=== mmcm_drp_reconfig ===
mmcm_drp_reconfig/layers.png
(3 px per um) Only two layers are drawn.
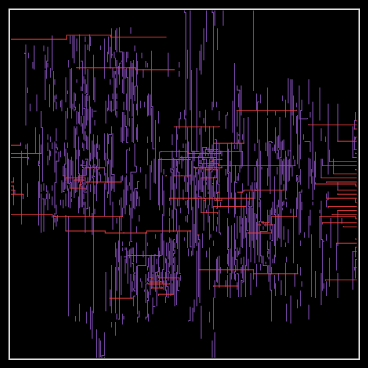

### config.mk
export PLATFORM = sky130hd
export DESIGN_NAME = mmcm_drp_reconfig
export DESIGN_NICKNAME = d
export VERILOG_FILES = /design/src/rtl/mmcm_drp_pkg.sv /design/src/rtl/mmcm_cfg_rom.sv /design/src/rtl/mmcm_drp_reconfig.sv
export SDC_FILE = /design/constraint.sdc
export NUM_CORES = 1
export LEC_CHECK = 0
export CORE_MARGIN = 3
export CORE_UTILIZATION = 40
export CTS_BUF_LIST = sky130_fd_sc_hd__clkbuf_8
export CTS_CLUSTER_DIAMETER = 120
export CTS_CLUSTER_SIZE = 24
export DETAILED_ROUTE_END_ITERATION = 10
export GPL_ROUTABILITY_DRIVEN = 1
export PLACE_DENSITY = 0.71
export SETUP_SLACK_MARGIN = 0.15
export SLEW_MARGIN = 20
export SYNTH_ARGS = -nofsm -noshare
export SYNTH_HDL_FRONTEND = slang
export SYNTH_SLANG_ARGS = --single-unit
### constraint.sdc
create_clock -name clk -period 7.7 [get_ports clk]
set_clock_uncertainty 0.1 [all_clocks]
set_input_delay 1.925 -clock clk [delete_from_list [all_inputs] [get_ports clk]]
set_output_delay 1.925 -clock clk [all_outputs]
set_load 0.1 [all_outputs]
### src/rtl/mmcm_drp_pkg.sv
// Shared types, FSM state codes and stored clock plans for the MMCME2_ADV DRP sequencer.
// DRP_VERIFY_EN adds the read-back verify states (VF_REQ / VF_WAIT).
package mmcm_drp_pkg;

    typedef struct packed {
        logic [6:0]  addr;
        logic [15:0] mask;
        logic [15:0] data;
    } drp_entry_t;

    typedef logic [3:0] state_t;

    localparam state_t S_IDLE       = 4'd0;
    localparam state_t S_RST_ASSERT = 4'd1;
    localparam state_t S_RD_REQ     = 4'd2;
    localparam state_t S_RD_WAIT    = 4'd3;
    localparam state_t S_WR_REQ     = 4'd4;
    localparam state_t S_WR_WAIT    = 4'd5;
`ifdef DRP_VERIFY_EN
    localparam state_t S_VF_REQ     = 4'd6;
    localparam state_t S_VF_WAIT    = 4'd7;
`endif
    localparam state_t S_NEXT       = 4'd8;
    localparam state_t S_RELEASE    = 4'd9;
    localparam state_t S_LOCK_WAIT  = 4'd10;
    localparam state_t S_DONE       = 4'd11;
    localparam state_t S_ERROR      = 4'd12;

    // CLKOUT0..6 divides per plan; VCO fixed at 1000 MHz (200 MHz in, D=1, M=5).
    function automatic logic [5:0] plan_div(input logic [1:0] sel, input logic [2:0] n);
        logic [6:0][5:0] d;
        case (sel)
            2'd0:    d = {6'd50, 6'd25, 6'd5,  6'd8,  6'd40, 6'd20, 6'd10};
            2'd1:    d = {6'd16, 6'd40, 6'd8,  6'd4,  6'd20, 6'd10, 6'd5};
            2'd2:    d = {6'd5,  6'd8,  6'd25, 6'd50, 6'd20, 6'd10, 6'd40};
            default: d = {6'd8,  6'd50, 6'd25, 6'd40, 6'd5,  6'd10, 6'd20};
        endcase
        return (n < 3'd7) ? d[n] : 6'd1;
    endfunction

    function automatic logic [15:0] clk_reg1(input logic [5:0] div);
        logic [5:0] hi;
        logic [5:0] lo;
        hi = div >> 1;
        lo = div - hi;
        return {4'b0000, hi, lo};
    endfunction

    function automatic logic [15:0] clk_reg2(input logic [5:0] div);
        return {8'h00, div[0], div == 6'd1, 6'b000000};
    endfunction

    function automatic drp_entry_t cfg_entry(input logic [1:0] sel, input logic [4:0] idx);
        drp_entry_t e;
        logic [2:0] n;
        logic [6:0] base;
        logic [5:0] div;
        n = 3'((idx - 5'd1) >> 1);
        case (n)
            3'd0:    base = 7'h08;
            3'd1:    base = 7'h0A;
            3'd2:    base = 7'h0C;
            3'd3:    base = 7'h0E;
            3'd4:    base = 7'h10;
            3'd5:    base = 7'h06;
            default: base = 7'h12;
        endcase
        div = plan_div(sel, n);
        case (idx)
            5'd15:   e = '{7'h16, 16'hC000, 16'h1041};
            5'd16:   e = '{7'h14, 16'h1000, clk_reg1(6'd5)};
            5'd17:   e = '{7'h15, 16'hFC00, clk_reg2(6'd5)};
            5'd18:   e = '{7'h18, 16'hFC00, 16'h03E8};
            5'd19:   e = '{7'h19, 16'h8000, 16'h7C01};
            5'd20:   e = '{7'h1A, 16'h8000, 16'h7FE9};
            5'd21:   e = '{7'h4E, 16'h66FF, 16'h0900};
            5'd22:   e = '{7'h4F, 16'h666F, 16'h1000};
            default: begin
                if (idx != 5'd0 && idx <= 5'd14) begin
                    e.addr = idx[0] ? base : base + 7'd1;
                    e.mask = idx[0] ? 16'h1000 : 16'hFC00;
                    e.data = idx[0] ? clk_reg1(div) : clk_reg2(div);
                end else begin
                    e = '{7'h28, 16'h0000, 16'hFFFF};
                end
            end
        endcase
        return e;
    endfunction

endpackage

### src/rtl/mmcm_cfg_rom.sv
// Combinational DRP table lookup: (plan, entry index) -> address, keep-mask and data.
// Unaffected by DRP_VERIFY_EN.
module mmcm_cfg_rom
    import mmcm_drp_pkg::*;
(
    input  logic [1:0] sel_i,
    input  logic [4:0] idx_i,
    output drp_entry_t entry_o
);

    assign entry_o = cfg_entry(sel_i, idx_i);

endmodule

### src/rtl/mmcm_drp_reconfig.sv
// MMCME2_ADV DRP reconfiguration sequencer: hold MMCM in reset, read-modify-write a plan, wait LOCKED.
// Define DRP_VERIFY_EN to re-read every written register and fail on mismatch.
module mmcm_drp_reconfig
    import mmcm_drp_pkg::*;
#(
    parameter int unsigned NUM_CFG      = 4,
    parameter int unsigned REGS_PER_CFG = 23,
    parameter int unsigned DRP_TIMEOUT  = 255,
    parameter int unsigned LOCK_TIMEOUT = 65535
) (
    input  logic                       clk,
    input  logic                       rst_n,
    input  logic                       cfg_valid,
    input  logic [$clog2(NUM_CFG)-1:0] cfg_sel,
    output logic                       cfg_ready,
    output logic                       busy,
    output logic                       done,
    output logic                       err,
    output logic [$clog2(NUM_CFG)-1:0] cur_cfg,
    output logic                       drp_den,
    output logic                       drp_dwe,
    output logic [6:0]                 drp_daddr,
    output logic [15:0]                drp_di,
    input  logic [15:0]                drp_do,
    input  logic                       drp_drdy,
    output logic                       mmcm_rst,
    input  logic                       mmcm_locked
);

    localparam int unsigned SEL_W = $clog2(NUM_CFG);
    localparam int unsigned IDX_W = $clog2(REGS_PER_CFG);
    localparam int unsigned TMR_W = $clog2(((LOCK_TIMEOUT > DRP_TIMEOUT) ? LOCK_TIMEOUT : DRP_TIMEOUT) + 1);

    state_t             state_q, state_d;
    logic [SEL_W-1:0]   sel_q, sel_d, cur_cfg_q;
    logic [IDX_W-1:0]   idx_q, idx_d;
    logic [TMR_W-1:0]   timer_q, timer_d;
    logic [15:0]        wdata_q, wdata_d, di_q;
    logic               seen_low_q, seen_low_d;
    logic               lock_meta_q, lock_sync_q;
    logic               err_q, den_q, dwe_q, mmcm_rst_q;
    logic [6:0]         daddr_q;
    logic               accept, issue;
    drp_entry_t         entry;

    mmcm_cfg_rom u_rom (
        .sel_i   (2'(sel_q)),
        .idx_i   (5'(idx_q)),
        .entry_o (entry)
    );

    assign accept    = (state_q == S_IDLE) && cfg_valid;
    assign cfg_ready = (state_q == S_IDLE);
    assign busy      = (state_q != S_IDLE) && (state_q != S_ERROR);
    assign done      = (state_q == S_DONE);
    assign err       = err_q;
    assign cur_cfg   = cur_cfg_q;
    assign drp_den   = den_q;
    assign drp_dwe   = dwe_q;
    assign drp_daddr = daddr_q;
    assign drp_di    = di_q;
    assign mmcm_rst  = mmcm_rst_q;

    always_comb begin
        issue = (state_q == S_RD_REQ) || (state_q == S_WR_REQ);
`ifdef DRP_VERIFY_EN
        issue = issue || (state_q == S_VF_REQ);
`endif
    end

    always_comb begin
        state_d    = state_q;
        sel_d      = sel_q;
        idx_d      = idx_q;
        timer_d    = timer_q;
        wdata_d    = wdata_q;
        seen_low_d = seen_low_q;
        case (state_q)
            S_IDLE: if (cfg_valid) begin
                sel_d   = cfg_sel;
                idx_d   = '0;
                state_d = S_RST_ASSERT;
            end
            S_RST_ASSERT: state_d = S_RD_REQ;
            S_RD_REQ: begin
                timer_d = '0;
                state_d = S_RD_WAIT;
            end
            S_RD_WAIT: begin
                if (drp_drdy) begin
                    wdata_d = (drp_do & entry.mask) | (entry.data & ~entry.mask);
                    state_d = S_WR_REQ;
                end else if (timer_q == TMR_W'(DRP_TIMEOUT)) state_d = S_ERROR;
                else timer_d = timer_q + 1'b1;
            end
            S_WR_REQ: begin
                timer_d = '0;
                state_d = S_WR_WAIT;
            end
            S_WR_WAIT: begin
                if (drp_drdy) begin
`ifdef DRP_VERIFY_EN
                    state_d = S_VF_REQ;
`else
                    state_d = S_NEXT;
`endif
                end else if (timer_q == TMR_W'(DRP_TIMEOUT)) state_d = S_ERROR;
                else timer_d = timer_q + 1'b1;
            end
`ifdef DRP_VERIFY_EN
            S_VF_REQ: begin
                timer_d = '0;
                state_d = S_VF_WAIT;
            end
            S_VF_WAIT: begin
                if (drp_drdy) state_d = ((drp_do ^ wdata_q) != '0) ? S_ERROR : S_NEXT;
                else if (timer_q == TMR_W'(DRP_TIMEOUT)) state_d = S_ERROR;
                else timer_d = timer_q + 1'b1;
            end
`endif
            S_NEXT: begin
                if (idx_q == IDX_W'(REGS_PER_CFG - 1)) state_d = S_RELEASE;
                else begin
                    idx_d   = idx_q + 1'b1;
                    state_d = S_RD_REQ;
                end
            end
            S_RELEASE: begin
                timer_d    = '0;
                seen_low_d = 1'b0;
                state_d    = S_LOCK_WAIT;
            end
            // LOCKED only counts once the synchroniser has been seen low after release.
            S_LOCK_WAIT: begin
                if (!lock_sync_q) seen_low_d = 1'b1;
                if (lock_sync_q && seen_low_q) state_d = S_DONE;
                else if (timer_q == TMR_W'(LOCK_TIMEOUT)) state_d = S_ERROR;
                else timer_d = timer_q + 1'b1;
            end
            S_DONE:  state_d = S_IDLE;
            S_ERROR: state_d = S_IDLE;
            default: state_d = S_IDLE;
        endcase
    end

    always_ff @(posedge clk or negedge rst_n) begin
        if (!rst_n) begin
            state_q     <= S_RST_ASSERT;
            sel_q       <= '0;
            idx_q       <= '0;
            timer_q     <= '0;
            wdata_q     <= '0;
            seen_low_q  <= 1'b0;
            lock_meta_q <= 1'b0;
            lock_sync_q <= 1'b0;
            err_q       <= 1'b0;
            cur_cfg_q   <= '0;
            den_q       <= 1'b0;
            dwe_q       <= 1'b0;
            daddr_q     <= '0;
            di_q        <= '0;
            mmcm_rst_q  <= 1'b1;
        end else begin
            state_q     <= state_d;
            sel_q       <= sel_d;
            idx_q       <= idx_d;
            timer_q     <= timer_d;
            wdata_q     <= wdata_d;
            seen_low_q  <= seen_low_d;
            lock_meta_q <= mmcm_locked;
            lock_sync_q <= lock_meta_q;
            den_q       <= issue;
            dwe_q       <= (state_q == S_WR_REQ);
            if (issue) daddr_q <= entry.addr;
            if (state_q == S_WR_REQ) di_q <= wdata_q;
            if (accept) begin
                err_q      <= 1'b0;
                mmcm_rst_q <= 1'b1;
            end else if (state_d == S_ERROR) begin
                err_q      <= 1'b1;
                mmcm_rst_q <= 1'b1;
            end else if (state_q == S_RELEASE) begin
                mmcm_rst_q <= 1'b0;
            end
            if (state_d == S_DONE) cur_cfg_q <= sel_q;
        end
    end

endmodule

=== icache_line_adapter ===
[config.mk]
export PLATFORM = sky130hd
export DESIGN_NAME = icache_line_adapter
export DESIGN_NICKNAME = d
export VERILOG_FILES = /design/src/rtl/icache_line_adapter_pkg.sv /design/src/rtl/icache_line_adapter_collector.sv /design/src/rtl/icache_line_adapter.sv
export SDC_FILE = /design/constraint.sdc
export NUM_CORES = 1
export LEC_CHECK = 0
export CAP_MARGIN = 20
export CORE_AREA = 8 8 258 260
export DETAILED_ROUTE_END_ITERATION = 6
export DIE_AREA = 0 0 266 268
export PLACE_DENSITY = 0.95
export SYNTH_ARGS = -nofsm -noshare
export SYNTH_HDL_FRONTEND = slang
export SYNTH_SLANG_ARGS = --single-unit
[constraint.sdc]
create_clock -name clk -period 6.95 [get_ports clk]
set_clock_uncertainty 0.05 [all_clocks]
set_input_delay 1.39 -clock clk [delete_from_list [all_inputs] [get_ports clk]]
set_output_delay 1.39 -clock clk [all_outputs]
set_load 0.02 [all_outputs]
[src/rtl/icache_line_adapter_pkg.sv]
`default_nettype none
// ============================================================================
// Module      : icache_line_adapter_pkg
// Description : Shared widths, state encoding and address helper for the
//               instruction-cache line adapter.
// Revision    : 1.0 - initial release
// ============================================================================
package icache_line_adapter_pkg;

   localparam int unsigned CACHELINE_W   = 256;
   localparam int unsigned BEAT_W        = 64;
   localparam int unsigned LINE_OFFSET_W = 5;
   localparam int unsigned ADDR_W        = 32;
   localparam int unsigned LINE_W        = ADDR_W - LINE_OFFSET_W;
   localparam int unsigned BEAT_CNT_W    = 2;

   typedef enum logic [2:0] {
      S_IDLE       = 3'd0,
      S_D_ISSUE    = 3'd1,
      S_D_COLLECT  = 3'd2,
      S_RESP       = 3'd3,
      S_PF_ISSUE   = 3'd4,
      S_PF_COLLECT = 3'd5
   } line_adapter_state_t;

   // Line number back to a line-aligned byte address.
   function automatic logic [ADDR_W-1:0] line_to_addr(input logic [LINE_W-1:0] line);
      return {line, {LINE_OFFSET_W{1'b0}}};
   endfunction

endpackage
`default_nettype wire

[src/rtl/icache_line_adapter_collector.sv]
`default_nettype none
// ============================================================================
// Module      : bmem_beat_collector
// Description : Assembles four 64-bit beats tagged with the expected line
//               into one 256-bit line; pulses done_o on the fourth beat with
//               that beat already merged into line_o.
// Revision    : 1.0 - initial release
// ============================================================================
module bmem_beat_collector
   import icache_line_adapter_pkg::*;
(
   input  logic                   clk,
   input  logic                   rst,
   input  logic                   clr_i,
   input  logic [LINE_W-1:0]      expect_line_i,
   input  logic                   bmem_rvalid_i,
   input  logic [ADDR_W-1:0]      bmem_raddr_i,
   input  logic [BEAT_W-1:0]      bmem_rdata_i,
   output logic [CACHELINE_W-1:0] line_o,
   output logic                   done_o
);

   logic [BEAT_CNT_W-1:0]  cnt_q, cnt_d;
   logic [CACHELINE_W-1:0] line_q, line_d;
   logic                   w_accept;
   logic                   w_unused_offset;

   // Beat offset bits only tag the beat position inside a line; they are not used.
   assign w_unused_offset = ^bmem_raddr_i[LINE_OFFSET_W-1:0];

   // Accept only beats belonging to the line in flight; merge at the beat slot.
   always_comb begin
      cnt_d    = cnt_q;
      line_d   = line_q;
      w_accept = bmem_rvalid_i && (bmem_raddr_i[ADDR_W-1:LINE_OFFSET_W] == expect_line_i);
      if (clr_i) begin
         cnt_d = '0;
      end else if (w_accept) begin
         cnt_d = cnt_q + 2'd1;
         line_d[{cnt_q, 6'd0} +: BEAT_W] = bmem_rdata_i;
      end
   end

   // The merged view lets the parent capture the full line on the last beat's edge.
   assign line_o = line_d;
   assign done_o = w_accept && !clr_i && (cnt_q == 2'd3);

   // Beat counter and partial line storage.
   always_ff @(posedge clk or negedge rst) begin
      if (!rst) begin
         cnt_q  <= '0;
         line_q <= '0;
      end else begin
         cnt_q  <= cnt_d;
         line_q <= line_d;
      end
   end

endmodule
`default_nettype wire

[src/rtl/icache_line_adapter.sv]
`default_nettype none
// ============================================================================
// Module      : icache_line_adapter
// Description : Converts 256-bit I-cache line reads into 4x64-bit bursts,
//               returns the assembled line with a one-cycle dfp_resp and
//               optionally prefetches the next sequential line into a
//               one-entry line buffer.
// Revision    : 1.0 - initial release
// ============================================================================
module icache_line_adapter
   import icache_line_adapter_pkg::*;
#(
   parameter bit          PREFETCH_EN = 1'b1,
   parameter int unsigned BEATS       = 4
)(
   input  logic                   clk,
   input  logic                   rst,
   input  logic [ADDR_W-1:0]      dfp_addr,
   input  logic                   dfp_read,
   output logic [CACHELINE_W-1:0] dfp_rdata,
   output logic                   dfp_resp,
   output logic [ADDR_W-1:0]      bmem_addr,
   output logic                   bmem_read,
   output logic                   bmem_write,
   output logic [BEAT_W-1:0]      bmem_wdata,
   input  logic                   bmem_ready,
   input  logic [ADDR_W-1:0]      bmem_raddr,
   input  logic [BEAT_W-1:0]      bmem_rdata,
   input  logic                   bmem_rvalid
);

   generate
      if (BEATS != 4) begin : g_beats_check
         $error("icache_line_adapter: BEATS must be 4 (256-bit line / 64-bit beat)");
      end
   endgenerate

   line_adapter_state_t    state_q, state_d;
   logic [LINE_W-1:0]      req_line_q, req_line_d;
   logic [LINE_W-1:0]      pf_line_q, pf_line_d;
   logic                   buf_valid_q, buf_valid_d;
   logic [LINE_W-1:0]      buf_line_q, buf_line_d;
   logic [CACHELINE_W-1:0] buf_data_q, buf_data_d;
   logic [CACHELINE_W-1:0] rdata_q, rdata_d;

   logic                   w_clr;
   logic [LINE_W-1:0]      w_expect_line;
   logic [CACHELINE_W-1:0] w_coll_line;
   logic                   w_coll_done;
   logic [LINE_W-1:0]      w_next_line;
   logic [LINE_W-1:0]      w_dfp_line;
   logic                   w_unused_offset;

   assign w_dfp_line      = dfp_addr[ADDR_W-1:LINE_OFFSET_W];
   assign w_unused_offset = ^dfp_addr[LINE_OFFSET_W-1:0];
   assign w_next_line     = req_line_q + {{(LINE_W-1){1'b0}}, 1'b1};

   assign dfp_rdata  = rdata_q;
   assign bmem_write = 1'b0;
   assign bmem_wdata = '0;

   bmem_beat_collector u_collector (
      .clk           (clk),
      .rst           (rst),
      .clr_i         (w_clr),
      .expect_line_i (w_expect_line),
      .bmem_rvalid_i (bmem_rvalid),
      .bmem_raddr_i  (bmem_raddr),
      .bmem_rdata_i  (bmem_rdata),
      .line_o        (w_coll_line),
      .done_o        (w_coll_done)
   );

   // Next-state, datapath updates and Moore-style outputs.
   always_comb begin
      state_d       = state_q;
      req_line_d    = req_line_q;
      pf_line_d     = pf_line_q;
      buf_valid_d   = buf_valid_q;
      buf_line_d    = buf_line_q;
      buf_data_d    = buf_data_q;
      rdata_d       = rdata_q;
      dfp_resp      = 1'b0;
      bmem_read     = 1'b0;
      bmem_addr     = '0;
      w_clr         = 1'b1;
      w_expect_line = req_line_q;

      unique case (state_q)
         S_IDLE: begin
            if (dfp_read) begin
               req_line_d = w_dfp_line;
               if (buf_valid_q && (buf_line_q == w_dfp_line)) begin
                  rdata_d = buf_data_q;
                  state_d = S_RESP;
               end else begin
                  state_d = S_D_ISSUE;
               end
            end
         end
         S_D_ISSUE: begin
            bmem_read = 1'b1;
            bmem_addr = line_to_addr(req_line_q);
            if (bmem_ready) state_d = S_D_COLLECT;
         end
         S_D_COLLECT: begin
            w_clr         = 1'b0;
            w_expect_line = req_line_q;
            if (w_coll_done) begin
               rdata_d = w_coll_line;
               state_d = S_RESP;
            end
         end
         S_RESP: begin
            dfp_resp = 1'b1;
            // Skip the prefetch only when the buffer already holds the next line.
            if (PREFETCH_EN && !(buf_valid_q && (buf_line_q == w_next_line))) begin
               pf_line_d   = w_next_line;
               buf_valid_d = 1'b0;
               state_d     = S_PF_ISSUE;
            end else begin
               state_d = S_IDLE;
            end
         end
         S_PF_ISSUE: begin
            bmem_read = 1'b1;
            bmem_addr = line_to_addr(pf_line_q);
            if (bmem_ready) state_d = S_PF_COLLECT;
         end
         S_PF_COLLECT: begin
            w_clr         = 1'b0;
            w_expect_line = pf_line_q;
            if (w_coll_done) begin
               buf_data_d  = w_coll_line;
               buf_line_d  = pf_line_q;
               buf_valid_d = 1'b1;
               state_d     = S_IDLE;
            end
         end
         default: state_d = S_IDLE;
      endcase
   end

   // State and datapath registers; reset drops any burst in flight.
   always_ff @(posedge clk or negedge rst) begin
      if (!rst) begin
         state_q     <= S_IDLE;
         req_line_q  <= '0;
         pf_line_q   <= '0;
         buf_valid_q <= 1'b0;
         buf_line_q  <= '0;
         buf_data_q  <= '0;
         rdata_q     <= '0;
      end else begin
         state_q     <= state_d;
         req_line_q  <= req_line_d;
         pf_line_q   <= pf_line_d;
         buf_valid_q <= buf_valid_d;
         buf_line_q  <= buf_line_d;
         buf_data_q  <= buf_data_d;
         rdata_q     <= rdata_d;
      end
   end

endmodule
`default_nettype wire

=== multi_clock_divider ===
$ cat src/rtl/multi_clock_divider.sv
// Per-channel programmable clock divider. Each channel registers its divided clock and
// one-cycle rise/fall strobes, gates only at period boundaries and reloads divisors through a one-deep slot.
module multi_clock_divider #(
    parameter int num_ch_p    = 2,
    parameter int div_width_p = 8,
    parameter int reset_div_p = 4
) (
    input  logic                            clk_i,
    input  logic                            reset_ni,
    input  logic [num_ch_p-1:0]             en_i,
    input  logic [num_ch_p*div_width_p-1:0] div_i,
    input  logic [num_ch_p-1:0]             load_v_i,
    output logic [num_ch_p-1:0]             load_r_o,
    output logic [num_ch_p-1:0]             clk_o,
    output logic [num_ch_p-1:0]             rise_o,
    output logic [num_ch_p-1:0]             fall_o,
    output logic [num_ch_p-1:0]             active_o
);

    typedef enum logic {ST_IDLE, ST_RUN} state_e;

    localparam logic [div_width_p-1:0] ONE       = div_width_p'(1);
    localparam logic [div_width_p-1:0] TWO       = div_width_p'(2);
    localparam logic [div_width_p-1:0] RESET_DIV = div_width_p'(reset_div_p);

    for (genvar c = 0; c < num_ch_p; c++) begin : g_ch
        state_e                 state_q, state_d;
        logic [div_width_p-1:0] cnt_q, cnt_d;
        logic [div_width_p-1:0] div_q, div_d;
        logic [div_width_p-1:0] pend_q, pend_d;
        logic                   pend_full_q, pend_full_d;
        logic                   clk_q, clk_d;
        logic                   rise_q, rise_d;
        logic                   fall_q, fall_d;
        logic [div_width_p-1:0] div_in, div_m1, high_m1;
        logic                   xfer, apply;

        assign div_in  = div_i[c*div_width_p +: div_width_p];
        assign div_m1  = div_q - ONE;
        // Odd divisors put the extra cycle in the high phase.
        assign high_m1 = div_q - (div_q >> 1) - ONE;
        assign xfer    = load_v_i[c] & ~pend_full_q;

        always_comb begin
            state_d = state_q;
            cnt_d   = cnt_q;
            div_d   = div_q;
            clk_d   = clk_q;
            rise_d  = 1'b0;
            fall_d  = 1'b0;
            apply   = 1'b0;
            case (state_q)
                ST_IDLE: begin
                    clk_d = 1'b0;
                    cnt_d = '0;
                    apply = pend_full_q;
                    if (pend_full_q) div_d = pend_q;
                    if (en_i[c]) begin
                        state_d = ST_RUN;
                        clk_d   = 1'b1;
                        rise_d  = 1'b1;
                    end
                end
                ST_RUN: begin
                    if (cnt_q == high_m1) begin
                        clk_d  = 1'b0;
                        fall_d = 1'b1;
                    end
                    // high_m1 < div_m1 whenever D >= 2, so these never coincide.
                    if (cnt_q == div_m1) begin
                        cnt_d = '0;
                        apply = pend_full_q;
                        if (pend_full_q) div_d = pend_q;
                        if (en_i[c]) begin
                            clk_d  = 1'b1;
                            rise_d = 1'b1;
                        end else begin
                            state_d = ST_IDLE;
                        end
                    end else begin
                        cnt_d = cnt_q + ONE;
                    end
                end
            endcase
        end

        assign pend_full_d = xfer | (pend_full_q & ~apply);
        assign pend_d      = xfer ? ((div_in < TWO) ? TWO : div_in) : pend_q;

        always_ff @(posedge clk_i or negedge reset_ni) begin
            if (!reset_ni) begin
                state_q     <= ST_IDLE;
                cnt_q       <= '0;
                div_q       <= RESET_DIV;
                pend_q      <= '0;
                pend_full_q <= 1'b0;
                clk_q       <= 1'b0;
                rise_q      <= 1'b0;
                fall_q      <= 1'b0;
            end else begin
                state_q     <= state_d;
                cnt_q       <= cnt_d;
                div_q       <= div_d;
                pend_q      <= pend_d;
                pend_full_q <= pend_full_d;
                clk_q       <= clk_d;
                rise_q      <= rise_d;
                fall_q      <= fall_d;
            end
        end

        assign clk_o[c]    = clk_q;
        assign rise_o[c]   = rise_q;
        assign fall_o[c]   = fall_q;
        assign active_o[c] = (state_q == ST_RUN);
        assign load_r_o[c] = ~pend_full_q;
    end

endmodule

$ cat config.mk
export PLATFORM = sky130hd
export DESIGN_NAME = multi_clock_divider
export DESIGN_NICKNAME = d
export VERILOG_FILES = /design/src/rtl/multi_clock_divider.sv
export SDC_FILE = /design/constraint.sdc
export NUM_CORES = 1
export LEC_CHECK = 0
export ABC_CLOCK_PERIOD_IN_PS = 5750
export CORE_MARGIN = 3
export CORE_UTILIZATION = 40
export DETAILED_ROUTE_END_ITERATION = 8
export PLACE_DENSITY = 0.63
export SYNTH_ARGS = -nofsm -noshare
export SYNTH_HDL_FRONTEND = slang
export SYNTH_SLANG_ARGS = --single-unit
$ cat constraint.sdc
create_clock -name clk_i -period 5.75 [get_ports clk_i]
set_input_delay 1.4375 -clock clk_i [delete_from_list [all_inputs] [get_ports clk_i]]
set_output_delay 1.4375 -clock clk_i [all_outputs]
set_load 0.05 [all_outputs]
=== cmul_sched ===
[src/rtl/cmul_sched_pkg.sv]
// cmul_sched_pkg: shared constants and types for the twiddle-multiplier scheduler.
//   N_DEF     data width exponent (data width W = 2**N)
//   W_DEF     default data width
//   NREQ_DEF  default number of requesters
//   LAT_DEF   register stages inside the shared multiplier
//   IDW       requester id width
//   tag_t     in-flight tag record {valid, id}
// The tag id width follows NREQ_DEF; change NREQ_DEF here when building
// for a different requester count.
package cmul_sched_pkg;

    localparam int N_DEF    = 4;
    localparam int W_DEF    = 2**N_DEF;
    localparam int NREQ_DEF = 4;
    localparam int LAT_DEF  = 2;
    localparam int IDW      = (NREQ_DEF > 1) ? $clog2(NREQ_DEF) : 1;

    typedef struct packed {
        logic           valid;
        logic [IDW-1:0] id;
    } tag_t;

endpackage

[src/rtl/rr_arbiter.sv]
// rr_arbiter: single-grant arbiter for the shared multiplier.
//   Build option CMUL_SCHED_RR_EN:
//     defined   -> round-robin; search starts at pointer+1 (mod NREQ), the
//                  pointer moves to the granted index on every grant and
//                  resets to NREQ-1 so requester 0 wins first.
//     undefined -> fixed priority, lowest index wins; no pointer state.
// Ports:
//   clk        clock (round-robin build only)
//   rst        synchronous active-low reset; grant forced to zero while low
//   i_req      per-requester request
//   o_gnt      one-hot grant, combinational
//   o_gnt_id   index of the granted requester (0 when none)
//   o_gnt_vld  any grant this cycle
module rr_arbiter
    import cmul_sched_pkg::*;
#(
    parameter int NREQ = NREQ_DEF
) (
`ifdef CMUL_SCHED_RR_EN
    input  logic            clk,
`endif
    input  logic            rst,
    input  logic [NREQ-1:0] i_req,
    output logic [NREQ-1:0] o_gnt,
    output logic [IDW-1:0]  o_gnt_id,
    output logic            o_gnt_vld
);

    logic [NREQ-1:0] w_gnt;
    logic [IDW-1:0]  w_gnt_id;
    logic            w_found;
    logic [IDW-1:0]  w_idx;

`ifdef CMUL_SCHED_RR_EN
    logic [IDW-1:0] r_ptr;

    always_ff @(posedge clk) begin
        if (!rst) begin
            r_ptr <= IDW'(NREQ - 1);
        end else if (w_found) begin
            r_ptr <= w_gnt_id;
        end
    end

    always_comb begin
        w_gnt    = '0;
        w_gnt_id = '0;
        w_found  = 1'b0;
        w_idx    = '0;
        if (rst) begin
            // Offsets 1..NREQ visit every requester once, the pointer's own
            // index last, so the most recent winner has lowest priority.
            for (int off = 1; off <= NREQ; off++) begin
                w_idx = IDW'((int'(r_ptr) + off) % NREQ);
                if (!w_found && i_req[w_idx]) begin
                    w_gnt[w_idx] = 1'b1;
                    w_gnt_id     = w_idx;
                    w_found      = 1'b1;
                end
            end
        end
    end
`else
    always_comb begin
        w_gnt    = '0;
        w_gnt_id = '0;
        w_found  = 1'b0;
        w_idx    = '0;
        if (rst) begin
            for (int i = 0; i < NREQ; i++) begin
                w_idx = IDW'(i);
                if (!w_found && i_req[w_idx]) begin
                    w_gnt[w_idx] = 1'b1;
                    w_gnt_id     = w_idx;
                    w_found      = 1'b1;
                end
            end
        end
    end
`endif

    assign o_gnt     = w_gnt;
    assign o_gnt_id  = w_gnt_id;
    assign o_gnt_vld = w_found;

endmodule

[src/rtl/cmul_sched.sv]
// cmul_sched: shares one pipelined 1/sqrt2 shift-add multiplier among NREQ
// butterfly requesters. Arbitrates, drives the registered multiplier operand,
// carries a tag alongside each operation and returns the product to the
// requester that issued it, LAT+2 cycles after its grant.
// Build option CMUL_SCHED_RR_EN selects round-robin arbitration (defined) or
// fixed lowest-index priority (undefined); timing is identical in both.
// Ports:
//   clk         clock, rising edge
//   rst         synchronous active-low reset
//   req         per-requester request, held until granted
//   req_data    packed operands, requester i at [i*W +: W]
//   gnt         one-hot grant, combinational
//   mul_a       registered operand to the shared multiplier
//   mul_result  multiplier output, valid LAT cycles after mul_a
//   rsp_valid   one-hot response strobe, one cycle wide
//   rsp_data    registered product (holds when rsp_valid is 0)
//   busy        any operation in flight
//
// Handshake: an operation transfers in the cycle where req[i] & gnt[i]; the
// requester keeps req[i] and its operand stable until then and drops or
// renews req the following cycle. Responses have no backpressure.
module cmul_sched
    import cmul_sched_pkg::*;
#(
    parameter  int N    = N_DEF,
    parameter  int NREQ = NREQ_DEF,
    parameter  int LAT  = LAT_DEF,
    localparam int W    = 2**N
) (
    input  logic              clk,
    input  logic              rst,
    input  logic [NREQ-1:0]   req,
    input  logic [NREQ*W-1:0] req_data,
    output logic [NREQ-1:0]   gnt,
    output logic [W-1:0]      mul_a,
    input  logic [W-1:0]      mul_result,
    output logic [NREQ-1:0]   rsp_valid,
    output logic [W-1:0]      rsp_data,
    output logic              busy
);

    logic [NREQ-1:0] w_gnt;
    logic [IDW-1:0]  w_gnt_id;
    logic            w_gnt_vld;
    logic [W-1:0]    w_ops [NREQ];
    logic            w_tag_busy;

    tag_t            r_tag [LAT+1];
    logic [W-1:0]    r_mul_a;
    logic [NREQ-1:0] r_rsp_valid;
    logic [W-1:0]    r_rsp_data;

    rr_arbiter #(
        .NREQ      (NREQ)
    ) u_arb (
`ifdef CMUL_SCHED_RR_EN
        .clk       (clk),
`endif
        .rst       (rst),
        .i_req     (req),
        .o_gnt     (w_gnt),
        .o_gnt_id  (w_gnt_id),
        .o_gnt_vld (w_gnt_vld)
    );

    for (genvar g = 0; g < NREQ; g++) begin : g_ops
        assign w_ops[g] = req_data[g*W +: W];
    end

    // r_tag[k] travels with the operand that entered the multiplier k cycles
    // ago; r_tag[LAT] lines up with mul_result, so no stall logic is needed.
    always_ff @(posedge clk) begin
        if (!rst) begin
            for (int k = 0; k <= LAT; k++) begin
                r_tag[k] <= '0;
            end
            r_mul_a     <= '0;
            r_rsp_valid <= '0;
            r_rsp_data  <= '0;
        end else begin
            r_tag[0] <= tag_t'{valid: w_gnt_vld, id: w_gnt_id};
            for (int k = 1; k <= LAT; k++) begin
                r_tag[k] <= r_tag[k-1];
            end
            r_mul_a <= w_gnt_vld ? w_ops[w_gnt_id] : '0;
            if (r_tag[LAT].valid) begin
                r_rsp_valid <= NREQ'(1) << r_tag[LAT].id;
                r_rsp_data  <= mul_result;
            end else begin
                r_rsp_valid <= '0;
            end
        end
    end

    always_comb begin
        w_tag_busy = 1'b0;
        for (int k = 0; k <= LAT; k++) begin
            w_tag_busy = w_tag_busy | r_tag[k].valid;
        end
    end

    assign gnt       = w_gnt;
    assign mul_a     = r_mul_a;
    assign rsp_valid = r_rsp_valid;
    assign rsp_data  = r_rsp_data;
    assign busy      = w_tag_busy | (|r_rsp_valid);

endmodule

[config.mk]
export PLATFORM = sky130hd
export DESIGN_NAME = cmul_sched
export DESIGN_NICKNAME = d
export VERILOG_FILES = /design/src/rtl/cmul_sched_pkg.sv /design/src/rtl/rr_arbiter.sv /design/src/rtl/cmul_sched.sv
export SDC_FILE = /design/constraint.sdc
export NUM_CORES = 1
export LEC_CHECK = 0
export ABC_AREA = 0
export CORE_ASPECT_RATIO = 0.5
export CORE_MARGIN = 5
export CORE_UTILIZATION = 33
export DETAILED_ROUTE_END_ITERATION = 10
export PLACE_DENSITY = 0.75
export SETUP_SLACK_MARGIN = 0.4
export SLEW_MARGIN = 25
export SYNTH_ARGS = -nofsm -noshare
export SYNTH_HDL_FRONTEND = slang
export SYNTH_SLANG_ARGS = --single-unit
[constraint.sdc]
create_clock -name clk -period 1.3 [get_ports clk]
set_input_delay 0.195 -clock clk [delete_from_list [all_inputs] [get_ports clk]]
set_output_delay 0.195 -clock clk [all_outputs]
set_load 0.005 [all_outputs]
multi_clock_divider/gates.png
(4 px per um)
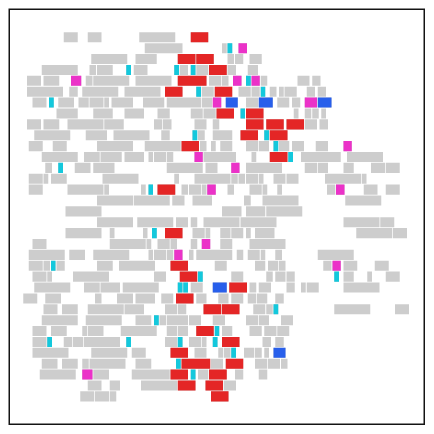
Key: magenta = and/or cells [cells 15]; cyan = inv cells [cells 31]; red = fa/ha/maj cells [cells 34, where a column down the middle]; blue = non-inverting ao/oa cells [cells 5]

==> results_tabular.tex, multi_clock_divider <==
% Implementation results table
\begin{tabular}{lr}
\hline
Metric & Value \\
\hline
\multicolumn{2}{l}{\textbf{Final layout}} \\
Tally of clock buffers in the finished layout & 12 \\
Area growth syn-to-layout & 15.01\% \\
\multicolumn{2}{l}{\textbf{Worst setup path}} \\
Data arrival, critical path & 1.63 ns \\
Worst R2R Path Depth & 8 \\
Worst setup path endpoint & load\_r\_o[1] \\
Reg-to-reg critical path endpoint & g\_ch[0].div\_q[0]\$\_DFFE\_PN0P\_ \\
\multicolumn{2}{l}{\textbf{Flow run}} \\
Total tool warning count & about 42 \\
\multicolumn{2}{l}{\textbf{Logic synthesis}} \\
Number of nets in the synthesized netlist & roughly 420 \\
Most common flop cell mapped by yosys & dfrtp\_1 \\
Distinct lib cells used & 52 \\
\multicolumn{2}{l}{\textbf{Drt}} \\
DRC marker count from the first detailed-route iteration & 80 \\
\multicolumn{2}{l}{\textbf{Outcome}} \\
Result of the run & finished clean \\
\multicolumn{2}{l}{\textbf{GRT}} \\
Met1 Use GR & about 22\% \\
\multicolumn{2}{l}{\textbf{Placed design}} \\
Port Buffer Count & 31 \\
\hline
\end{tabular}
==> multi_clock_divider: routing by layer <==
metal  part of all wire [%]  routed length, um
met4                    1.2                 85
met2                     43               3020
met3                    3.2                228
met5                      0                  0
met1                     53               3724
==> multi_clock_divider: metrics by stage <==
step	setup WS (ns)	hold slack [ns]	cells	utilization, %
floorplan	3.319	0.4446	361	-
global placement	2.838	0.4683	503	46.49
detailed placement	2.737	0.4834	503	46.49
CTS	2.660	0.4956	519	48.61
global route	2.603	0.5238	519	48.61
finish	2.685	0.4964	519	48.61
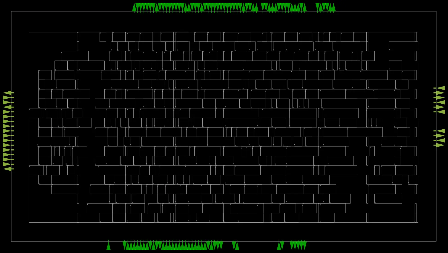
cmul_sched/placed.png
number of fill cells in the layout: 418
Tapcell Cnt: 88
FF+latch count: 45
Seq/total area: 22.20%

==> results_tabular.tex, cmul_sched <==
% Implementation results table
\begin{tabular}{lr}
\hline
Metric & Value \\
\hline
\multicolumn{2}{l}{\textbf{Outcome}} \\
Result of the run & finished clean \\
\multicolumn{2}{l}{\textbf{Drt}} \\
DRC marker count from the first detailed-route iteration & roughly 150 \\
\multicolumn{2}{l}{\textbf{Logic synthesis}} \\
Gate count of the mapped netlist & between 200 and 250 \\
Part of the Yosys area used for sequential elements & 43.82\% \\
Simple-gate area share of the yosys netlist & 18.44\% \\
Synth async-reset ratio & 0\% \\
Avg Cell Area, Syn & 9.344 um2 \\
Count of warnings emitted by yosys & 0 \\
Seq cells post-synth & 45 \\
\multicolumn{2}{l}{\textbf{Final layout}} \\
Area growth syn-to-layout & 105.7\% \\
Proportion of cell area occupied by multi-input gates & 29.30\% \\
Logic cell area & $\sim$1200 um2 \\
Total number of nets in the final design & around 470 \\
Antenna diode instance count & 0 \\
Fin util & between 60\% and 70\% \\
\multicolumn{2}{l}{\textbf{Worst setup path}} \\
Worst reg2reg startpoint & r\_tag[0][8]\$\_SDFF\_PN0\_ \\
Data arrival, critical path & 1.07 ns \\
Sort of element at the start of the critical path & register \\
Biggest fanout along the worst timing path & 2 \\
Worst R2R Path Depth & 6 \\
Setup CP Type & register to primary output \\
\multicolumn{2}{l}{\textbf{Timing}} \\
Worst Slack Setup Final & 0.03029 ns \\
Slew Viols, Final & 0 \\
\multicolumn{2}{l}{\textbf{Flow run}} \\
Total tool warning count & 29 \\
\multicolumn{2}{l}{\textbf{Clock tree}} \\
Clock buffer count from CTS & 5 \\
\multicolumn{2}{l}{\textbf{Floorplanning}} \\
Height of the die & 65.81 um \\
Init Core Util & 33.95\% \\
\multicolumn{2}{l}{\textbf{Placed design}} \\
RePlAce Congestion & 0.8378 \\
\multicolumn{2}{l}{\textbf{Worst hold path}} \\
Class of the tightest hold or removal check & input port to register \\
\hline
\end{tabular}
==> cmul_sched: worst max path at each step <==
stage	from	endpoint	slack, ns	cells past startpoint
2_1_floorplan	req[0]	mul_a[8]$_SDFF_PN0_	-0.02	6
3_3_place_gp	rst	gnt[3]	-0.75	4
3_5_place_dp	rst	gnt[3]	-0.73	4
4_1_cts	rsp_valid[2]$_SDFF_PN0_	busy	0.03	3
5_1_grt	rsp_valid[1]$_SDFF_PP0_	busy	-0.03	3
6_report	rsp_valid[1]$_SDFF_PP0_	busy	0.03	3
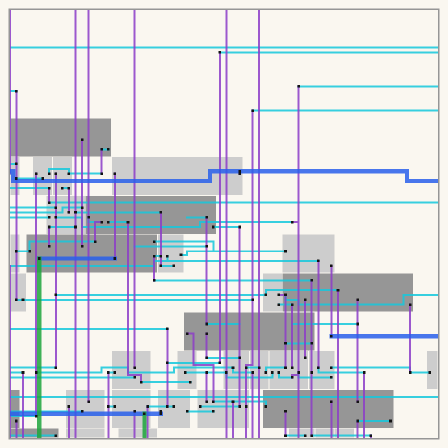
icache_line_adapter/closeup.png
Region (118, 119) to (148, 149) um. Cells in gray, sequential cells in the stronger gray; small squares are vias.
Key: purple = M2; blue = M3; green = M4; cyan = M1
Most frequent: dfrtp_1 (6), nand2_1 (4). Netlist names of flops here include buf_data_q (3), dfp_rdata (2). 23 logic cells have their middle in the window. Sequential cells in the window: 6.

==> results_tabular.tex, icache_line_adapter <==
% Implementation results table
\begin{tabular}{lr}
\hline
Metric & Value \\
\hline
\multicolumn{2}{l}{\textbf{Final layout}} \\
Antenna diode instance count & 3 \\
Fraction of final layout cells sized beyond drive strength 1 & 7.581\% \\
Area growth syn-to-layout & 20.23\% \\
Count of placed standard cells in the final layout, fillers left out & 4,727 \\
Inverters excl. clock & roughly 260 \\
Layout Cell Area excl Fill & 44,590 um2 \\
FF+latch count & 829 \\
\multicolumn{2}{l}{\textbf{Drt}} \\
Post-detailed-route count of antenna-violating nets & 0 \\
Drt pass-1 iters & 6 \\
Met2 wire length & approximately 57,000 um \\
Detailed-route via count & 29,110 \\
Routed length on met1 & 43,810 um \\
\multicolumn{2}{l}{\textbf{Worst setup path}} \\
Worst R2R Setup Slack & 1.30 ns \\
Sort of element at the start of the critical path & register \\
Setup CP Type & register to register \\
Critical path buffers and inverters & 1 \\
List of cells traversed by the critical path & and3b\_2 -> mux2i\_1 -> o2bb2ai\_1 -> nor4\_1 -> nand4\_1 -> or4\_4 -> nand2b\_4 -> buf\_12 -> o211ai\_1 \\
Data arrival, critical path & approximately 6.1 ns \\
\multicolumn{2}{l}{\textbf{Worst hold path}} \\
Class of the tightest hold or removal check & register to register \\
Hold Path Depth & 2 \\
\multicolumn{2}{l}{\textbf{Timing}} \\
Shortest clock period the worst path allows after layout & approximately 5.7 ns \\
Final hold slack & 0.4266 ns \\
Number of hold-slack violations in the final timing report & 0 \\
Max-slew headroom at the worst pin & 6.882\% \\
Post-layout period usage of the worst path & 81.30\% \\
\multicolumn{2}{l}{\textbf{Logic synthesis}} \\
Avg Cell Area, Syn & approximately 11 um2 \\
\multicolumn{2}{l}{\textbf{Placed design}} \\
Worst-case setup slack after placement & around 1.2 ns \\
\multicolumn{2}{l}{\textbf{Outcome}} \\
Result of the run & finished clean \\
\multicolumn{2}{l}{\textbf{Floorplanning}} \\
Number of rows created at floorplan & 92 \\
Overall die width & 266 um \\
\multicolumn{2}{l}{\textbf{GRT}} \\
Number of antenna violations at the first check in global routing & 5 \\
\hline
\end{tabular}
-- icache_line_adapter: logic make-up (layout without fill, tap and decap cells) --
family / after synthesis / count (layout) / share of synthesized area (%)
AOI/OAI and AO/OA: 781 / 781 / 13.62
xor gates and xnor gates: 90 / 90 / 2.237
adders and majority gates: 6 / 6 / 0.2024
buffers and inverters: 577 / 866 / 6.848
DFF: 829 / 829 / 55.93
muxes: 339 / 339 / 9.399
other: 1 / 73 / 0.01011
and+or+nand+nor: 897 / 897 / 11.75
mmcm_drp_reconfig/placed.png
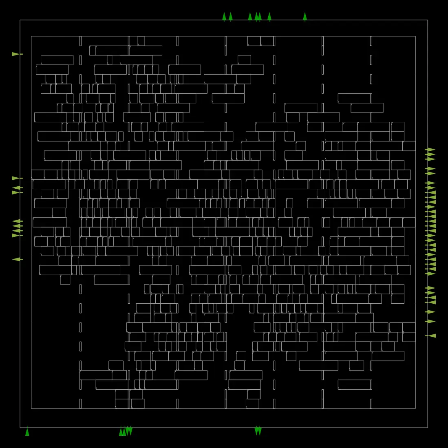
count of placed standard cells in the final layout, fillers left out: 713
fin util: 48.64%
Seq/total area: 33.27%

Notes on mmcm_drp_reconfig/layers.png above:
Key: purple = M2 [wire length 5,490 um]; red = M3 [wire length 758 um]
detailed-route via count: 4,114
post-detailed-routing wire length: 11,760 um

==> results_tabular.tex, mmcm_drp_reconfig <==
% Implementation results table
\begin{tabular}{lr}
\hline
Metric & Value \\
\hline
\multicolumn{2}{l}{\textbf{Outcome}} \\
Result of the run & finished clean \\
\multicolumn{2}{l}{\textbf{Worst setup path}} \\
Critical path data required time & 5.68 ns \\
Critical path buffers and inverters & 1 \\
\multicolumn{2}{l}{\textbf{Timing}} \\
Post-layout period usage of the worst path & 61.24\% \\
Fmax & 0.2121 GHz \\
Number of hold-slack violations in the final timing report & 0 \\
Slew Viols, Final & 0 \\
Shortest clock period the worst path allows after layout & 4.715 ns \\
\multicolumn{2}{l}{\textbf{Final layout}} \\
Cell type taking the most area & combinational gates \\
\multicolumn{2}{l}{\textbf{Drt}} \\
Post-route DRC violation count & 0 \\
Met2 wire length & 5485 um \\
\multicolumn{2}{l}{\textbf{Logic synthesis}} \\
Cell type contributing the most total cell area after synthesis & dfrtp\_1 \\
Cell area after synthesis & just under 5000 um2 \\
Leading cell types by total area after synthesis & dfrtp\_1 38\%, ha\_1 5.9\%, mux2\_2 5.1\% \\
Post-synth area from yosys stat & 4853 um2 \\
Cells in synth\_stat.txt & $\sim$530 \\
\multicolumn{2}{l}{\textbf{Clock tree}} \\
Post-CTS clock slew at the launch and capture registers of the worst setup and hold paths & 0.08 ns \\
Number of clock sinks & 75 \\
\hline
\end{tabular}
## mmcm_drp_reconfig: sequential cells by signal, summed over array words and instances (netlist names)
| signal | count |
|---|---|
| seen_low_q | 1 |
| lock_sync_q | 1 |
| lock_meta_q | 1 |
| mmcm_rst | 1 |
| drp_di | 16 |
| drp_den | 1 |
| timer_q | 16 |
| state_q | 4 |
| idx_q | 5 |
| sel_q | 2 |
| drp_daddr | 7 |
| wdata_q | 16 |
| cur_cfg | 2 |
| err | 1 |
| drp_dwe | 1 |

=== control_unit ===
File: src/rtl/control_unit.sv
// control_unit: four-state sequencer for a simple processor (mv, mvi, add, sub, nop).
module control_unit (
  input  logic        Clock,
  input  logic        Resetn,
  input  logic        Run,
  input  logic [15:0] DIN,
  output logic        IRin,
  output logic [0:7]  Rout,
  output logic        Gout,
  output logic        DINout,
  output logic [0:7]  Rin,
  output logic        Ain,
  output logic        Gin,
  output logic        AddSub,
  output logic        Done
);
  typedef enum logic [1:0] {T0, T1, T2, T3} state_t;
  state_t state_q, state_d;
  logic [8:0] ir_q;
  logic [2:0] op, x, y;
  logic unused_din;
  assign unused_din = ^DIN[6:0];
  assign op = ir_q[8:6];
  assign x  = ir_q[5:3];
  assign y  = ir_q[2:0];
  // Index 0 is the MSB of a [0:7] vector, so shifting right walks toward R7.
  function automatic logic [0:7] dec(input logic [2:0] s);
    return 8'b1000_0000 >> s;
  endfunction
  always_ff @(posedge Clock or negedge Resetn)
    if (!Resetn) begin
      state_q <= T0;
      ir_q    <= '0;
    end else begin
      state_q <= state_d;
      if (state_q == T0 && Run) ir_q <= DIN[15:7];
    end
  always_comb begin
    state_d = state_q;
    IRin    = 1'b0;
    Rout    = '0;
    Gout    = 1'b0;
    DINout  = 1'b0;
    Rin     = '0;
    Ain     = 1'b0;
    Gin     = 1'b0;
    AddSub  = 1'b0;
    Done    = 1'b0;
    case (state_q)
      T0: begin
        IRin    = Run;
        state_d = Run ? T1 : T0;
      end
      T1: case (op)
        3'b000: begin
          Rout    = dec(y);
          Rin     = dec(x);
          Done    = 1'b1;
          state_d = T0;
        end
        3'b001: begin
          DINout  = 1'b1;
          Rin     = dec(x);
          Done    = 1'b1;
          state_d = T0;
        end
        3'b010, 3'b011: begin
          Rout    = dec(x);
          Ain     = 1'b1;
          state_d = T2;
        end
        default: begin
          Done    = 1'b1;
          state_d = T0;
        end
      endcase
      T2: begin
        Rout    = dec(y);
        Gin     = 1'b1;
        AddSub  = ir_q[6];
        state_d = T3;
      end
      default: begin
        Gout    = 1'b1;
        Rin     = dec(x);
        Done    = 1'b1;
        state_d = T0;
      end
    endcase
    // Outputs are held low for the whole reset interval, not just after the edge.
    if (!Resetn) begin
      IRin   = 1'b0;
      Rout   = '0;
      Gout   = 1'b0;
      DINout = 1'b0;
      Rin    = '0;
      Ain    = 1'b0;
      Gin    = 1'b0;
      AddSub = 1'b0;
      Done   = 1'b0;
    end
  end
endmodule

File: config.mk
export PLATFORM = sky130hd
export DESIGN_NAME = control_unit
export DESIGN_NICKNAME = d
export VERILOG_FILES = /design/src/rtl/control_unit.sv
export SDC_FILE = /design/constraint.sdc
export NUM_CORES = 1
export LEC_CHECK = 0
export CELL_PAD_IN_SITES_DETAIL_PLACEMENT = 1
export CELL_PAD_IN_SITES_GLOBAL_PLACEMENT = 2
export CORE_AREA = 10 10 58 60
export DETAILED_ROUTE_END_ITERATION = 7
export DIE_AREA = 0 0 68 70
export DONT_BUFFER_PORTS = 1
export PLACE_DENSITY_LB_ADDON = 0.3
export SYNTH_ARGS = -nofsm -noshare
export SYNTH_HDL_FRONTEND = slang
export SYNTH_SLANG_ARGS = --single-unit
File: constraint.sdc
create_clock -name Clock -period 3.79 [get_ports Clock]
set_input_delay 0.758 -clock Clock [delete_from_list [all_inputs] [get_ports Clock]]
set_output_delay 0.758 -clock Clock [all_outputs]
set_load 0.03 [all_outputs]
=== bus_arbiter_flat ===
File: src/rtl/bus_arbiter_pkg.sv
// Shared types and constants for the IF/MEM unified-bus arbiter.
// Also holds the 2-bit arbiter state codes and the byte-enable width.
package bus_arbiter_pkg;

    localparam int BE_WIDTH = 4;
    localparam logic [BE_WIDTH-1:0] BE_FULL = 4'hF;

    typedef enum logic [1:0] {
        ARB_IDLE    = 2'd0,
        ARB_IF_XFER = 2'd1,
        ARB_DM_XFER = 2'd2
    } arb_state_e;

    // Data side wins a tie unless the fetch side has been passed over too often.
    function automatic logic dm_wins(input logic dm_req, input logic if_req, input logic if_starved);
        return dm_req && !(if_req && if_starved);
    endfunction

endpackage

File: src/rtl/bus_arbiter_if.sv
// Request/ack signal bundle between the pipeline requesters, the arbiter and the external bus.
// The slave modport is the arbiter's view; master is the surrounding pipeline/bus view.
interface bus_arbiter_if
    import bus_arbiter_pkg::*;
#(
    parameter int ADDR_W = 32,
    parameter int DATA_W = 32
);

    logic                if_req_i;
    logic [ADDR_W-1:0]   if_addr_i;
    logic                if_rvalid_o;
    logic [DATA_W-1:0]   if_rdata_o;
    logic                if_stall_o;

    logic                dm_req_i;
    logic                dm_we_i;
    logic [BE_WIDTH-1:0] dm_be_i;
    logic [ADDR_W-1:0]   dm_addr_i;
    logic [DATA_W-1:0]   dm_wdata_i;
    logic                dm_rvalid_o;
    logic [DATA_W-1:0]   dm_rdata_o;
    logic                dm_stall_o;

    logic                bus_req_o;
    logic                bus_we_o;
    logic [BE_WIDTH-1:0] bus_be_o;
    logic [ADDR_W-1:0]   bus_addr_o;
    logic [DATA_W-1:0]   bus_wdata_o;
    logic                bus_ack_i;
    logic [DATA_W-1:0]   bus_rdata_i;

    logic                err_o;

    modport slave (
        input  if_req_i, if_addr_i,
        output if_rvalid_o, if_rdata_o, if_stall_o,
        input  dm_req_i, dm_we_i, dm_be_i, dm_addr_i, dm_wdata_i,
        output dm_rvalid_o, dm_rdata_o, dm_stall_o,
        output bus_req_o, bus_we_o, bus_be_o, bus_addr_o, bus_wdata_o,
        input  bus_ack_i, bus_rdata_i,
        output err_o
    );

    modport master (
        output if_req_i, if_addr_i,
        input  if_rvalid_o, if_rdata_o, if_stall_o,
        output dm_req_i, dm_we_i, dm_be_i, dm_addr_i, dm_wdata_i,
        input  dm_rvalid_o, dm_rdata_o, dm_stall_o,
        input  bus_req_o, bus_we_o, bus_be_o, bus_addr_o, bus_wdata_o,
        output bus_ack_i, bus_rdata_i,
        input  err_o
    );

endinterface

File: src/rtl/bus_arbiter_wait_counter.sv
// arb_wait_counter: counts cycles spent in a bus transfer and flags expiry at WAIT_MAX.
// Only instantiated when BUS_TIMEOUT_EN is defined.
module arb_wait_counter
    import bus_arbiter_pkg::*;
#(
    parameter int WAIT_MAX = 15
) (
    input  logic clk_i,
    input  logic rst_i,
    input  logic count_en,
    output logic expired
);

    localparam int CW = $clog2(WAIT_MAX + 1);

    logic [CW-1:0] wait_cnt;

    // Cleared whenever the arbiter is idle so each transfer starts from zero.
    always_ff @(posedge clk_i or negedge rst_i) begin
        if (!rst_i) begin
            wait_cnt <= '0;
        end else if (!count_en) begin
            wait_cnt <= '0;
        end else if (wait_cnt != CW'(WAIT_MAX)) begin
            wait_cnt <= wait_cnt + CW'(1);
        end
    end

    assign expired = count_en && (wait_cnt == CW'(WAIT_MAX));

endmodule

File: src/rtl/bus_arbiter.sv
// Arbitrates one unified bus between instruction fetch and load/store, one transfer at a time.
// Optional transfer timeout is enabled by defining BUS_TIMEOUT_EN.
module bus_arbiter
    import bus_arbiter_pkg::*;
#(
    parameter int ADDR_W       = 32,
    parameter int DATA_W       = 32,
    parameter int STARVE_LIMIT = 4,
    parameter int WAIT_MAX     = 15
) (
    input  logic         clk_i,
    input  logic         rst_i,
    bus_arbiter_if.slave arb
);

    localparam int SW = $clog2(STARVE_LIMIT + 1);

    arb_state_e          state_q, state_d;
    logic [SW-1:0]       starve_q, starve_d;
    logic                bus_req_q, bus_req_d;
    logic                bus_we_q, bus_we_d;
    logic [BE_WIDTH-1:0] bus_be_q, bus_be_d;
    logic [ADDR_W-1:0]   bus_addr_q, bus_addr_d;
    logic [DATA_W-1:0]   bus_wdata_q, bus_wdata_d;

    logic if_starved;
    logic timeout_expired;
    logic xfer_done;
    logic if_own;
    logic dm_own;

`ifdef BUS_TIMEOUT_EN
    arb_wait_counter #(
        .WAIT_MAX (WAIT_MAX)
    ) u_wait_counter (
        .clk_i    (clk_i),
        .rst_i    (rst_i),
        .count_en (state_q != ARB_IDLE),
        .expired  (timeout_expired)
    );

    // A real ack in the expiry cycle wins; err only flags a genuine abort.
    assign arb.err_o = timeout_expired && !arb.bus_ack_i;
`else
    logic unused_wait_cfg;

    assign unused_wait_cfg = (WAIT_MAX != 0);
    assign timeout_expired = 1'b0;
    assign arb.err_o       = 1'b0;
`endif

    assign if_starved = (starve_q == SW'(STARVE_LIMIT));
    assign xfer_done  = arb.bus_ack_i || timeout_expired;
    assign if_own     = (state_q == ARB_IF_XFER);
    assign dm_own     = (state_q == ARB_DM_XFER);

    always_ff @(posedge clk_i or negedge rst_i) begin
        if (!rst_i) begin
            state_q     <= ARB_IDLE;
            starve_q    <= '0;
            bus_req_q   <= 1'b0;
            bus_we_q    <= 1'b0;
            bus_be_q    <= '0;
            bus_addr_q  <= '0;
            bus_wdata_q <= '0;
        end else begin
            state_q     <= state_d;
            starve_q    <= starve_d;
            bus_req_q   <= bus_req_d;
            bus_we_q    <= bus_we_d;
            bus_be_q    <= bus_be_d;
            bus_addr_q  <= bus_addr_d;
            bus_wdata_q <= bus_wdata_d;
        end
    end

    // Grants are only made from IDLE, so every transfer is followed by a one-cycle bubble.
    always_comb begin
        state_d     = state_q;
        starve_d    = starve_q;
        bus_req_d   = bus_req_q;
        bus_we_d    = bus_we_q;
        bus_be_d    = bus_be_q;
        bus_addr_d  = bus_addr_q;
        bus_wdata_d = bus_wdata_q;

        case (state_q)
            ARB_IDLE: begin
                if (dm_wins(arb.dm_req_i, arb.if_req_i, if_starved)) begin
                    state_d     = ARB_DM_XFER;
                    bus_req_d   = 1'b1;
                    bus_we_d    = arb.dm_we_i;
                    bus_be_d    = arb.dm_be_i;
                    bus_addr_d  = arb.dm_addr_i;
                    bus_wdata_d = arb.dm_wdata_i;
                    if (!arb.if_req_i) begin
                        starve_d = '0;
                    end else if (!if_starved) begin
                        starve_d = starve_q + SW'(1);
                    end
                end else if (arb.if_req_i) begin
                    state_d     = ARB_IF_XFER;
                    bus_req_d   = 1'b1;
                    bus_we_d    = 1'b0;
                    bus_be_d    = BE_FULL;
                    bus_addr_d  = arb.if_addr_i;
                    bus_wdata_d = '0;
                    starve_d    = '0;
                end
            end
            ARB_IF_XFER, ARB_DM_XFER: begin
                if (xfer_done) begin
                    state_d     = ARB_IDLE;
                    bus_req_d   = 1'b0;
                    bus_we_d    = 1'b0;
                    bus_be_d    = '0;
                    bus_addr_d  = '0;
                    bus_wdata_d = '0;
                end
            end
            default: begin
                state_d   = ARB_IDLE;
                bus_req_d = 1'b0;
            end
        endcase
    end

    assign arb.bus_req_o   = bus_req_q;
    assign arb.bus_we_o    = bus_we_q;
    assign arb.bus_be_o    = bus_be_q;
    assign arb.bus_addr_o  = bus_addr_q;
    assign arb.bus_wdata_o = bus_wdata_q;

    // On a timeout abort the owner still sees rvalid, but with zeroed data.
    assign arb.if_rvalid_o = if_own && xfer_done;
    assign arb.if_rdata_o  = (if_own && arb.bus_ack_i) ? arb.bus_rdata_i : '0;
    assign arb.dm_rvalid_o = dm_own && xfer_done;
    assign arb.dm_rdata_o  = (dm_own && arb.bus_ack_i) ? arb.bus_rdata_i : '0;

    assign arb.if_stall_o  = arb.if_req_i && !arb.if_rvalid_o;
    assign arb.dm_stall_o  = arb.dm_req_i && !arb.dm_rvalid_o;

endmodule

File: src/flat_wrapper.sv
// flat-port wrapper written by rule: the top's interface ports become plain ports
module bus_arbiter_flat import bus_arbiter_pkg::*;
#(
    parameter int ADDR_W       = 32,
    parameter int DATA_W       = 32,
    parameter int STARVE_LIMIT = 4,
    parameter int WAIT_MAX     = 15
)
  (clk_i, rst_i, arb_if_req_i, arb_if_addr_i, arb_if_rvalid_o, arb_if_rdata_o, arb_if_stall_o, arb_dm_req_i, arb_dm_we_i, arb_dm_be_i, arb_dm_addr_i, arb_dm_wdata_i, arb_dm_rvalid_o, arb_dm_rdata_o, arb_dm_stall_o, arb_bus_req_o, arb_bus_we_o, arb_bus_be_o, arb_bus_addr_o, arb_bus_wdata_o, arb_bus_ack_i, arb_bus_rdata_i, arb_err_o);
  bus_arbiter_if #(.ADDR_W(ADDR_W), .DATA_W(DATA_W)) arb_i ();
  input  logic clk_i;
  input  logic rst_i;
  input wire logic [$bits(arb_i.if_req_i)-1:0] arb_if_req_i;
  input wire logic [$bits(arb_i.if_addr_i)-1:0] arb_if_addr_i;
  output wire logic [$bits(arb_i.if_rvalid_o)-1:0] arb_if_rvalid_o;
  output wire logic [$bits(arb_i.if_rdata_o)-1:0] arb_if_rdata_o;
  output wire logic [$bits(arb_i.if_stall_o)-1:0] arb_if_stall_o;
  input wire logic [$bits(arb_i.dm_req_i)-1:0] arb_dm_req_i;
  input wire logic [$bits(arb_i.dm_we_i)-1:0] arb_dm_we_i;
  input wire logic [$bits(arb_i.dm_be_i)-1:0] arb_dm_be_i;
  input wire logic [$bits(arb_i.dm_addr_i)-1:0] arb_dm_addr_i;
  input wire logic [$bits(arb_i.dm_wdata_i)-1:0] arb_dm_wdata_i;
  output wire logic [$bits(arb_i.dm_rvalid_o)-1:0] arb_dm_rvalid_o;
  output wire logic [$bits(arb_i.dm_rdata_o)-1:0] arb_dm_rdata_o;
  output wire logic [$bits(arb_i.dm_stall_o)-1:0] arb_dm_stall_o;
  output wire logic [$bits(arb_i.bus_req_o)-1:0] arb_bus_req_o;
  output wire logic [$bits(arb_i.bus_we_o)-1:0] arb_bus_we_o;
  output wire logic [$bits(arb_i.bus_be_o)-1:0] arb_bus_be_o;
  output wire logic [$bits(arb_i.bus_addr_o)-1:0] arb_bus_addr_o;
  output wire logic [$bits(arb_i.bus_wdata_o)-1:0] arb_bus_wdata_o;
  input wire logic [$bits(arb_i.bus_ack_i)-1:0] arb_bus_ack_i;
  input wire logic [$bits(arb_i.bus_rdata_i)-1:0] arb_bus_rdata_i;
  output wire logic [$bits(arb_i.err_o)-1:0] arb_err_o;
  assign arb_i.if_req_i = arb_if_req_i;
  assign arb_i.if_addr_i = arb_if_addr_i;
  assign arb_if_rvalid_o = arb_i.if_rvalid_o;
  assign arb_if_rdata_o = arb_i.if_rdata_o;
  assign arb_if_stall_o = arb_i.if_stall_o;
  assign arb_i.dm_req_i = arb_dm_req_i;
  assign arb_i.dm_we_i = arb_dm_we_i;
  assign arb_i.dm_be_i = arb_dm_be_i;
  assign arb_i.dm_addr_i = arb_dm_addr_i;
  assign arb_i.dm_wdata_i = arb_dm_wdata_i;
  assign arb_dm_rvalid_o = arb_i.dm_rvalid_o;
  assign arb_dm_rdata_o = arb_i.dm_rdata_o;
  assign arb_dm_stall_o = arb_i.dm_stall_o;
  assign arb_bus_req_o = arb_i.bus_req_o;
  assign arb_bus_we_o = arb_i.bus_we_o;
  assign arb_bus_be_o = arb_i.bus_be_o;
  assign arb_bus_addr_o = arb_i.bus_addr_o;
  assign arb_bus_wdata_o = arb_i.bus_wdata_o;
  assign arb_i.bus_ack_i = arb_bus_ack_i;
  assign arb_i.bus_rdata_i = arb_bus_rdata_i;
  assign arb_err_o = arb_i.err_o;
  bus_arbiter #(.ADDR_W(ADDR_W), .DATA_W(DATA_W), .STARVE_LIMIT(STARVE_LIMIT), .WAIT_MAX(WAIT_MAX)) u_core (.clk_i(clk_i), .rst_i(rst_i), .arb(arb_i));
endmodule
File: config.mk
export PLATFORM = sky130hd
export DESIGN_NAME = bus_arbiter_flat
export DESIGN_NICKNAME = d
export VERILOG_FILES = /design/src/rtl/bus_arbiter_pkg.sv /design/src/rtl/bus_arbiter_if.sv /design/src/rtl/bus_arbiter_wait_counter.sv /design/src/rtl/bus_arbiter.sv /design/src/flat_wrapper.sv
export SDC_FILE = /design/constraint.sdc
export NUM_CORES = 1
export LEC_CHECK = 0
export ABC_CLOCK_PERIOD_IN_PS = 2700
export CAP_MARGIN = 20
export CORE_ASPECT_RATIO = 1.2
export CORE_UTILIZATION = 39
export CTS_CLUSTER_SIZE = 40
export DETAILED_ROUTE_END_ITERATION = 8
export GPL_ROUTABILITY_DRIVEN = 0
export PLACE_DENSITY_LB_ADDON = 0.12
export SLEW_MARGIN = 25
export SYNTH_ARGS = -nofsm -noshare
export SYNTH_HDL_FRONTEND = slang
export SYNTH_SLANG_ARGS = --single-unit
File: constraint.sdc
create_clock -name clk_i -period 2.7 [get_ports clk_i]
set_input_delay 0.54 -clock clk_i [delete_from_list [all_inputs] [get_ports clk_i]]
set_output_delay 0.54 -clock clk_i [all_outputs]
set_load 0.02 [all_outputs]
=== pokey_kbd_matrix_emu ===
File: config.mk
export PLATFORM = sky130hd
export DESIGN_NAME = pokey_kbd_matrix_emu
export DESIGN_NICKNAME = d
export VERILOG_FILES = /design/src/rtl/atari_kbd_pkg.sv /design/src/rtl/scan_wrap_det.sv /design/src/rtl/pokey_kbd_matrix_emu.sv
export SDC_FILE = /design/constraint.sdc
export NUM_CORES = 1
export LEC_CHECK = 0
export CAP_MARGIN = 30
export CORE_MARGIN = 3
export CORE_UTILIZATION = 49
export DETAILED_ROUTE_END_ITERATION = 8
export PLACE_DENSITY = 0.73
export SLEW_MARGIN = 30
export SYNTH_ARGS = -nofsm -noshare
export SYNTH_HDL_FRONTEND = slang
export SYNTH_SLANG_ARGS = --single-unit
File: constraint.sdc
create_clock -name clk -period 2.3 [get_ports clk]
set_input_delay 0.23 -clock clk [delete_from_list [all_inputs] [get_ports clk]]
set_output_delay 0.23 -clock clk [all_outputs]
set_load 0.1 [all_outputs]
File: src/rtl/atari_kbd_pkg.sv
// Shared definitions for the Atari keyboard-matrix emulation blocks:
// scan address width, scan wrap endpoints, default modifier addresses and the sequencer states.
package atari_kbd_pkg;

   localparam int KEY_W = 6;
   localparam int CNT_W = 4;

   localparam logic [KEY_W-1:0] SCAN_LAST  = 6'h3F;
   localparam logic [KEY_W-1:0] SCAN_FIRST = 6'h00;

   localparam logic [KEY_W-1:0] DEF_SHIFT_ADDR = 6'h10;
   localparam logic [KEY_W-1:0] DEF_CTRL_ADDR  = 6'h00;
   localparam logic [KEY_W-1:0] DEF_BREAK_ADDR = 6'h30;

   typedef enum logic [1:0] {
      IDLE,
      SYNC,
      PRESS,
      RELEASE
   } kbdState_t;

   // A wrap is the last scan address followed directly by the first one.
   function automatic logic isScanWrap(input logic [KEY_W-1:0] prevAddr,
                                       input logic [KEY_W-1:0] curAddr);
      return (prevAddr == SCAN_LAST) && (curAddr == SCAN_FIRST);
   endfunction

endpackage

File: src/rtl/scan_wrap_det.sv
// Detects the 3F->00 wrap of the POKEY keyboard scan address and emits a one-cycle pulse.
module scan_wrap_det
   import atari_kbd_pkg::*;
(
   input  logic             clk,
   input  logic             reset,
   input  logic [KEY_W-1:0] keyAddr,
   output logic             wrap
);

   logic [KEY_W-1:0] prevAddr;

   // Previous address resets to the first scan address so no spurious wrap follows reset.
   always_ff @(posedge clk or posedge reset) begin
      if (reset) begin
         prevAddr <= SCAN_FIRST;
      end else begin
         prevAddr <= keyAddr;
      end
   end

   // The pulse is one cycle long because prevAddr becomes 00 on the following edge.
   always_comb begin
      wrap = isScanWrap(prevAddr, keyAddr);
   end

endmodule

File: src/rtl/pokey_kbd_matrix_emu.sv
// Drives POKEY's active-low keyboard return lines from host key commands,
// holding each key for whole scans so it survives POKEY's debounce.
module pokey_kbd_matrix_emu
   import atari_kbd_pkg::*;
#(
   parameter int               HOLD_SCANS    = 4,
   parameter int               RELEASE_SCANS = 2,
   parameter logic [KEY_W-1:0] SHIFT_ADDR    = DEF_SHIFT_ADDR,
   parameter logic [KEY_W-1:0] CTRL_ADDR     = DEF_CTRL_ADDR,
   parameter logic [KEY_W-1:0] BREAK_ADDR    = DEF_BREAK_ADDR
)
(
   input  logic             clk,
   input  logic             reset,
   input  logic [KEY_W-1:0] keyAddr,
   input  logic             cmdValid,
   output logic             cmdReady,
   input  logic [KEY_W-1:0] cmdCode,
   input  logic             cmdShift,
   input  logic             cmdCtrl,
   input  logic             breakKey,
   output logic             nKR1,
   output logic             nKR2,
   output logic             busy
);

   localparam logic [CNT_W-1:0] HOLD_LAST    = CNT_W'(HOLD_SCANS - 1);
   localparam logic [CNT_W-1:0] RELEASE_LAST = CNT_W'(RELEASE_SCANS - 1);

   kbdState_t        state;
   kbdState_t        stateNext;
   logic [CNT_W-1:0] scanCnt;
   logic [CNT_W-1:0] scanCntNext;
   logic [KEY_W-1:0] latchCode;
   logic             latchShift;
   logic             latchCtrl;
   logic             accept;
   logic             wrap;
   logic             kr1Hit;
   logic             kr2Hit;
   logic             pressNext;

   scan_wrap_det uWrapDet (
      .clk     (clk),
      .reset   (reset),
      .keyAddr (keyAddr),
      .wrap    (wrap)
   );

   // State, scan counter and command latch; reset discards any key in flight.
   always_ff @(posedge clk or posedge reset) begin
      if (reset) begin
         state      <= IDLE;
         scanCnt    <= '0;
         latchCode  <= '0;
         latchShift <= 1'b0;
         latchCtrl  <= 1'b0;
      end else begin
         state   <= stateNext;
         scanCnt <= scanCntNext;
         if (accept) begin
            latchCode  <= cmdCode;
            latchShift <= cmdShift;
            latchCtrl  <= cmdCtrl;
         end
      end
   end

   // Next-state logic: only scan wraps advance the sequence once a key is accepted,
   // so a wrap coinciding with acceptance is ignored and SYNC waits for the next one.
   always_comb begin
      stateNext   = state;
      scanCntNext = scanCnt;
      accept      = 1'b0;
      case (state)
         IDLE: begin
            if (cmdValid) begin
               accept    = 1'b1;
               stateNext = SYNC;
            end
         end
         SYNC: begin
            if (wrap) begin
               stateNext   = PRESS;
               scanCntNext = '0;
            end
         end
         PRESS: begin
            if (wrap) begin
               if (scanCnt == HOLD_LAST) begin
                  stateNext   = RELEASE;
                  scanCntNext = '0;
               end else begin
                  scanCntNext = scanCnt + 1'b1;
               end
            end
         end
         RELEASE: begin
            if (wrap) begin
               if (scanCnt == RELEASE_LAST) begin
                  stateNext   = IDLE;
                  scanCntNext = '0;
               end else begin
                  scanCntNext = scanCnt + 1'b1;
               end
            end
         end
         default: begin
            stateNext   = IDLE;
            scanCntNext = '0;
         end
      endcase
   end

   // Return decode uses the state being entered so the press window lines up with whole scans.
   always_comb begin
      pressNext = (stateNext == PRESS);
      kr1Hit    = pressNext && (keyAddr == latchCode);
      kr2Hit    = (pressNext && ((latchShift && (keyAddr == SHIFT_ADDR)) ||
                                 (latchCtrl  && (keyAddr == CTRL_ADDR)))) ||
                  (breakKey && (keyAddr == BREAK_ADDR));
   end

   // Registered returns release high asynchronously on reset.
   always_ff @(posedge clk or posedge reset) begin
      if (reset) begin
         nKR1 <= 1'b1;
         nKR2 <= 1'b1;
      end else begin
         nKR1 <= ~kr1Hit;
         nKR2 <= ~kr2Hit;
      end
   end

   always_comb begin
      cmdReady = (state == IDLE);
      busy     = (state != IDLE);
   end

endmodule

control_unit/placed.png
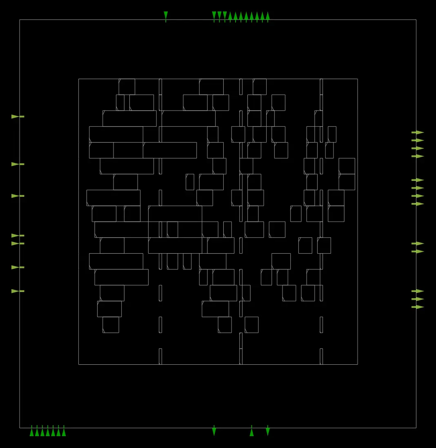
number of fill cells in the layout: 294
Tapcell Cnt: 30
count of placed standard cells in the final layout, fillers left out: 114
Seq/total area: 33.23%

control_unit/layers.png
(6 px per um) Only two layers are drawn.
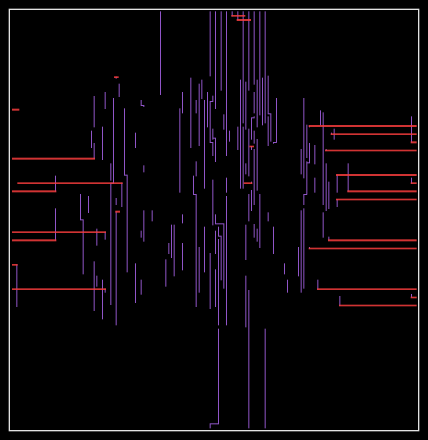
Key: red = M3 [wire length 231 um]; purple = M2 [wire length 925 um]
post-detailed-routing wire length: 2089 um
GRT Total Usage: 8.984%
post-detailed-route wirelength per cell: 18.32 um

==> results_tabular.tex, control_unit <==
% Implementation results table
\begin{tabular}{lr}
\hline
Metric & Value \\
\hline
\multicolumn{2}{l}{\textbf{Final layout}} \\
Fraction of final layout cells sized beyond drive strength 1 & 25.00\% \\
Proportion of cell area spent on the clock network & 3.172\% \\
Area growth syn-to-layout & 11.45\% \\
Proportion of cell area occupied by multi-input gates & 54.53\% \\
Tally of clock buffers in the finished layout & 4 \\
Sequential Area & 275.3 um2 \\
\multicolumn{2}{l}{\textbf{Drt}} \\
Post-route DRC violation count & 0 \\
Highest routing layer actually used & met4 \\
Drt pass-1 iters & 4 \\
Detailed-route via count & about 640 \\
\multicolumn{2}{l}{\textbf{Placed design}} \\
Detailed placement HPWL & between 1500 and 2000 um \\
Port Buffer Count & 0 \\
\multicolumn{2}{l}{\textbf{Pwr}} \\
P\_leak & 0.3319 nW \\
\multicolumn{2}{l}{\textbf{Logic synthesis}} \\
Count of warnings emitted by yosys & 0 \\
Seq cells post-synth & 11 \\
Gate count of the mapped netlist & 78 \\
Cell area after synthesis & 743.2 um2 \\
Most common flop cell mapped by yosys & dfrtp\_1 \\
Synth Area in Compound Gates & 12.12\% \\
Commonest cells in the synthesized netlist & 11 x dfrtp\_1, 9 x mux2\_2, 8 x o22ai\_1 \\
Adder-cell share of the synthesized area & under 10\% \\
Synth async-reset ratio & 100.0\% \\
\multicolumn{2}{l}{\textbf{Clock tree}} \\
Post-CTS clock slew at the launch and capture registers of the worst setup and hold paths & 0.06 ns \\
Buffer depth of the longest clock path & 2 \\
Number of clock sinks & 11 \\
Setup Fix Bufs, Post-CTS & 0 \\
Depth of the CTS H-tree & 1 \\
\multicolumn{2}{l}{\textbf{Worst setup path}} \\
Reg-to-reg critical path endpoint & ir\_q[5]\$\_DFFE\_PN0P\_ \\
Worst reg2reg startpoint & state\_q[1]\$\_DFF\_PN0\_ \\
Family with the most delay on the worst path & AND-OR/OR-AND gates \\
Crit path largest cell delay & 0.61 ns \\
Worst setup EP type & primary output \\
\multicolumn{2}{l}{\textbf{Outcome}} \\
Result of the run & finished clean \\
\multicolumn{2}{l}{\textbf{GRT}} \\
Top Usage Layer GRT & met2 \\
Remaining Overflow, GRT & 0 \\
Maximum number of pins on one net before global-route repair & 23 \\
\multicolumn{2}{l}{\textbf{Timing}} \\
Worst Tran Pin Value & 0.7564 ns \\
Setup repair after global routing missed its margin & false \\
\multicolumn{2}{l}{\textbf{Floorplanning}} \\
Height of the die & 70 um \\
\hline
\end{tabular}
control_unit: report_power, final:
| part | switching, mW | internal, mW | leakage (nW) | total (mW) |
|---|---|---|---|---|
| logic | 0.160 | 0.119 | 0.186 | 0.279 |
| clock network | 0.0366 | 0.0408 | 0.0150 | 0.0774 |
| registers | 0.0739 | 0.175 | 0.131 | 0.249 |
control_unit: worst reg2reg max path, cell delays in order (launching register included):
cell     delay, ns
dfrtp_1       0.43
inv_1         0.09
ha_1          0.22
nand2_1       0.32
mux2_2        0.39
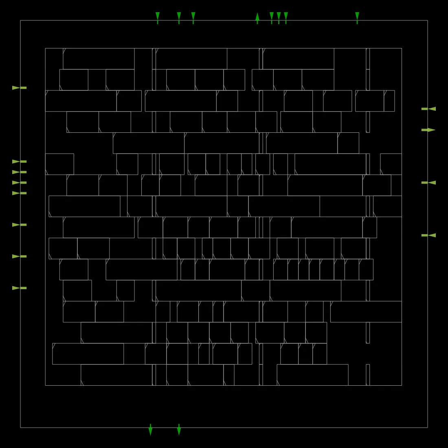
pokey_kbd_matrix_emu/placed.png
count of placed standard cells in the final layout, fillers left out: 154
FF+latch count: 22

==> results_tabular.tex, pokey_kbd_matrix_emu <==
% Implementation results table
\begin{tabular}{lr}
\hline
Metric & Value \\
\hline
\multicolumn{2}{l}{\textbf{Timing}} \\
Post-layout period usage of the worst path & 90.23\% \\
Max-slew headroom at the worst pin & 44.30\% \\
\multicolumn{2}{l}{\textbf{Final layout}} \\
Registers with the most flip-flops & latchCode: 6 flops, uWrapDet.prevAddr: 6 flops, scanCnt: 4 flops \\
Number of fill cells in the layout & between 150 and 200 \\
Sequential Area & 553.0 um2 \\
Seq/total area & 39.01\% \\
Dominant logic cell type in the layout & dfrtp\_1 \\
\multicolumn{2}{l}{\textbf{Pwr}} \\
Group drawing the most power & registers \\
VDD IR-drop max & 0.0006238 V \\
\multicolumn{2}{l}{\textbf{Clock tree}} \\
Clock buffer count from CTS & 3 \\
\multicolumn{2}{l}{\textbf{Logic synthesis}} \\
Leading cell types by total area after synthesis & dfrtp\_1 47\%, mux2\_2 8.5\%, dfstp\_2 4.9\% \\
Synth async-reset ratio & 100.0\% \\
Distinct lib cells used & 34 \\
\multicolumn{2}{l}{\textbf{Worst setup path}} \\
Reg-to-reg critical path endpoint & nKR2\$\_DFF\_PP1\_ \\
\multicolumn{2}{l}{\textbf{GRT}} \\
GRT Total Usage & a little under a fifth \\
Met1 Use GR & a little under a quarter \\
Met2 Resource Use GR & 28.93\% \\
\multicolumn{2}{l}{\textbf{Placed design}} \\
Number of placed cells counting well taps & 150 \\
\multicolumn{2}{l}{\textbf{Drt}} \\
Post-detailed-route count of antenna-violating nets & 0 \\
\multicolumn{2}{l}{\textbf{Outcome}} \\
Result of the run & finished clean \\
\hline
\end{tabular}
## pokey_kbd_matrix_emu: metrics by stage
step                util (%)  worst slack (ns)
floorplan                  -           0.04439
global placement       68.19          -0.08256
detailed placement     68.19           -0.1111
CTS                    70.81            0.2375
global route           70.81            0.2016
finish                 70.81            0.2246
## pokey_kbd_matrix_emu: logic make-up (layout without fill, tap and decap cells)
logic type	Yosys count	after routing	share of synthesized area (%)
compound gates	14	14	7.539
flops	22	22	52.06
xor+xnor	6	6	4.947
mux	10	10	10.37
simple gates	32	32	18.61
buf+inv	8	40	2.945
fa+ha+maj	3	3	3.534
bus_arbiter_flat/closeup.png
Region (37, 47) to (67, 77) um. Cells in gray, sequential cells in the stronger gray; small squares are vias.
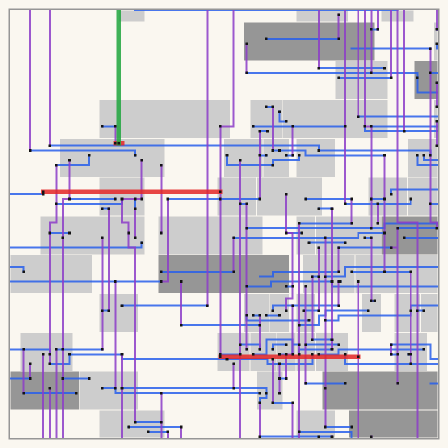
Key: green = M4; purple = M2; blue = M1; red = M3
Netlist names of flops here include u_core.arb.bus_addr_o (2), u_core.starve_q (2). 43 logic cells have their middle in the window. Most frequent: buf_4 (7), dfrtp_1 (5). Sequential cells in the window: 5.

==> results_tabular.tex, bus_arbiter_flat <==
% Implementation results table
\begin{tabular}{lr}
\hline
Metric & Value \\
\hline
\multicolumn{2}{l}{\textbf{Outcome}} \\
Result of the run & finished clean \\
\multicolumn{2}{l}{\textbf{Floorplanning}} \\
Init Core Util & 40.74\% \\
Overall die width & 103.0 um \\
\multicolumn{2}{l}{\textbf{Timing}} \\
Shortest clock period the worst path allows after layout & 2.623 ns \\
Worst Tran Pin Value & roughly 0.79 ns \\
Fin Clk Skew & 0.008167 ns \\
Slew Viols, Final & 0 \\
Final hold slack & 0.1549 ns \\
Final setup violation count & 0 \\
\multicolumn{2}{l}{\textbf{Logic synthesis}} \\
Synth async-reset ratio & 100.0\% \\
Count of warnings emitted by yosys & 0 \\
Part of the Yosys area used for sequential elements & 39.28\% \\
Post-synthesis share of cell area spent on xor and xnor gates & 0\% \\
Fraction of synthesized cell area taken by the top area cell type & 39.28\% \\
\multicolumn{2}{l}{\textbf{Worst setup path}} \\
Sort of element at the start of the critical path & input port \\
Crit path largest cell delay & 0.61 ns \\
Cell at the slowest stage of the critical path & clkdlybuf4s50\_1 \\
Worst setup path endpoint & arb\_if\_rdata\_o[11] \\
Biggest fanout along the worst timing path & $\sim$43 \\
\multicolumn{2}{l}{\textbf{Pwr}} \\
Power density normalized to cell area & just under 1000 nW/um2 \\
\multicolumn{2}{l}{\textbf{Final layout}} \\
Area growth syn-to-layout & 65.75\% \\
Cell type taking the most area & buffers \\
Seq/total area & 23.70\% \\
Inverters excl. clock & 6 \\
Layout Cell Area excl Fill & just under 8000 um2 \\
Number of fill cells in the layout & 952 \\
\multicolumn{2}{l}{\textbf{Clock tree}} \\
Clock root buffer & clkbuf\_16 \\
Buffer depth of the longest clock path & 2 \\
Setup Fix Bufs, Post-CTS & 0 \\
\multicolumn{2}{l}{\textbf{GRT}} \\
Maximum number of pins on one net before global-route repair & 96 \\
GRT Total Usage & approximately a quarter \\
Wire length of the first global-routing pass & 25,470 um \\
\multicolumn{2}{l}{\textbf{Flow run}} \\
Number of violations of the max-capacitance limit & 0 \\
\multicolumn{2}{l}{\textbf{Drt}} \\
Highest routing layer actually used & met4 \\
\multicolumn{2}{l}{\textbf{Placed design}} \\
Placement Cell Area & 7585 um2 \\
\hline
\end{tabular}
bus_arbiter_flat: power breakdown:
part,leakage (nW),switching [mW],internal [mW]
clock network,0.152,0.459,0.803
registers,0.970,0.300,1.65
logic,2.51,2.25,2.22
bus_arbiter_flat: cell usage in the layout (no fill, tap or decap), types with 7 or more instances in the layout:
cell type / n
mux2_2: 32
dfrtp_1: 75
a22o_2: 21
nand4_1: 33
buf_4: 11
nand2b_1: 30
a22o_1: 15
and4b_1: 31
clkdlybuf4s50_1: 265
nand2_1: 37
clkbuf_16: 9
o211ai_1: 32
dlymetal6s2s_1: 7
and3_1: 65

==> gallery <==
Gate-type map.
(a)
(6 px per um)
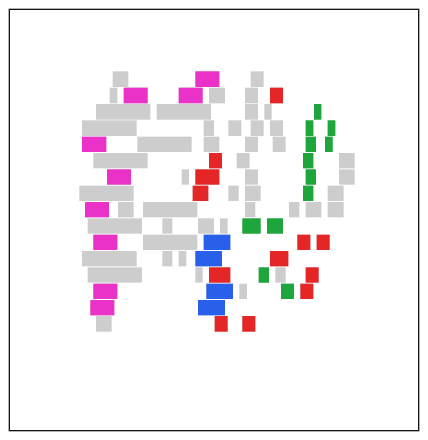
(b)
(3 px per um)
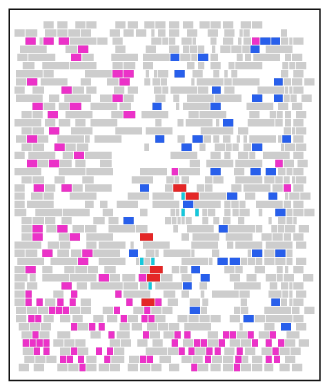
(c)
(8 px per um)
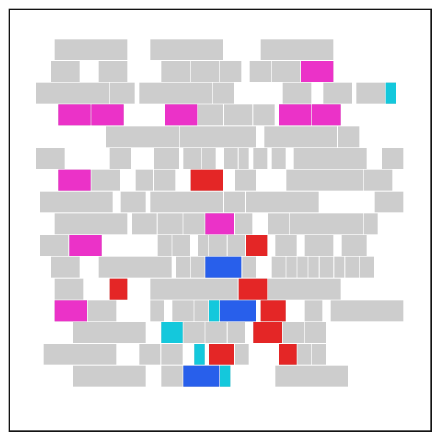
pokey_kbd_matrix_emu: (c)
control_unit: (a)
bus_arbiter_flat: (b)
Of these, most cells: (b)
Of these, fewest cells: (a)

Key to (a):
Key: red = and/or cells [cells 12]; blue = fa/ha/maj cells [cells 4]; green = nor cells [cells 12]; magenta = mux cells [cells 9]


=== timer_seq_ctrl ===
timer_seq_ctrl/route_heat.png
(3 px per um) 17 x 17 tiles, from dark purple (low) to yellow (high), scaled to the fullest tile. Values are wire area over tile area, all layers added.
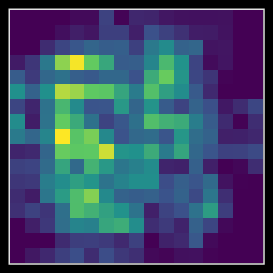

<file path="config.mk">
export PLATFORM = sky130hd
export DESIGN_NAME = timer_seq_ctrl
export DESIGN_NICKNAME = d
export VERILOG_FILES = /design/src/rtl/timer_seq_ctrl.sv
export SDC_FILE = /design/constraint.sdc
export NUM_CORES = 1
export LEC_CHECK = 0
export ABC_AREA = 0
export CORE_UTILIZATION = 35
export DETAILED_ROUTE_END_ITERATION = 12
export SLEW_MARGIN = 20
export SYNTH_ARGS = -nofsm -noshare
export SYNTH_HDL_FRONTEND = slang
export SYNTH_SLANG_ARGS = --single-unit
</file>
<file path="constraint.sdc">
create_clock -name i_chosen_clk -period 2.3 [get_ports i_chosen_clk]
set_input_delay 0.345 -clock i_chosen_clk [delete_from_list [all_inputs] [get_ports i_chosen_clk]]
set_output_delay 0.345 -clock i_chosen_clk [all_outputs]
set_load 0.02 [all_outputs]
</file>
<file path="src/rtl/timer_seq_ctrl.sv">
// Timer-mode sequencer for the PWM/timer main counter: one-shot/continuous runs, irq pulse + flag.
// Optional prescaler is enabled by defining TIMER_PRESCALE_EN (adds the i_psc_reg port).
module timer_seq_ctrl #(
  parameter int unsigned CNT_W = 16,
  parameter int unsigned PSC_W = 8
) (
  input  logic             i_chosen_clk,
  input  logic             i_rst,
  input  logic             i_core_en,
  input  logic             i_cont,
  input  logic             i_cnt_clr,
  input  logic             i_irq_clr,
  input  logic [CNT_W-1:0] i_period_reg,
`ifdef TIMER_PRESCALE_EN
  input  logic [PSC_W-1:0] i_psc_reg,
`endif
  output logic [CNT_W-1:0] o_counter,
  output logic [CNT_W-1:0] o_period_act,
  output logic             o_timer_en,
  output logic             o_irq,
  output logic             o_irq_flag
);

  localparam logic [1:0] S_IDLE = 2'd0;
  localparam logic [1:0] S_RUN  = 2'd1;
  localparam logic [1:0] S_DONE = 2'd2;

  logic [1:0]       r_state;
  logic [CNT_W-1:0] r_counter;
  logic [CNT_W-1:0] r_period_act;
  logic             r_irq;
  logic             r_irq_flag;
  logic [PSC_W-1:0] r_psc;

  logic [PSC_W-1:0] w_psc_lim;
  logic             w_tick;
  logic             w_term;

  // Without the prescaler the limit is tied to 0, so every edge is a tick.
`ifdef TIMER_PRESCALE_EN
  assign w_psc_lim = i_psc_reg;
`else
  assign w_psc_lim = '0;
`endif

  assign w_tick = (r_psc == w_psc_lim);
  assign w_term = i_core_en && (r_state == S_RUN) && !i_cnt_clr && w_tick &&
                  (r_counter == r_period_act);

  always_ff @(posedge i_chosen_clk) begin
    if (i_rst) begin
      r_state      <= S_IDLE;
      r_counter    <= '0;
      r_period_act <= '0;
      r_irq        <= 1'b0;
      r_irq_flag   <= 1'b0;
      r_psc        <= '0;
    end else begin
      r_irq <= w_term;
      // A terminal on the same edge as irq_clr keeps the flag set.
      if (w_term) begin
        r_irq_flag <= 1'b1;
      end else if (i_irq_clr) begin
        r_irq_flag <= 1'b0;
      end

      if (!i_core_en) begin
        r_state   <= S_IDLE;
        r_counter <= '0;
        r_psc     <= '0;
      end else begin
        case (r_state)
          S_IDLE: begin
            r_counter    <= '0;
            r_psc        <= '0;
            r_period_act <= i_period_reg;
            r_state      <= S_RUN;
          end
          S_RUN: begin
            if (i_cnt_clr) begin
              r_counter    <= '0;
              r_psc        <= '0;
              r_period_act <= i_period_reg;
            end else if (w_tick) begin
              r_psc <= '0;
              if (w_term) begin
                r_counter <= '0;
                if (i_cont) begin
                  r_period_act <= i_period_reg;
                end else begin
                  r_state <= S_DONE;
                end
              end else begin
                r_counter <= r_counter + CNT_W'(1);
              end
            end else begin
              r_psc <= r_psc + PSC_W'(1);
            end
          end
          S_DONE: begin
            r_counter <= '0;
            r_psc     <= '0;
            if (i_cnt_clr) begin
              r_period_act <= i_period_reg;
              r_state      <= S_RUN;
            end
          end
          default: begin
            r_state   <= S_IDLE;
            r_counter <= '0;
            r_psc     <= '0;
          end
        endcase
      end
    end
  end

  assign o_counter    = r_counter;
  assign o_period_act = r_period_act;
  assign o_timer_en   = (r_state == S_RUN);
  assign o_irq        = r_irq;
  assign o_irq_flag   = r_irq_flag;

endmodule

</file>
=== spi_bus_arbiter ===
**config.mk**
```make
export PLATFORM = sky130hd
export DESIGN_NAME = spi_bus_arbiter
export DESIGN_NICKNAME = d
export VERILOG_FILES = /design/src/rtl/spi_arb_pkg.sv /design/src/rtl/spi_arb_timer.sv /design/src/rtl/spi_bus_arbiter.sv
export SDC_FILE = /design/constraint.sdc
export NUM_CORES = 1
export LEC_CHECK = 0
export CAP_MARGIN = 20
export CORE_ASPECT_RATIO = 2
export CORE_MARGIN = 4
export CORE_UTILIZATION = 44
export CTS_CLUSTER_DIAMETER = 120
export CTS_CLUSTER_SIZE = 10
export DETAILED_ROUTE_END_ITERATION = 8
export PLACE_DENSITY = 0.82
export SYNTH_ARGS = -nofsm -noshare
export SYNTH_HDL_FRONTEND = slang
export SYNTH_HIERARCHICAL = 1
export SYNTH_SLANG_ARGS = --single-unit
```
**constraint.sdc**
```tcl
create_clock -name clk_10 -period 2.45 [get_ports clk_10]
set_input_delay 0.49 -clock clk_10 [delete_from_list [all_inputs] [get_ports clk_10]]
set_output_delay 0.49 -clock clk_10 [all_outputs]
set_load 0.01 [all_outputs]
```
**src/rtl/spi_arb_pkg.sv**
```systemverilog
// Shared types and defaults for the SPI bus arbiter slice.
package spi_arb_pkg;

  typedef enum logic [2:0] {
    ST_IDLE  = 3'd0,
    ST_SETUP = 3'd1,
    ST_XFER  = 3'd2,
    ST_WAIT  = 3'd3,
    ST_NEXT  = 3'd4,
    ST_GAP   = 3'd5
  } arb_state_e;

  localparam logic REQ_TX = 1'b0;
  localparam logic REQ_RX = 1'b1;

  localparam int unsigned DEF_CSN_SETUP_CYC = 2;
  localparam int unsigned DEF_CSN_GAP_CYC   = 5;
  localparam int unsigned DEF_TIMEOUT_CYC   = 1023;

  function automatic int unsigned max3(input int unsigned a,
                                       input int unsigned b,
                                       input int unsigned c);
    int unsigned m;
    m = (a > b) ? a : b;
    return (m > c) ? m : c;
  endfunction

endpackage

```
**src/rtl/spi_arb_timer.sv**
```systemverilog
// Loadable down-counter with zero flag; shared by setup, gap and timeout counts.
module spi_arb_timer #(
  parameter int unsigned W = 8
) (
  input  logic         clk_10,
  input  logic         rst_n,
  input  logic         load_i,
  input  logic [W-1:0] load_val_i,
  output logic         zero_o
);

  logic [W-1:0] cnt_q;
  logic [W-1:0] cnt_d;

  always_comb begin
    cnt_d = cnt_q;
    if (load_i) begin
      cnt_d = load_val_i;
    end else if (cnt_q != '0) begin
      cnt_d = cnt_q - 1'b1;
    end
  end

  always_ff @(posedge clk_10 or negedge rst_n) begin
    if (!rst_n) begin
      cnt_q <= '0;
    end else begin
      cnt_q <= cnt_d;
    end
  end

  assign zero_o = (cnt_q == '0);

endmodule

```
**src/rtl/spi_bus_arbiter.sv**
```systemverilog
// Round-robin arbiter sharing one SPI byte engine between the TX and RX radio paths.
// Optional WAIT timeout enabled by defining SPI_ARB_TIMEOUT_EN.
module spi_bus_arbiter
  import spi_arb_pkg::*;
#(
  parameter int unsigned CSN_SETUP_CYC = DEF_CSN_SETUP_CYC,
  parameter int unsigned CSN_GAP_CYC   = DEF_CSN_GAP_CYC,
  parameter int unsigned TIMEOUT_CYC   = DEF_TIMEOUT_CYC
) (
  input  logic       clk_10,
  input  logic       rst_n,
  input  logic [1:0] req,
  input  logic [1:0] last,
  input  logic [7:0] wdata0,
  input  logic [7:0] wdata1,
  output logic [1:0] ack,
  output logic [1:0] rvalid,
  output logic [7:0] rdata,
  output logic [1:0] err,
  output logic       busy,
  output logic       eng_start,
  output logic [7:0] eng_wdata,
  input  logic       eng_done,
  input  logic [7:0] eng_rdata,
  output logic       csn_tx,
  output logic       csn_rx
);

  localparam int unsigned TW = $clog2(max3(CSN_SETUP_CYC, CSN_GAP_CYC, TIMEOUT_CYC) + 1);
  localparam logic [TW-1:0] SETUP_LD = TW'(CSN_SETUP_CYC - 1);
  localparam logic [TW-1:0] GAP_LD   = TW'(CSN_GAP_CYC - 1);
`ifdef SPI_ARB_TIMEOUT_EN
  localparam logic [TW-1:0] TMO_LD   = TW'(TIMEOUT_CYC - 1);
`endif

  arb_state_e  state_q, state_d;
  logic        grant_q, grant_d;
  logic        ptr_q, ptr_d;
  logic        last_q, last_d;
  logic [7:0]  rdata_q, rdata_d;
  logic [1:0]  rvalid_q, rvalid_d;
  logic        tmr_load;
  logic [TW-1:0] tmr_val;
  logic        tmr_zero;
  logic [1:0]  gnt_vec;

  assign gnt_vec = {grant_q == REQ_RX, grant_q == REQ_TX};

  spi_arb_timer #(
    .W(TW)
  ) u_timer (
    .clk_10     (clk_10),
    .rst_n      (rst_n),
    .load_i     (tmr_load),
    .load_val_i (tmr_val),
    .zero_o     (tmr_zero)
  );

  always_ff @(posedge clk_10 or negedge rst_n) begin
    if (!rst_n) begin
      state_q  <= ST_IDLE;
      grant_q  <= REQ_TX;
      ptr_q    <= REQ_TX;
      last_q   <= 1'b0;
      rdata_q  <= '0;
      rvalid_q <= '0;
    end else begin
      state_q  <= state_d;
      grant_q  <= grant_d;
      ptr_q    <= ptr_d;
      last_q   <= last_d;
      rdata_q  <= rdata_d;
      rvalid_q <= rvalid_d;
    end
  end

  // Timer is reloaded on every state entry that needs a count; it free-runs to zero otherwise.
  always_comb begin
    state_d  = state_q;
    grant_d  = grant_q;
    ptr_d    = ptr_q;
    last_d   = last_q;
    rdata_d  = rdata_q;
    rvalid_d = '0;
    tmr_load = 1'b0;
    tmr_val  = '0;
    case (state_q)
      ST_IDLE: begin
        if (req != 2'b00) begin
          if (req == 2'b11) begin
            grant_d = ptr_q;
          end else begin
            grant_d = req[REQ_RX] ? REQ_RX : REQ_TX;
          end
          state_d  = ST_SETUP;
          tmr_load = 1'b1;
          tmr_val  = SETUP_LD;
        end
      end
      ST_SETUP: begin
        if (tmr_zero) begin
          state_d = ST_XFER;
        end
      end
      ST_XFER: begin
        last_d  = last[grant_q];
        state_d = ST_WAIT;
`ifdef SPI_ARB_TIMEOUT_EN
        tmr_load = 1'b1;
        tmr_val  = TMO_LD;
`endif
      end
      ST_WAIT: begin
        if (eng_done) begin
          rdata_d  = eng_rdata;
          rvalid_d = gnt_vec;
          if (last_q) begin
            state_d  = ST_GAP;
            ptr_d    = ~grant_q;
            tmr_load = 1'b1;
            tmr_val  = GAP_LD;
          end else begin
            state_d = ST_NEXT;
          end
        end
`ifdef SPI_ARB_TIMEOUT_EN
        else if (tmr_zero) begin
          state_d  = ST_GAP;
          ptr_d    = ~grant_q;
          tmr_load = 1'b1;
          tmr_val  = GAP_LD;
        end
`endif
      end
      ST_NEXT: begin
        if (req[grant_q]) begin
          state_d = ST_XFER;
        end
      end
      ST_GAP: begin
        if (tmr_zero) begin
          state_d = ST_IDLE;
        end
      end
      default: state_d = ST_IDLE;
    endcase
  end

  always_comb begin
    busy      = 1'b0;
    csn_tx    = 1'b1;
    csn_rx    = 1'b1;
    eng_start = 1'b0;
    eng_wdata = '0;
    ack       = '0;
    err       = '0;
    case (state_q)
      ST_SETUP, ST_WAIT, ST_NEXT: begin
        busy   = 1'b1;
        csn_tx = (grant_q != REQ_TX);
        csn_rx = (grant_q != REQ_RX);
      end
      ST_XFER: begin
        busy      = 1'b1;
        csn_tx    = (grant_q != REQ_TX);
        csn_rx    = (grant_q != REQ_RX);
        eng_start = 1'b1;
        eng_wdata = (grant_q == REQ_RX) ? wdata1 : wdata0;
        ack       = gnt_vec;
      end
      default: ;
    endcase
`ifdef SPI_ARB_TIMEOUT_EN
    if (state_q == ST_WAIT && !eng_done && tmr_zero) begin
      err = gnt_vec;
    end
`endif
  end

  assign rdata  = rdata_q;
  assign rvalid = rvalid_q;

endmodule

```
spi_bus_arbiter/placed.png
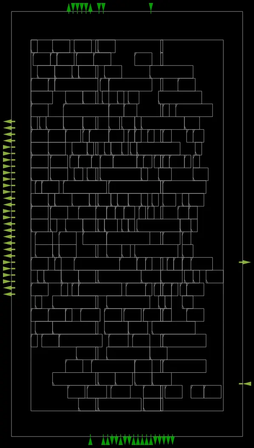
FF+latch count: 26
count of placed standard cells in the final layout, fillers left out: 253
Tapcell Cnt: 31
number of rows created at floorplan: 29

spi_bus_arbiter/route_heat.png
(4 px per um) 10 x 18 tiles, from dark purple (low) to yellow (high), scaled to the fullest tile. Values are wire area over tile area, all layers added.
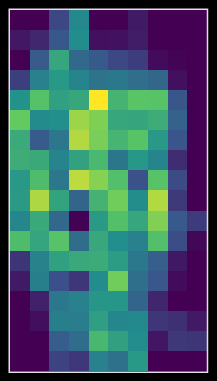
The fullest tile reaches 0.35. The emptiest ninth of the die: lower right. 19% of the tiles are nearly empty. The mean over all tiles is 0.12. 33% of the tiles are over half the peak.

==> results_tabular.tex, spi_bus_arbiter <==
% Implementation results table
\begin{tabular}{lr}
\hline
Metric & Value \\
\hline
\multicolumn{2}{l}{\textbf{Logic synthesis}} \\
Cell area after synthesis & 1493 um2 \\
Synth Area in Compound Gates & 8.298\% \\
Seq cells post-synth & 26 \\
Distinct lib cells used & 35 \\
\multicolumn{2}{l}{\textbf{Drt}} \\
Mean number of vias per cell & around 5.1 \\
Post-detailed-route wirelength per cell & 14.00 um \\
\multicolumn{2}{l}{\textbf{Final layout}} \\
Seq/total area & 29.69\% \\
Proportion of cell area spent on the clock network & 3.242\% \\
Number of fill cells in the layout & $\sim$250 \\
Inverters excl. clock & 10 \\
Multi-input combinational cell count & 120 \\
Fin util & 68.11\% \\
Flip-flop count of the largest register, all copies and words added & 10 \\
Sequential Area & 653.1 um2 \\
Number of non-clock buffers in the layout & between 60 and 70 \\
Most numerous logic cells after layout & 53 x clkdlybuf4s50\_1, 24 x nor2\_1, 24 x dfrtp\_1 \\
\multicolumn{2}{l}{\textbf{Placed design}} \\
Number of placed cells counting well taps & 246 \\
RePlAce Congestion & 0.7985 \\
Port Buffer Count & roughly 54 \\
\multicolumn{2}{l}{\textbf{GRT}} \\
Wire length of the first global-routing pass & around 5700 um \\
\multicolumn{2}{l}{\textbf{Pwr}} \\
Power consumed by the clock network & 0.351 mW \\
Power share of the clock group & 18.1\% \\
VDD IR-drop max & 0.0006402 V \\
Combinational share of power & 43.1\% \\
Internal & 1.270 mW \\
Switching power & 0.6680 mW \\
\multicolumn{2}{l}{\textbf{Worst setup path}} \\
Data arrival, critical path & roughly 1.9 ns \\
Critical path data required time & 1.96 ns \\
Cell at the slowest stage of the critical path & clkdlybuf4s50\_1 \\
Worst R2R Setup Slack & 0.61 ns \\
Setup CP Type & register to primary output \\
\multicolumn{2}{l}{\textbf{Clock tree}} \\
Clock root buffer & clkbuf\_8 \\
TritonCTS clock tree & built \\
\multicolumn{2}{l}{\textbf{Timing}} \\
Worst Slack Setup Final & between 0.1 and 0.15 ns \\
Fin Clk Skew & approximately 0.0038 ns \\
Number of hold-slack violations in the final timing report & 0 \\
Slew Viols, Final & 0 \\
\multicolumn{2}{l}{\textbf{Outcome}} \\
Result of the run & finished clean \\
\hline
\end{tabular}
## spi_bus_arbiter: worst paths after layout
path / to / cells past startpoint
max: eng_wdata[3] / 3
min: rdata[1]$_DFFE_PN0P_ / 1
max reg2reg: state_q[1]$_DFFE_PN0P_ / 6
min reg2reg: rdata[1]$_DFFE_PN0P_ / 1
max in group asynchronous: state_q[0]$_DFFE_PN0P_ / 2
min in group asynchronous: rdata[4]$_DFFE_PN0P_ / 2
## spi_bus_arbiter: routing by layer
metal,part of all wire (%),track usage [%]
met5,0,0
met4,1.2,7.838
met3,3.6,2.645
met2,59,30.38
met1,36,16.91
timer_seq_ctrl/placed.png
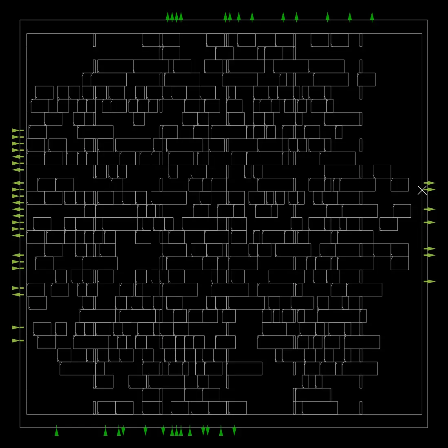
number of rows created at floorplan: 29
Seq/total area: 27.89%
count of placed standard cells in the final layout, fillers left out: 419
Tapcell Cnt: 77
FF+latch count: 44

Notes on timer_seq_ctrl/route_heat.png above:
The emptiest ninth of the die: upper right. 18% of the tiles are over half the peak. 17% of the tiles are nearly empty. The mean over all tiles is 0.14.

==> results_tabular.tex, timer_seq_ctrl <==
% Implementation results table
\begin{tabular}{lr}
\hline
Metric & Value \\
\hline
\multicolumn{2}{l}{\textbf{Outcome}} \\
Result of the run & finished with violations \\
Violated checks & design-rule violations \\
\multicolumn{2}{l}{\textbf{Drt}} \\
Post-detailed-route wirelength per cell & 14.63 um \\
Post-route DRC violation count & 2 \\
\multicolumn{2}{l}{\textbf{Timing}} \\
Final hold slack & 0.4653 ns \\
Final setup violation count & 0 \\
Max-slew headroom at the worst pin & 64.62\% \\
Number of hold-slack violations in the final timing report & 0 \\
Setup repair after global routing missed its margin & false \\
\multicolumn{2}{l}{\textbf{Logic synthesis}} \\
Cells in synth\_stat.txt & 279 \\
Post-synth EDFFs & 0 \\
Commonest cells in the synthesized netlist & 44 x dfxtp\_1, 44 x nand3\_1, 25 x nor2\_1, 25 x xor2\_1 \\
\multicolumn{2}{l}{\textbf{Final layout}} \\
Number of non-clock buffers in the layout & 69 \\
Proportion of cell area occupied by multi-input gates & 44.33\% \\
Area growth syn-to-layout & 32.84\% \\
Logic cell area & 1400 um2 \\
\multicolumn{2}{l}{\textbf{Clock tree}} \\
Clock buffer count from CTS & 5 \\
Post-CTS Hold Buffers & 0 \\
\multicolumn{2}{l}{\textbf{Pwr}} \\
Sequential power & 0.803 mW \\
Power consumed by the clock network & 0.488 mW \\
Sequential cell fraction of total power & a little over half \\
Group drawing the most power & registers \\
Switching power & 0.4250 mW \\
\multicolumn{2}{l}{\textbf{GRT}} \\
Number of antenna violations at the first check in global routing & 0 \\
Number of global-route vias before repair & 2,110 \\
Met3 track utilization from global routing & 3.048\% \\
\multicolumn{2}{l}{\textbf{Worst setup path}} \\
Crit. path cell count & 8 \\
Sort of element at the start of the critical path & register \\
\multicolumn{2}{l}{\textbf{Placed design}} \\
Port Buffer Count & 56 \\
\hline
\end{tabular}
-- timer_seq_ctrl: path summary, 6_finish.rpt --
path | from | end | slack [ns]
hold / removal | r_psc[0]$_SDFF_PP0_ | r_psc[0]$_SDFF_PP0_ | 0.47
hold reg to reg | r_psc[0]$_SDFF_PP0_ | r_psc[0]$_SDFF_PP0_ | 0.47
setup reg to reg | r_psc[0]$_SDFF_PP0_ | o_counter[1]$_SDFFE_PP0N_ | 0.37
setup / recovery | r_psc[0]$_SDFF_PP0_ | o_counter[1]$_SDFFE_PP0N_ | 0.37

==> gallery <==
Zoomed window.
panel A
Region (27, 27) to (57, 57) um. Cells in gray, sequential cells in the stronger gray; small squares are vias.
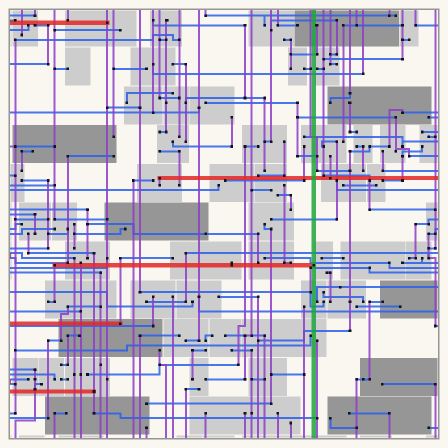
panel B
Region (10, 30) to (40, 60) um. Cells in gray, sequential cells in the stronger gray; small squares are vias.
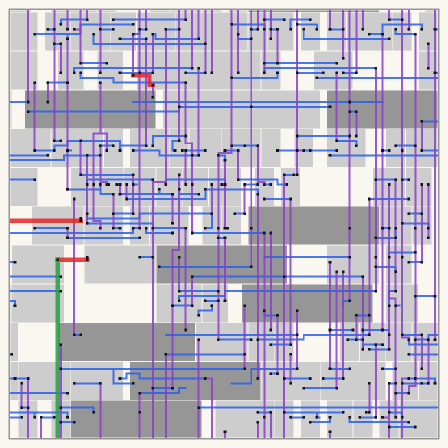
| picture | from |
|---|---|
| panel A | timer_seq_ctrl |
| panel B | spi_bus_arbiter |


=== spi_master_frame ===
--- src/rtl/spi_master_frame.sv ---
// -----------------------------------------------------------------------------
// spi_master_frame
//
// SPI master that clocks one fixed-length, full-duplex frame to an SPI slave
// frame endpoint. The protocol matches the endpoint:
//   - SPI_CS is active low and SPI_CLK idles low.
//   - Bit 0 is sent and received first.
//   - SPI_MOSI changes on the SCK falling edge and the slave samples it on the
//     rising edge.
//   - SPI_MISO is sampled in the last CLK cycle of each SCK high phase, just
//     before the fall. By then the slave (with its 5-cycle input filters) has
//     settled the bit it drove after the previous fall or after CS fell.
// Every output comes straight from a flop.
//
// Parameters
//   FRAME_BITS  bits per frame
//   CLK_DIV     CLK cycles per SCK half-period (at least 8 with a 5-cycle
//               slave filter)
//   CS_SETUP    CLK cycles from CS low to the first SCK rising edge
//   CS_HOLD     CLK cycles from the last SCK falling edge to CS high
//   CS_GAP      minimum CLK cycles CS stays high between frames
//
// Ports
//   CLK       in   system clock
//   RESET_N   in   synchronous, active-low reset
//   LOOPBACK  in   only with SPI_MASTER_LOOPBACK_EN: sample SPI_MOSI instead
//                  of SPI_MISO for this frame (latched when START is accepted)
//   START     in   frame request, honoured only in IDLE
//   DATA_TX   in   transmit frame, latched when START is accepted
//   SPI_MISO  in   serial data from the slave (already synchronised)
//   SPI_CS    out  chip select, active low
//   SPI_CLK   out  serial clock
//   SPI_MOSI  out  serial data to the slave
//   DATA_RX   out  last completed received frame
//   BUSY      out  high from the cycle after START acceptance until IDLE
//   DONE      out  one-cycle pulse when a frame completes
//
// Optional feature
//   Define SPI_MASTER_LOOPBACK_EN to add the LOOPBACK input. When LOOPBACK is
//   high at START acceptance, the receive path samples the internal SPI_MOSI
//   register, so DATA_RX returns the transmitted frame. The SPI pins still
//   toggle normally in loopback.
// -----------------------------------------------------------------------------
module spi_master_frame #(
   parameter int FRAME_BITS = 512,
   parameter int CLK_DIV    = 10,
   parameter int CS_SETUP   = 16,
   parameter int CS_HOLD    = 16,
   parameter int CS_GAP     = 16
) (
   input  logic                  CLK,
   input  logic                  RESET_N,
`ifdef SPI_MASTER_LOOPBACK_EN
   input  logic                  LOOPBACK,
`endif
   input  logic                  START,
   input  logic [FRAME_BITS-1:0] DATA_TX,
   input  logic                  SPI_MISO,
   output logic                  SPI_CS,
   output logic                  SPI_CLK,
   output logic                  SPI_MOSI,
   output logic [FRAME_BITS-1:0] DATA_RX,
   output logic                  BUSY,
   output logic                  DONE
);

   // --------------------------------------------------------------------------
   // Counter sizing
   // --------------------------------------------------------------------------
   localparam int BIT_W   = $clog2(FRAME_BITS) + 1;
   localparam int MAX_A   = (CLK_DIV > CS_SETUP) ? CLK_DIV : CS_SETUP;
   localparam int MAX_B   = (CS_HOLD > CS_GAP)   ? CS_HOLD : CS_GAP;
   localparam int MAX_CNT = (MAX_A > MAX_B) ? MAX_A : MAX_B;
   localparam int CNT_W   = $clog2(MAX_CNT + 1);

   // Terminal values: each timed phase ends on the edge where the counter,
   // cleared on entry, reaches its length minus one.
   localparam logic [CNT_W-1:0] DIV_LAST   = CNT_W'(CLK_DIV - 1);
   localparam logic [CNT_W-1:0] SETUP_LAST = CNT_W'(CS_SETUP - 1);
   localparam logic [CNT_W-1:0] HOLD_LAST  = CNT_W'(CS_HOLD - 1);
   localparam logic [CNT_W-1:0] GAP_LAST   = CNT_W'(CS_GAP - 1);
   localparam logic [BIT_W-1:0] BIT_LAST   = BIT_W'(FRAME_BITS - 1);

   typedef enum logic [2:0] {
      IDLE,
      SETUP,
      SCK_HI,
      SCK_LO,
      HOLD,
      GAP
   } state_t;

   // --------------------------------------------------------------------------
   // State and next-state signals
   // --------------------------------------------------------------------------
   state_t                  state,   state_nxt;
   logic [CNT_W-1:0]        cnt,     cnt_nxt;
   logic [BIT_W-1:0]        bit_ctr, bit_ctr_nxt;
   logic [FRAME_BITS-1:0]   tx_sr,   tx_sr_nxt;
   logic [FRAME_BITS-1:0]   rx_sr,   rx_sr_nxt;
   logic [FRAME_BITS-1:0]   data_rx_nxt;
   logic                    cs_nxt;
   logic                    sck_nxt;
   logic                    mosi_nxt;
   logic                    busy_nxt;
   logic                    done_nxt;
   logic                    rx_bit;

   // Receive source. In loopback the bit is taken from the SPI_MOSI flop,
   // which holds tx bit bit_ctr for the whole SCK high phase.
`ifdef SPI_MASTER_LOOPBACK_EN
   logic loopback_q, loopback_nxt;
   assign rx_bit = loopback_q ? SPI_MOSI : SPI_MISO;
`else
   assign rx_bit = SPI_MISO;
`endif

   // --------------------------------------------------------------------------
   // Next-state and output logic
   // --------------------------------------------------------------------------
   always_comb begin
      // NOTE: every signal gets a default first, so no path can leave one
      // unassigned and infer a latch.
      state_nxt   = state;
      cnt_nxt     = cnt;
      bit_ctr_nxt = bit_ctr;
      tx_sr_nxt   = tx_sr;
      rx_sr_nxt   = rx_sr;
      data_rx_nxt = DATA_RX;
      cs_nxt      = SPI_CS;
      sck_nxt     = SPI_CLK;
      mosi_nxt    = SPI_MOSI;
      busy_nxt    = BUSY;
      done_nxt    = 1'b0;
`ifdef SPI_MASTER_LOOPBACK_EN
      loopback_nxt = loopback_q;
`endif

      unique case (state)
         IDLE: begin
            if (START) begin
               tx_sr_nxt   = DATA_TX;
               rx_sr_nxt   = '0;
               bit_ctr_nxt = '0;
               cnt_nxt     = '0;
               cs_nxt      = 1'b0;
               mosi_nxt    = DATA_TX[0];
               busy_nxt    = 1'b1;
               state_nxt   = SETUP;
`ifdef SPI_MASTER_LOOPBACK_EN
               loopback_nxt = LOOPBACK;
`endif
            end
         end

         SETUP: begin
            if (cnt == SETUP_LAST) begin
               cnt_nxt   = '0;
               sck_nxt   = 1'b1;
               state_nxt = SCK_HI;
            end else begin
               cnt_nxt = cnt + 1'b1;
            end
         end

         SCK_HI: begin
            if (cnt == DIV_LAST) begin
               cnt_nxt = '0;
               sck_nxt = 1'b0;
               // Shifting in from the top puts the first received bit at
               // index 0 once all FRAME_BITS have arrived.
               rx_sr_nxt = {rx_bit, rx_sr[FRAME_BITS-1:1]};
               if (bit_ctr == BIT_LAST) begin
                  // MOSI stays at the last bit through HOLD.
                  state_nxt = HOLD;
               end else begin
                  // tx_sr[0] is the bit now on MOSI; tx_sr[1] is the next one.
                  bit_ctr_nxt = bit_ctr + 1'b1;
                  tx_sr_nxt   = tx_sr >> 1;
                  mosi_nxt    = tx_sr[1];
                  state_nxt   = SCK_LO;
               end
            end else begin
               cnt_nxt = cnt + 1'b1;
            end
         end

         SCK_LO: begin
            if (cnt == DIV_LAST) begin
               cnt_nxt   = '0;
               sck_nxt   = 1'b1;
               state_nxt = SCK_HI;
            end else begin
               cnt_nxt = cnt + 1'b1;
            end
         end

         HOLD: begin
            if (cnt == HOLD_LAST) begin
               cnt_nxt     = '0;
               cs_nxt      = 1'b1;
               mosi_nxt    = 1'b0;
               data_rx_nxt = rx_sr;
               done_nxt    = 1'b1;
               state_nxt   = GAP;
            end else begin
               cnt_nxt = cnt + 1'b1;
            end
         end

         GAP: begin
            if (cnt == GAP_LAST) begin
               cnt_nxt   = '0;
               busy_nxt  = 1'b0;
               state_nxt = IDLE;
            end else begin
               cnt_nxt = cnt + 1'b1;
            end
         end

         default: begin
            state_nxt = IDLE;
         end
      endcase
   end

   // --------------------------------------------------------------------------
   // State register
   // --------------------------------------------------------------------------
   // NOTE: non-blocking assignments only, so every flop takes the value from
   // before the edge no matter how the statements are ordered.
   always_ff @(posedge CLK) begin
      if (!RESET_N) begin
         state    <= IDLE;
         cnt      <= '0;
         bit_ctr  <= '0;
         // NOTE: the frame-wide shift registers and DATA_RX are reset as
         // well. An aborted frame must leave DATA_RX at zero, not at a
         // partial frame.
         tx_sr    <= '0;
         rx_sr    <= '0;
         DATA_RX  <= '0;
         SPI_CS   <= 1'b1;
         SPI_CLK  <= 1'b0;
         SPI_MOSI <= 1'b0;
         BUSY     <= 1'b0;
         DONE     <= 1'b0;
`ifdef SPI_MASTER_LOOPBACK_EN
         loopback_q <= 1'b0;
`endif
      end else begin
         state    <= state_nxt;
         cnt      <= cnt_nxt;
         bit_ctr  <= bit_ctr_nxt;
         tx_sr    <= tx_sr_nxt;
         rx_sr    <= rx_sr_nxt;
         DATA_RX  <= data_rx_nxt;
         SPI_CS   <= cs_nxt;
         SPI_CLK  <= sck_nxt;
         SPI_MOSI <= mosi_nxt;
         BUSY     <= busy_nxt;
         DONE     <= done_nxt;
`ifdef SPI_MASTER_LOOPBACK_EN
         loopback_q <= loopback_nxt;
`endif
      end
   end

endmodule

--- config.mk ---
export PLATFORM = sky130hd
export DESIGN_NAME = spi_master_frame
export DESIGN_NICKNAME = d
export VERILOG_FILES = /design/src/rtl/spi_master_frame.sv
export SDC_FILE = /design/constraint.sdc
export NUM_CORES = 2
export LEC_CHECK = 0
export CORE_AREA = 2 2 403 405
export DETAILED_ROUTE_END_ITERATION = 12
export DIE_AREA = 0 0 405 407
export GPL_ROUTABILITY_DRIVEN = 1
export GPL_TIMING_DRIVEN = 0
export PLACE_DENSITY_LB_ADDON = 0.3
export SYNTH_ARGS = -nofsm -noshare
export SYNTH_HDL_FRONTEND = slang
export SYNTH_SLANG_ARGS = --single-unit
--- constraint.sdc ---
create_clock -name CLK -period 2.15 [get_ports CLK]
set_clock_uncertainty 0.2 [all_clocks]
set_input_delay 0.43 -clock CLK [delete_from_list [all_inputs] [get_ports CLK]]
set_output_delay 0.43 -clock CLK [all_outputs]
set_load 0.02 [all_outputs]
==> results_tabular.tex <==
% Implementation results table
\begin{tabular}{lr}
\hline
Metric & Value \\
\hline
\multicolumn{2}{l}{\textbf{Logic synthesis}} \\
Adder-cell share of the synthesized area & 0.08272\% \\
Post-synth area from yosys stat & 60,500 um2 \\
Count of warnings emitted by yosys & 0 \\
Cell type contributing the most total cell area after synthesis & dfxtp\_1 \\
Cells in synth\_stat.txt & 5,917 \\
Leading cell types by total area after synthesis & dfxtp\_1 52\%, nand3\_1 8.5\%, mux2i\_1 8.5\% \\
Synth Area in Compound Gates & approximately 23\% \\
\multicolumn{2}{l}{\textbf{Worst setup path}} \\
Worst setup path endpoint & rx\_sr[227]\$\_SDFFE\_PN0P\_ \\
Worst reg2reg startpoint & state[2]\$\_SDFFE\_PN0P\_ \\
Data arrival, critical path & 2.94 ns \\
Reg-to-reg critical path endpoint & rx\_sr[227]\$\_SDFFE\_PN0P\_ \\
Startpoint of the worst setup timing path & state[2]\$\_SDFFE\_PN0P\_ \\
Worst R2R Setup Slack & -0.27 ns \\
\multicolumn{2}{l}{\textbf{Placed design}} \\
Worst-case setup slack after placement & -2.087 ns \\
RePlAce Congestion & 0.8988 \\
\multicolumn{2}{l}{\textbf{Drt}} \\
Routed length on met1 & 84,930 um \\
Highest routing layer actually used & met5 \\
Drt pass-1 iters & 6 \\
Met2 wire length & 106,900 um \\
\multicolumn{2}{l}{\textbf{Floorplanning}} \\
Number of rows created at floorplan & 147 \\
Overall die width & 405 um \\
Init Core Util & 37.77\% \\
\multicolumn{2}{l}{\textbf{Timing}} \\
Total Neg Setup Slack & -175.45 ns \\
Post-layout period usage of the worst path & 112.4\% \\
Worst Slack Setup Final & -0.2675 ns \\
Final setup violation count & roughly 1,600 \\
Final hold slack & 0.1624 ns \\
\multicolumn{2}{l}{\textbf{Final layout}} \\
Proportion of cell area spent on the clock network & $\sim$6.6\% \\
Dominant logic cell type in the layout & dfxtp\_1 \\
Antenna diode instance count & $\sim$41 \\
Area growth syn-to-layout & 43.27\% \\
Layout Cell Area excl Fill & around 87,000 um2 \\
Sequential Area & 31,220 um2 \\
Tally of clock buffers in the finished layout & $\sim$240 \\
Multi-input combinational cell count & $\sim$3,700 \\
\multicolumn{2}{l}{\textbf{Outcome}} \\
Violated checks & negative setup slack \\
Result of the run & finished with violations \\
\multicolumn{2}{l}{\textbf{Clock tree}} \\
TritonCTS clock tree & built \\
Post-CTS clock slew at the launch and capture registers of the worst setup and hold paths & around 0.06 ns \\
Clock buffer count from CTS & roughly 170 \\
\multicolumn{2}{l}{\textbf{GRT}} \\
GRT Total Usage & 24.56\% \\
Met2 Resource Use GR & 42.03\% \\
Top Usage Layer GRT & met2 \\
\multicolumn{2}{l}{\textbf{Pwr}} \\
P\_leak & 37.83 nW \\
\hline
\end{tabular}
## critical path: stages (launching register included)
cell	delay, ns
dfxtp_4	0.36
or2_0	0.20
buf_4	0.16
a211oi_4	0.24
buf_12	0.19
buf_12	0.16
buf_12	0.12
buf_12	0.11
buf_12	0.12
clkbuf_16	0.14
nand3_1	0.08
a21boi_0	0.22
## where the power goes
group          internal [mW]  total (mW)  switching, mW
Sequential              29.8        30.3          0.513
Combinational           3.99        7.26           3.26
Clock                   17.4        29.9           12.5
spi_master_frame/layers.png
(1 px per um) Only two layers are drawn.
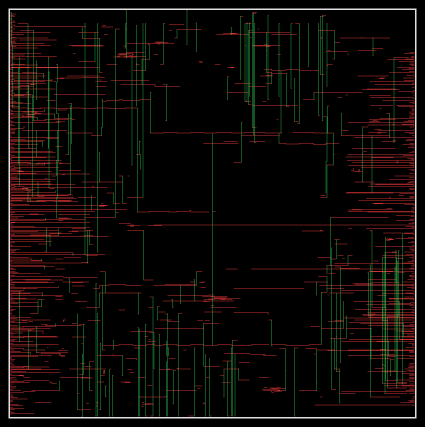
Key: red = M3 [wire length 17,200 um]; green = M4 [wire length 10,200 um]
detailed-route via count: 52,090
post-detailed-route wirelength per cell: 22.83 um

spi_master_frame/route_heat.png
20 x 20 tiles, from dark purple (low) to yellow (high), scaled to the fullest tile. Values are wire area over tile area, all layers added.
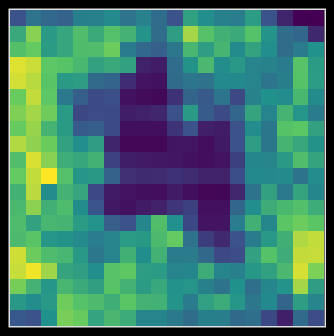
The emptiest ninth of the die: center. The fullest tile reaches 0.48. 1.8% of the tiles are nearly empty. 48% of the tiles are over half the peak. The mean over all tiles is 0.22.



==> gallery <==
Cell placement.
image #1
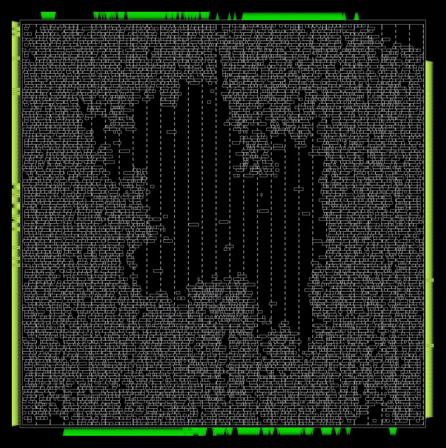
image #2
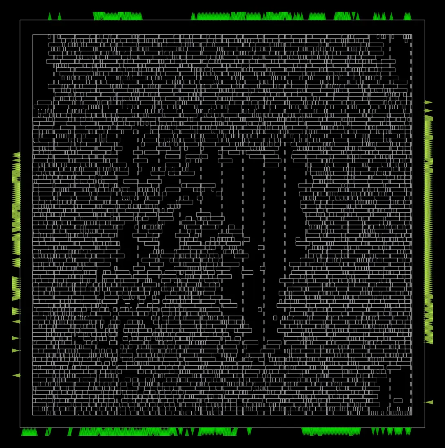
image #3
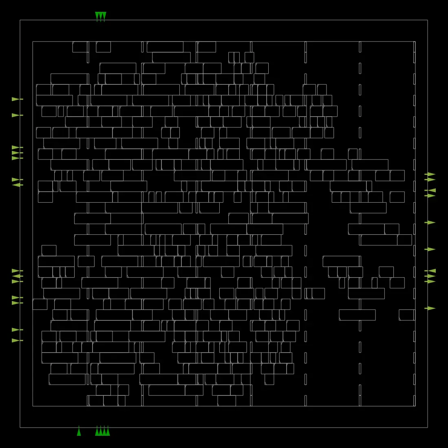
image #4
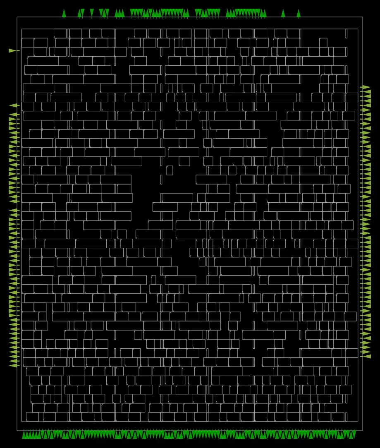
| picture | from |
|---|---|
| image #3 | multi_clock_divider |
| image #1 | spi_master_frame |
| image #2 | icache_line_adapter |
| image #4 | bus_arbiter_flat |


==> notes/layouts.md <==
Pictures saved along the way, in no particular order.

Gate-type map.
Plate I
(4 px per um)
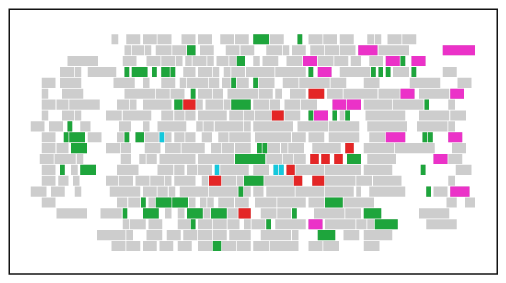
Plate II
(3 px per um)
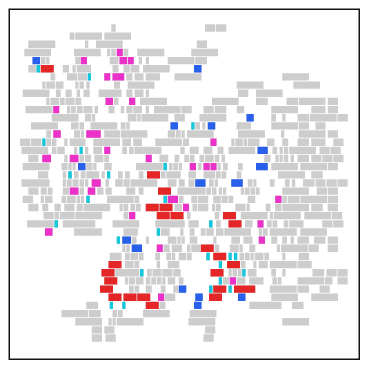
Plate III
(1.5 px per um)
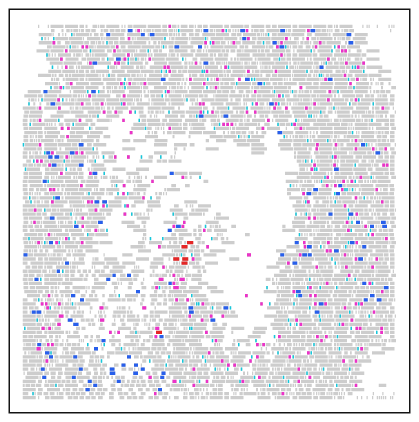
Plate IV
(4 px per um)
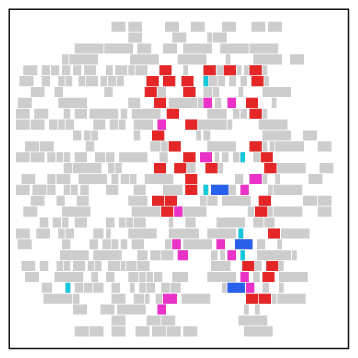
Plate V
(6 px per um)
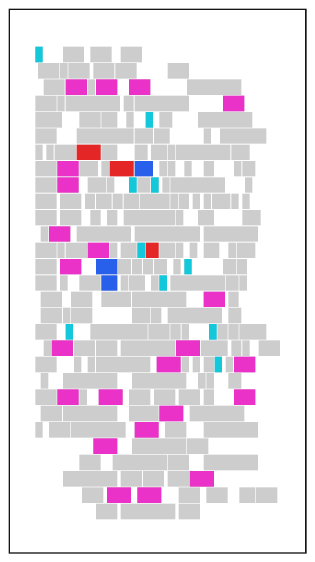
Of these, fewest cells: Plate V
Of these, most cells: Plate III
Plate V -> spi_bus_arbiter
Plate I -> cmul_sched
Plate III -> icache_line_adapter
Plate IV -> timer_seq_ctrl
Plate II -> mmcm_drp_reconfig

Power is estimated from default activity; no workload was simulated.
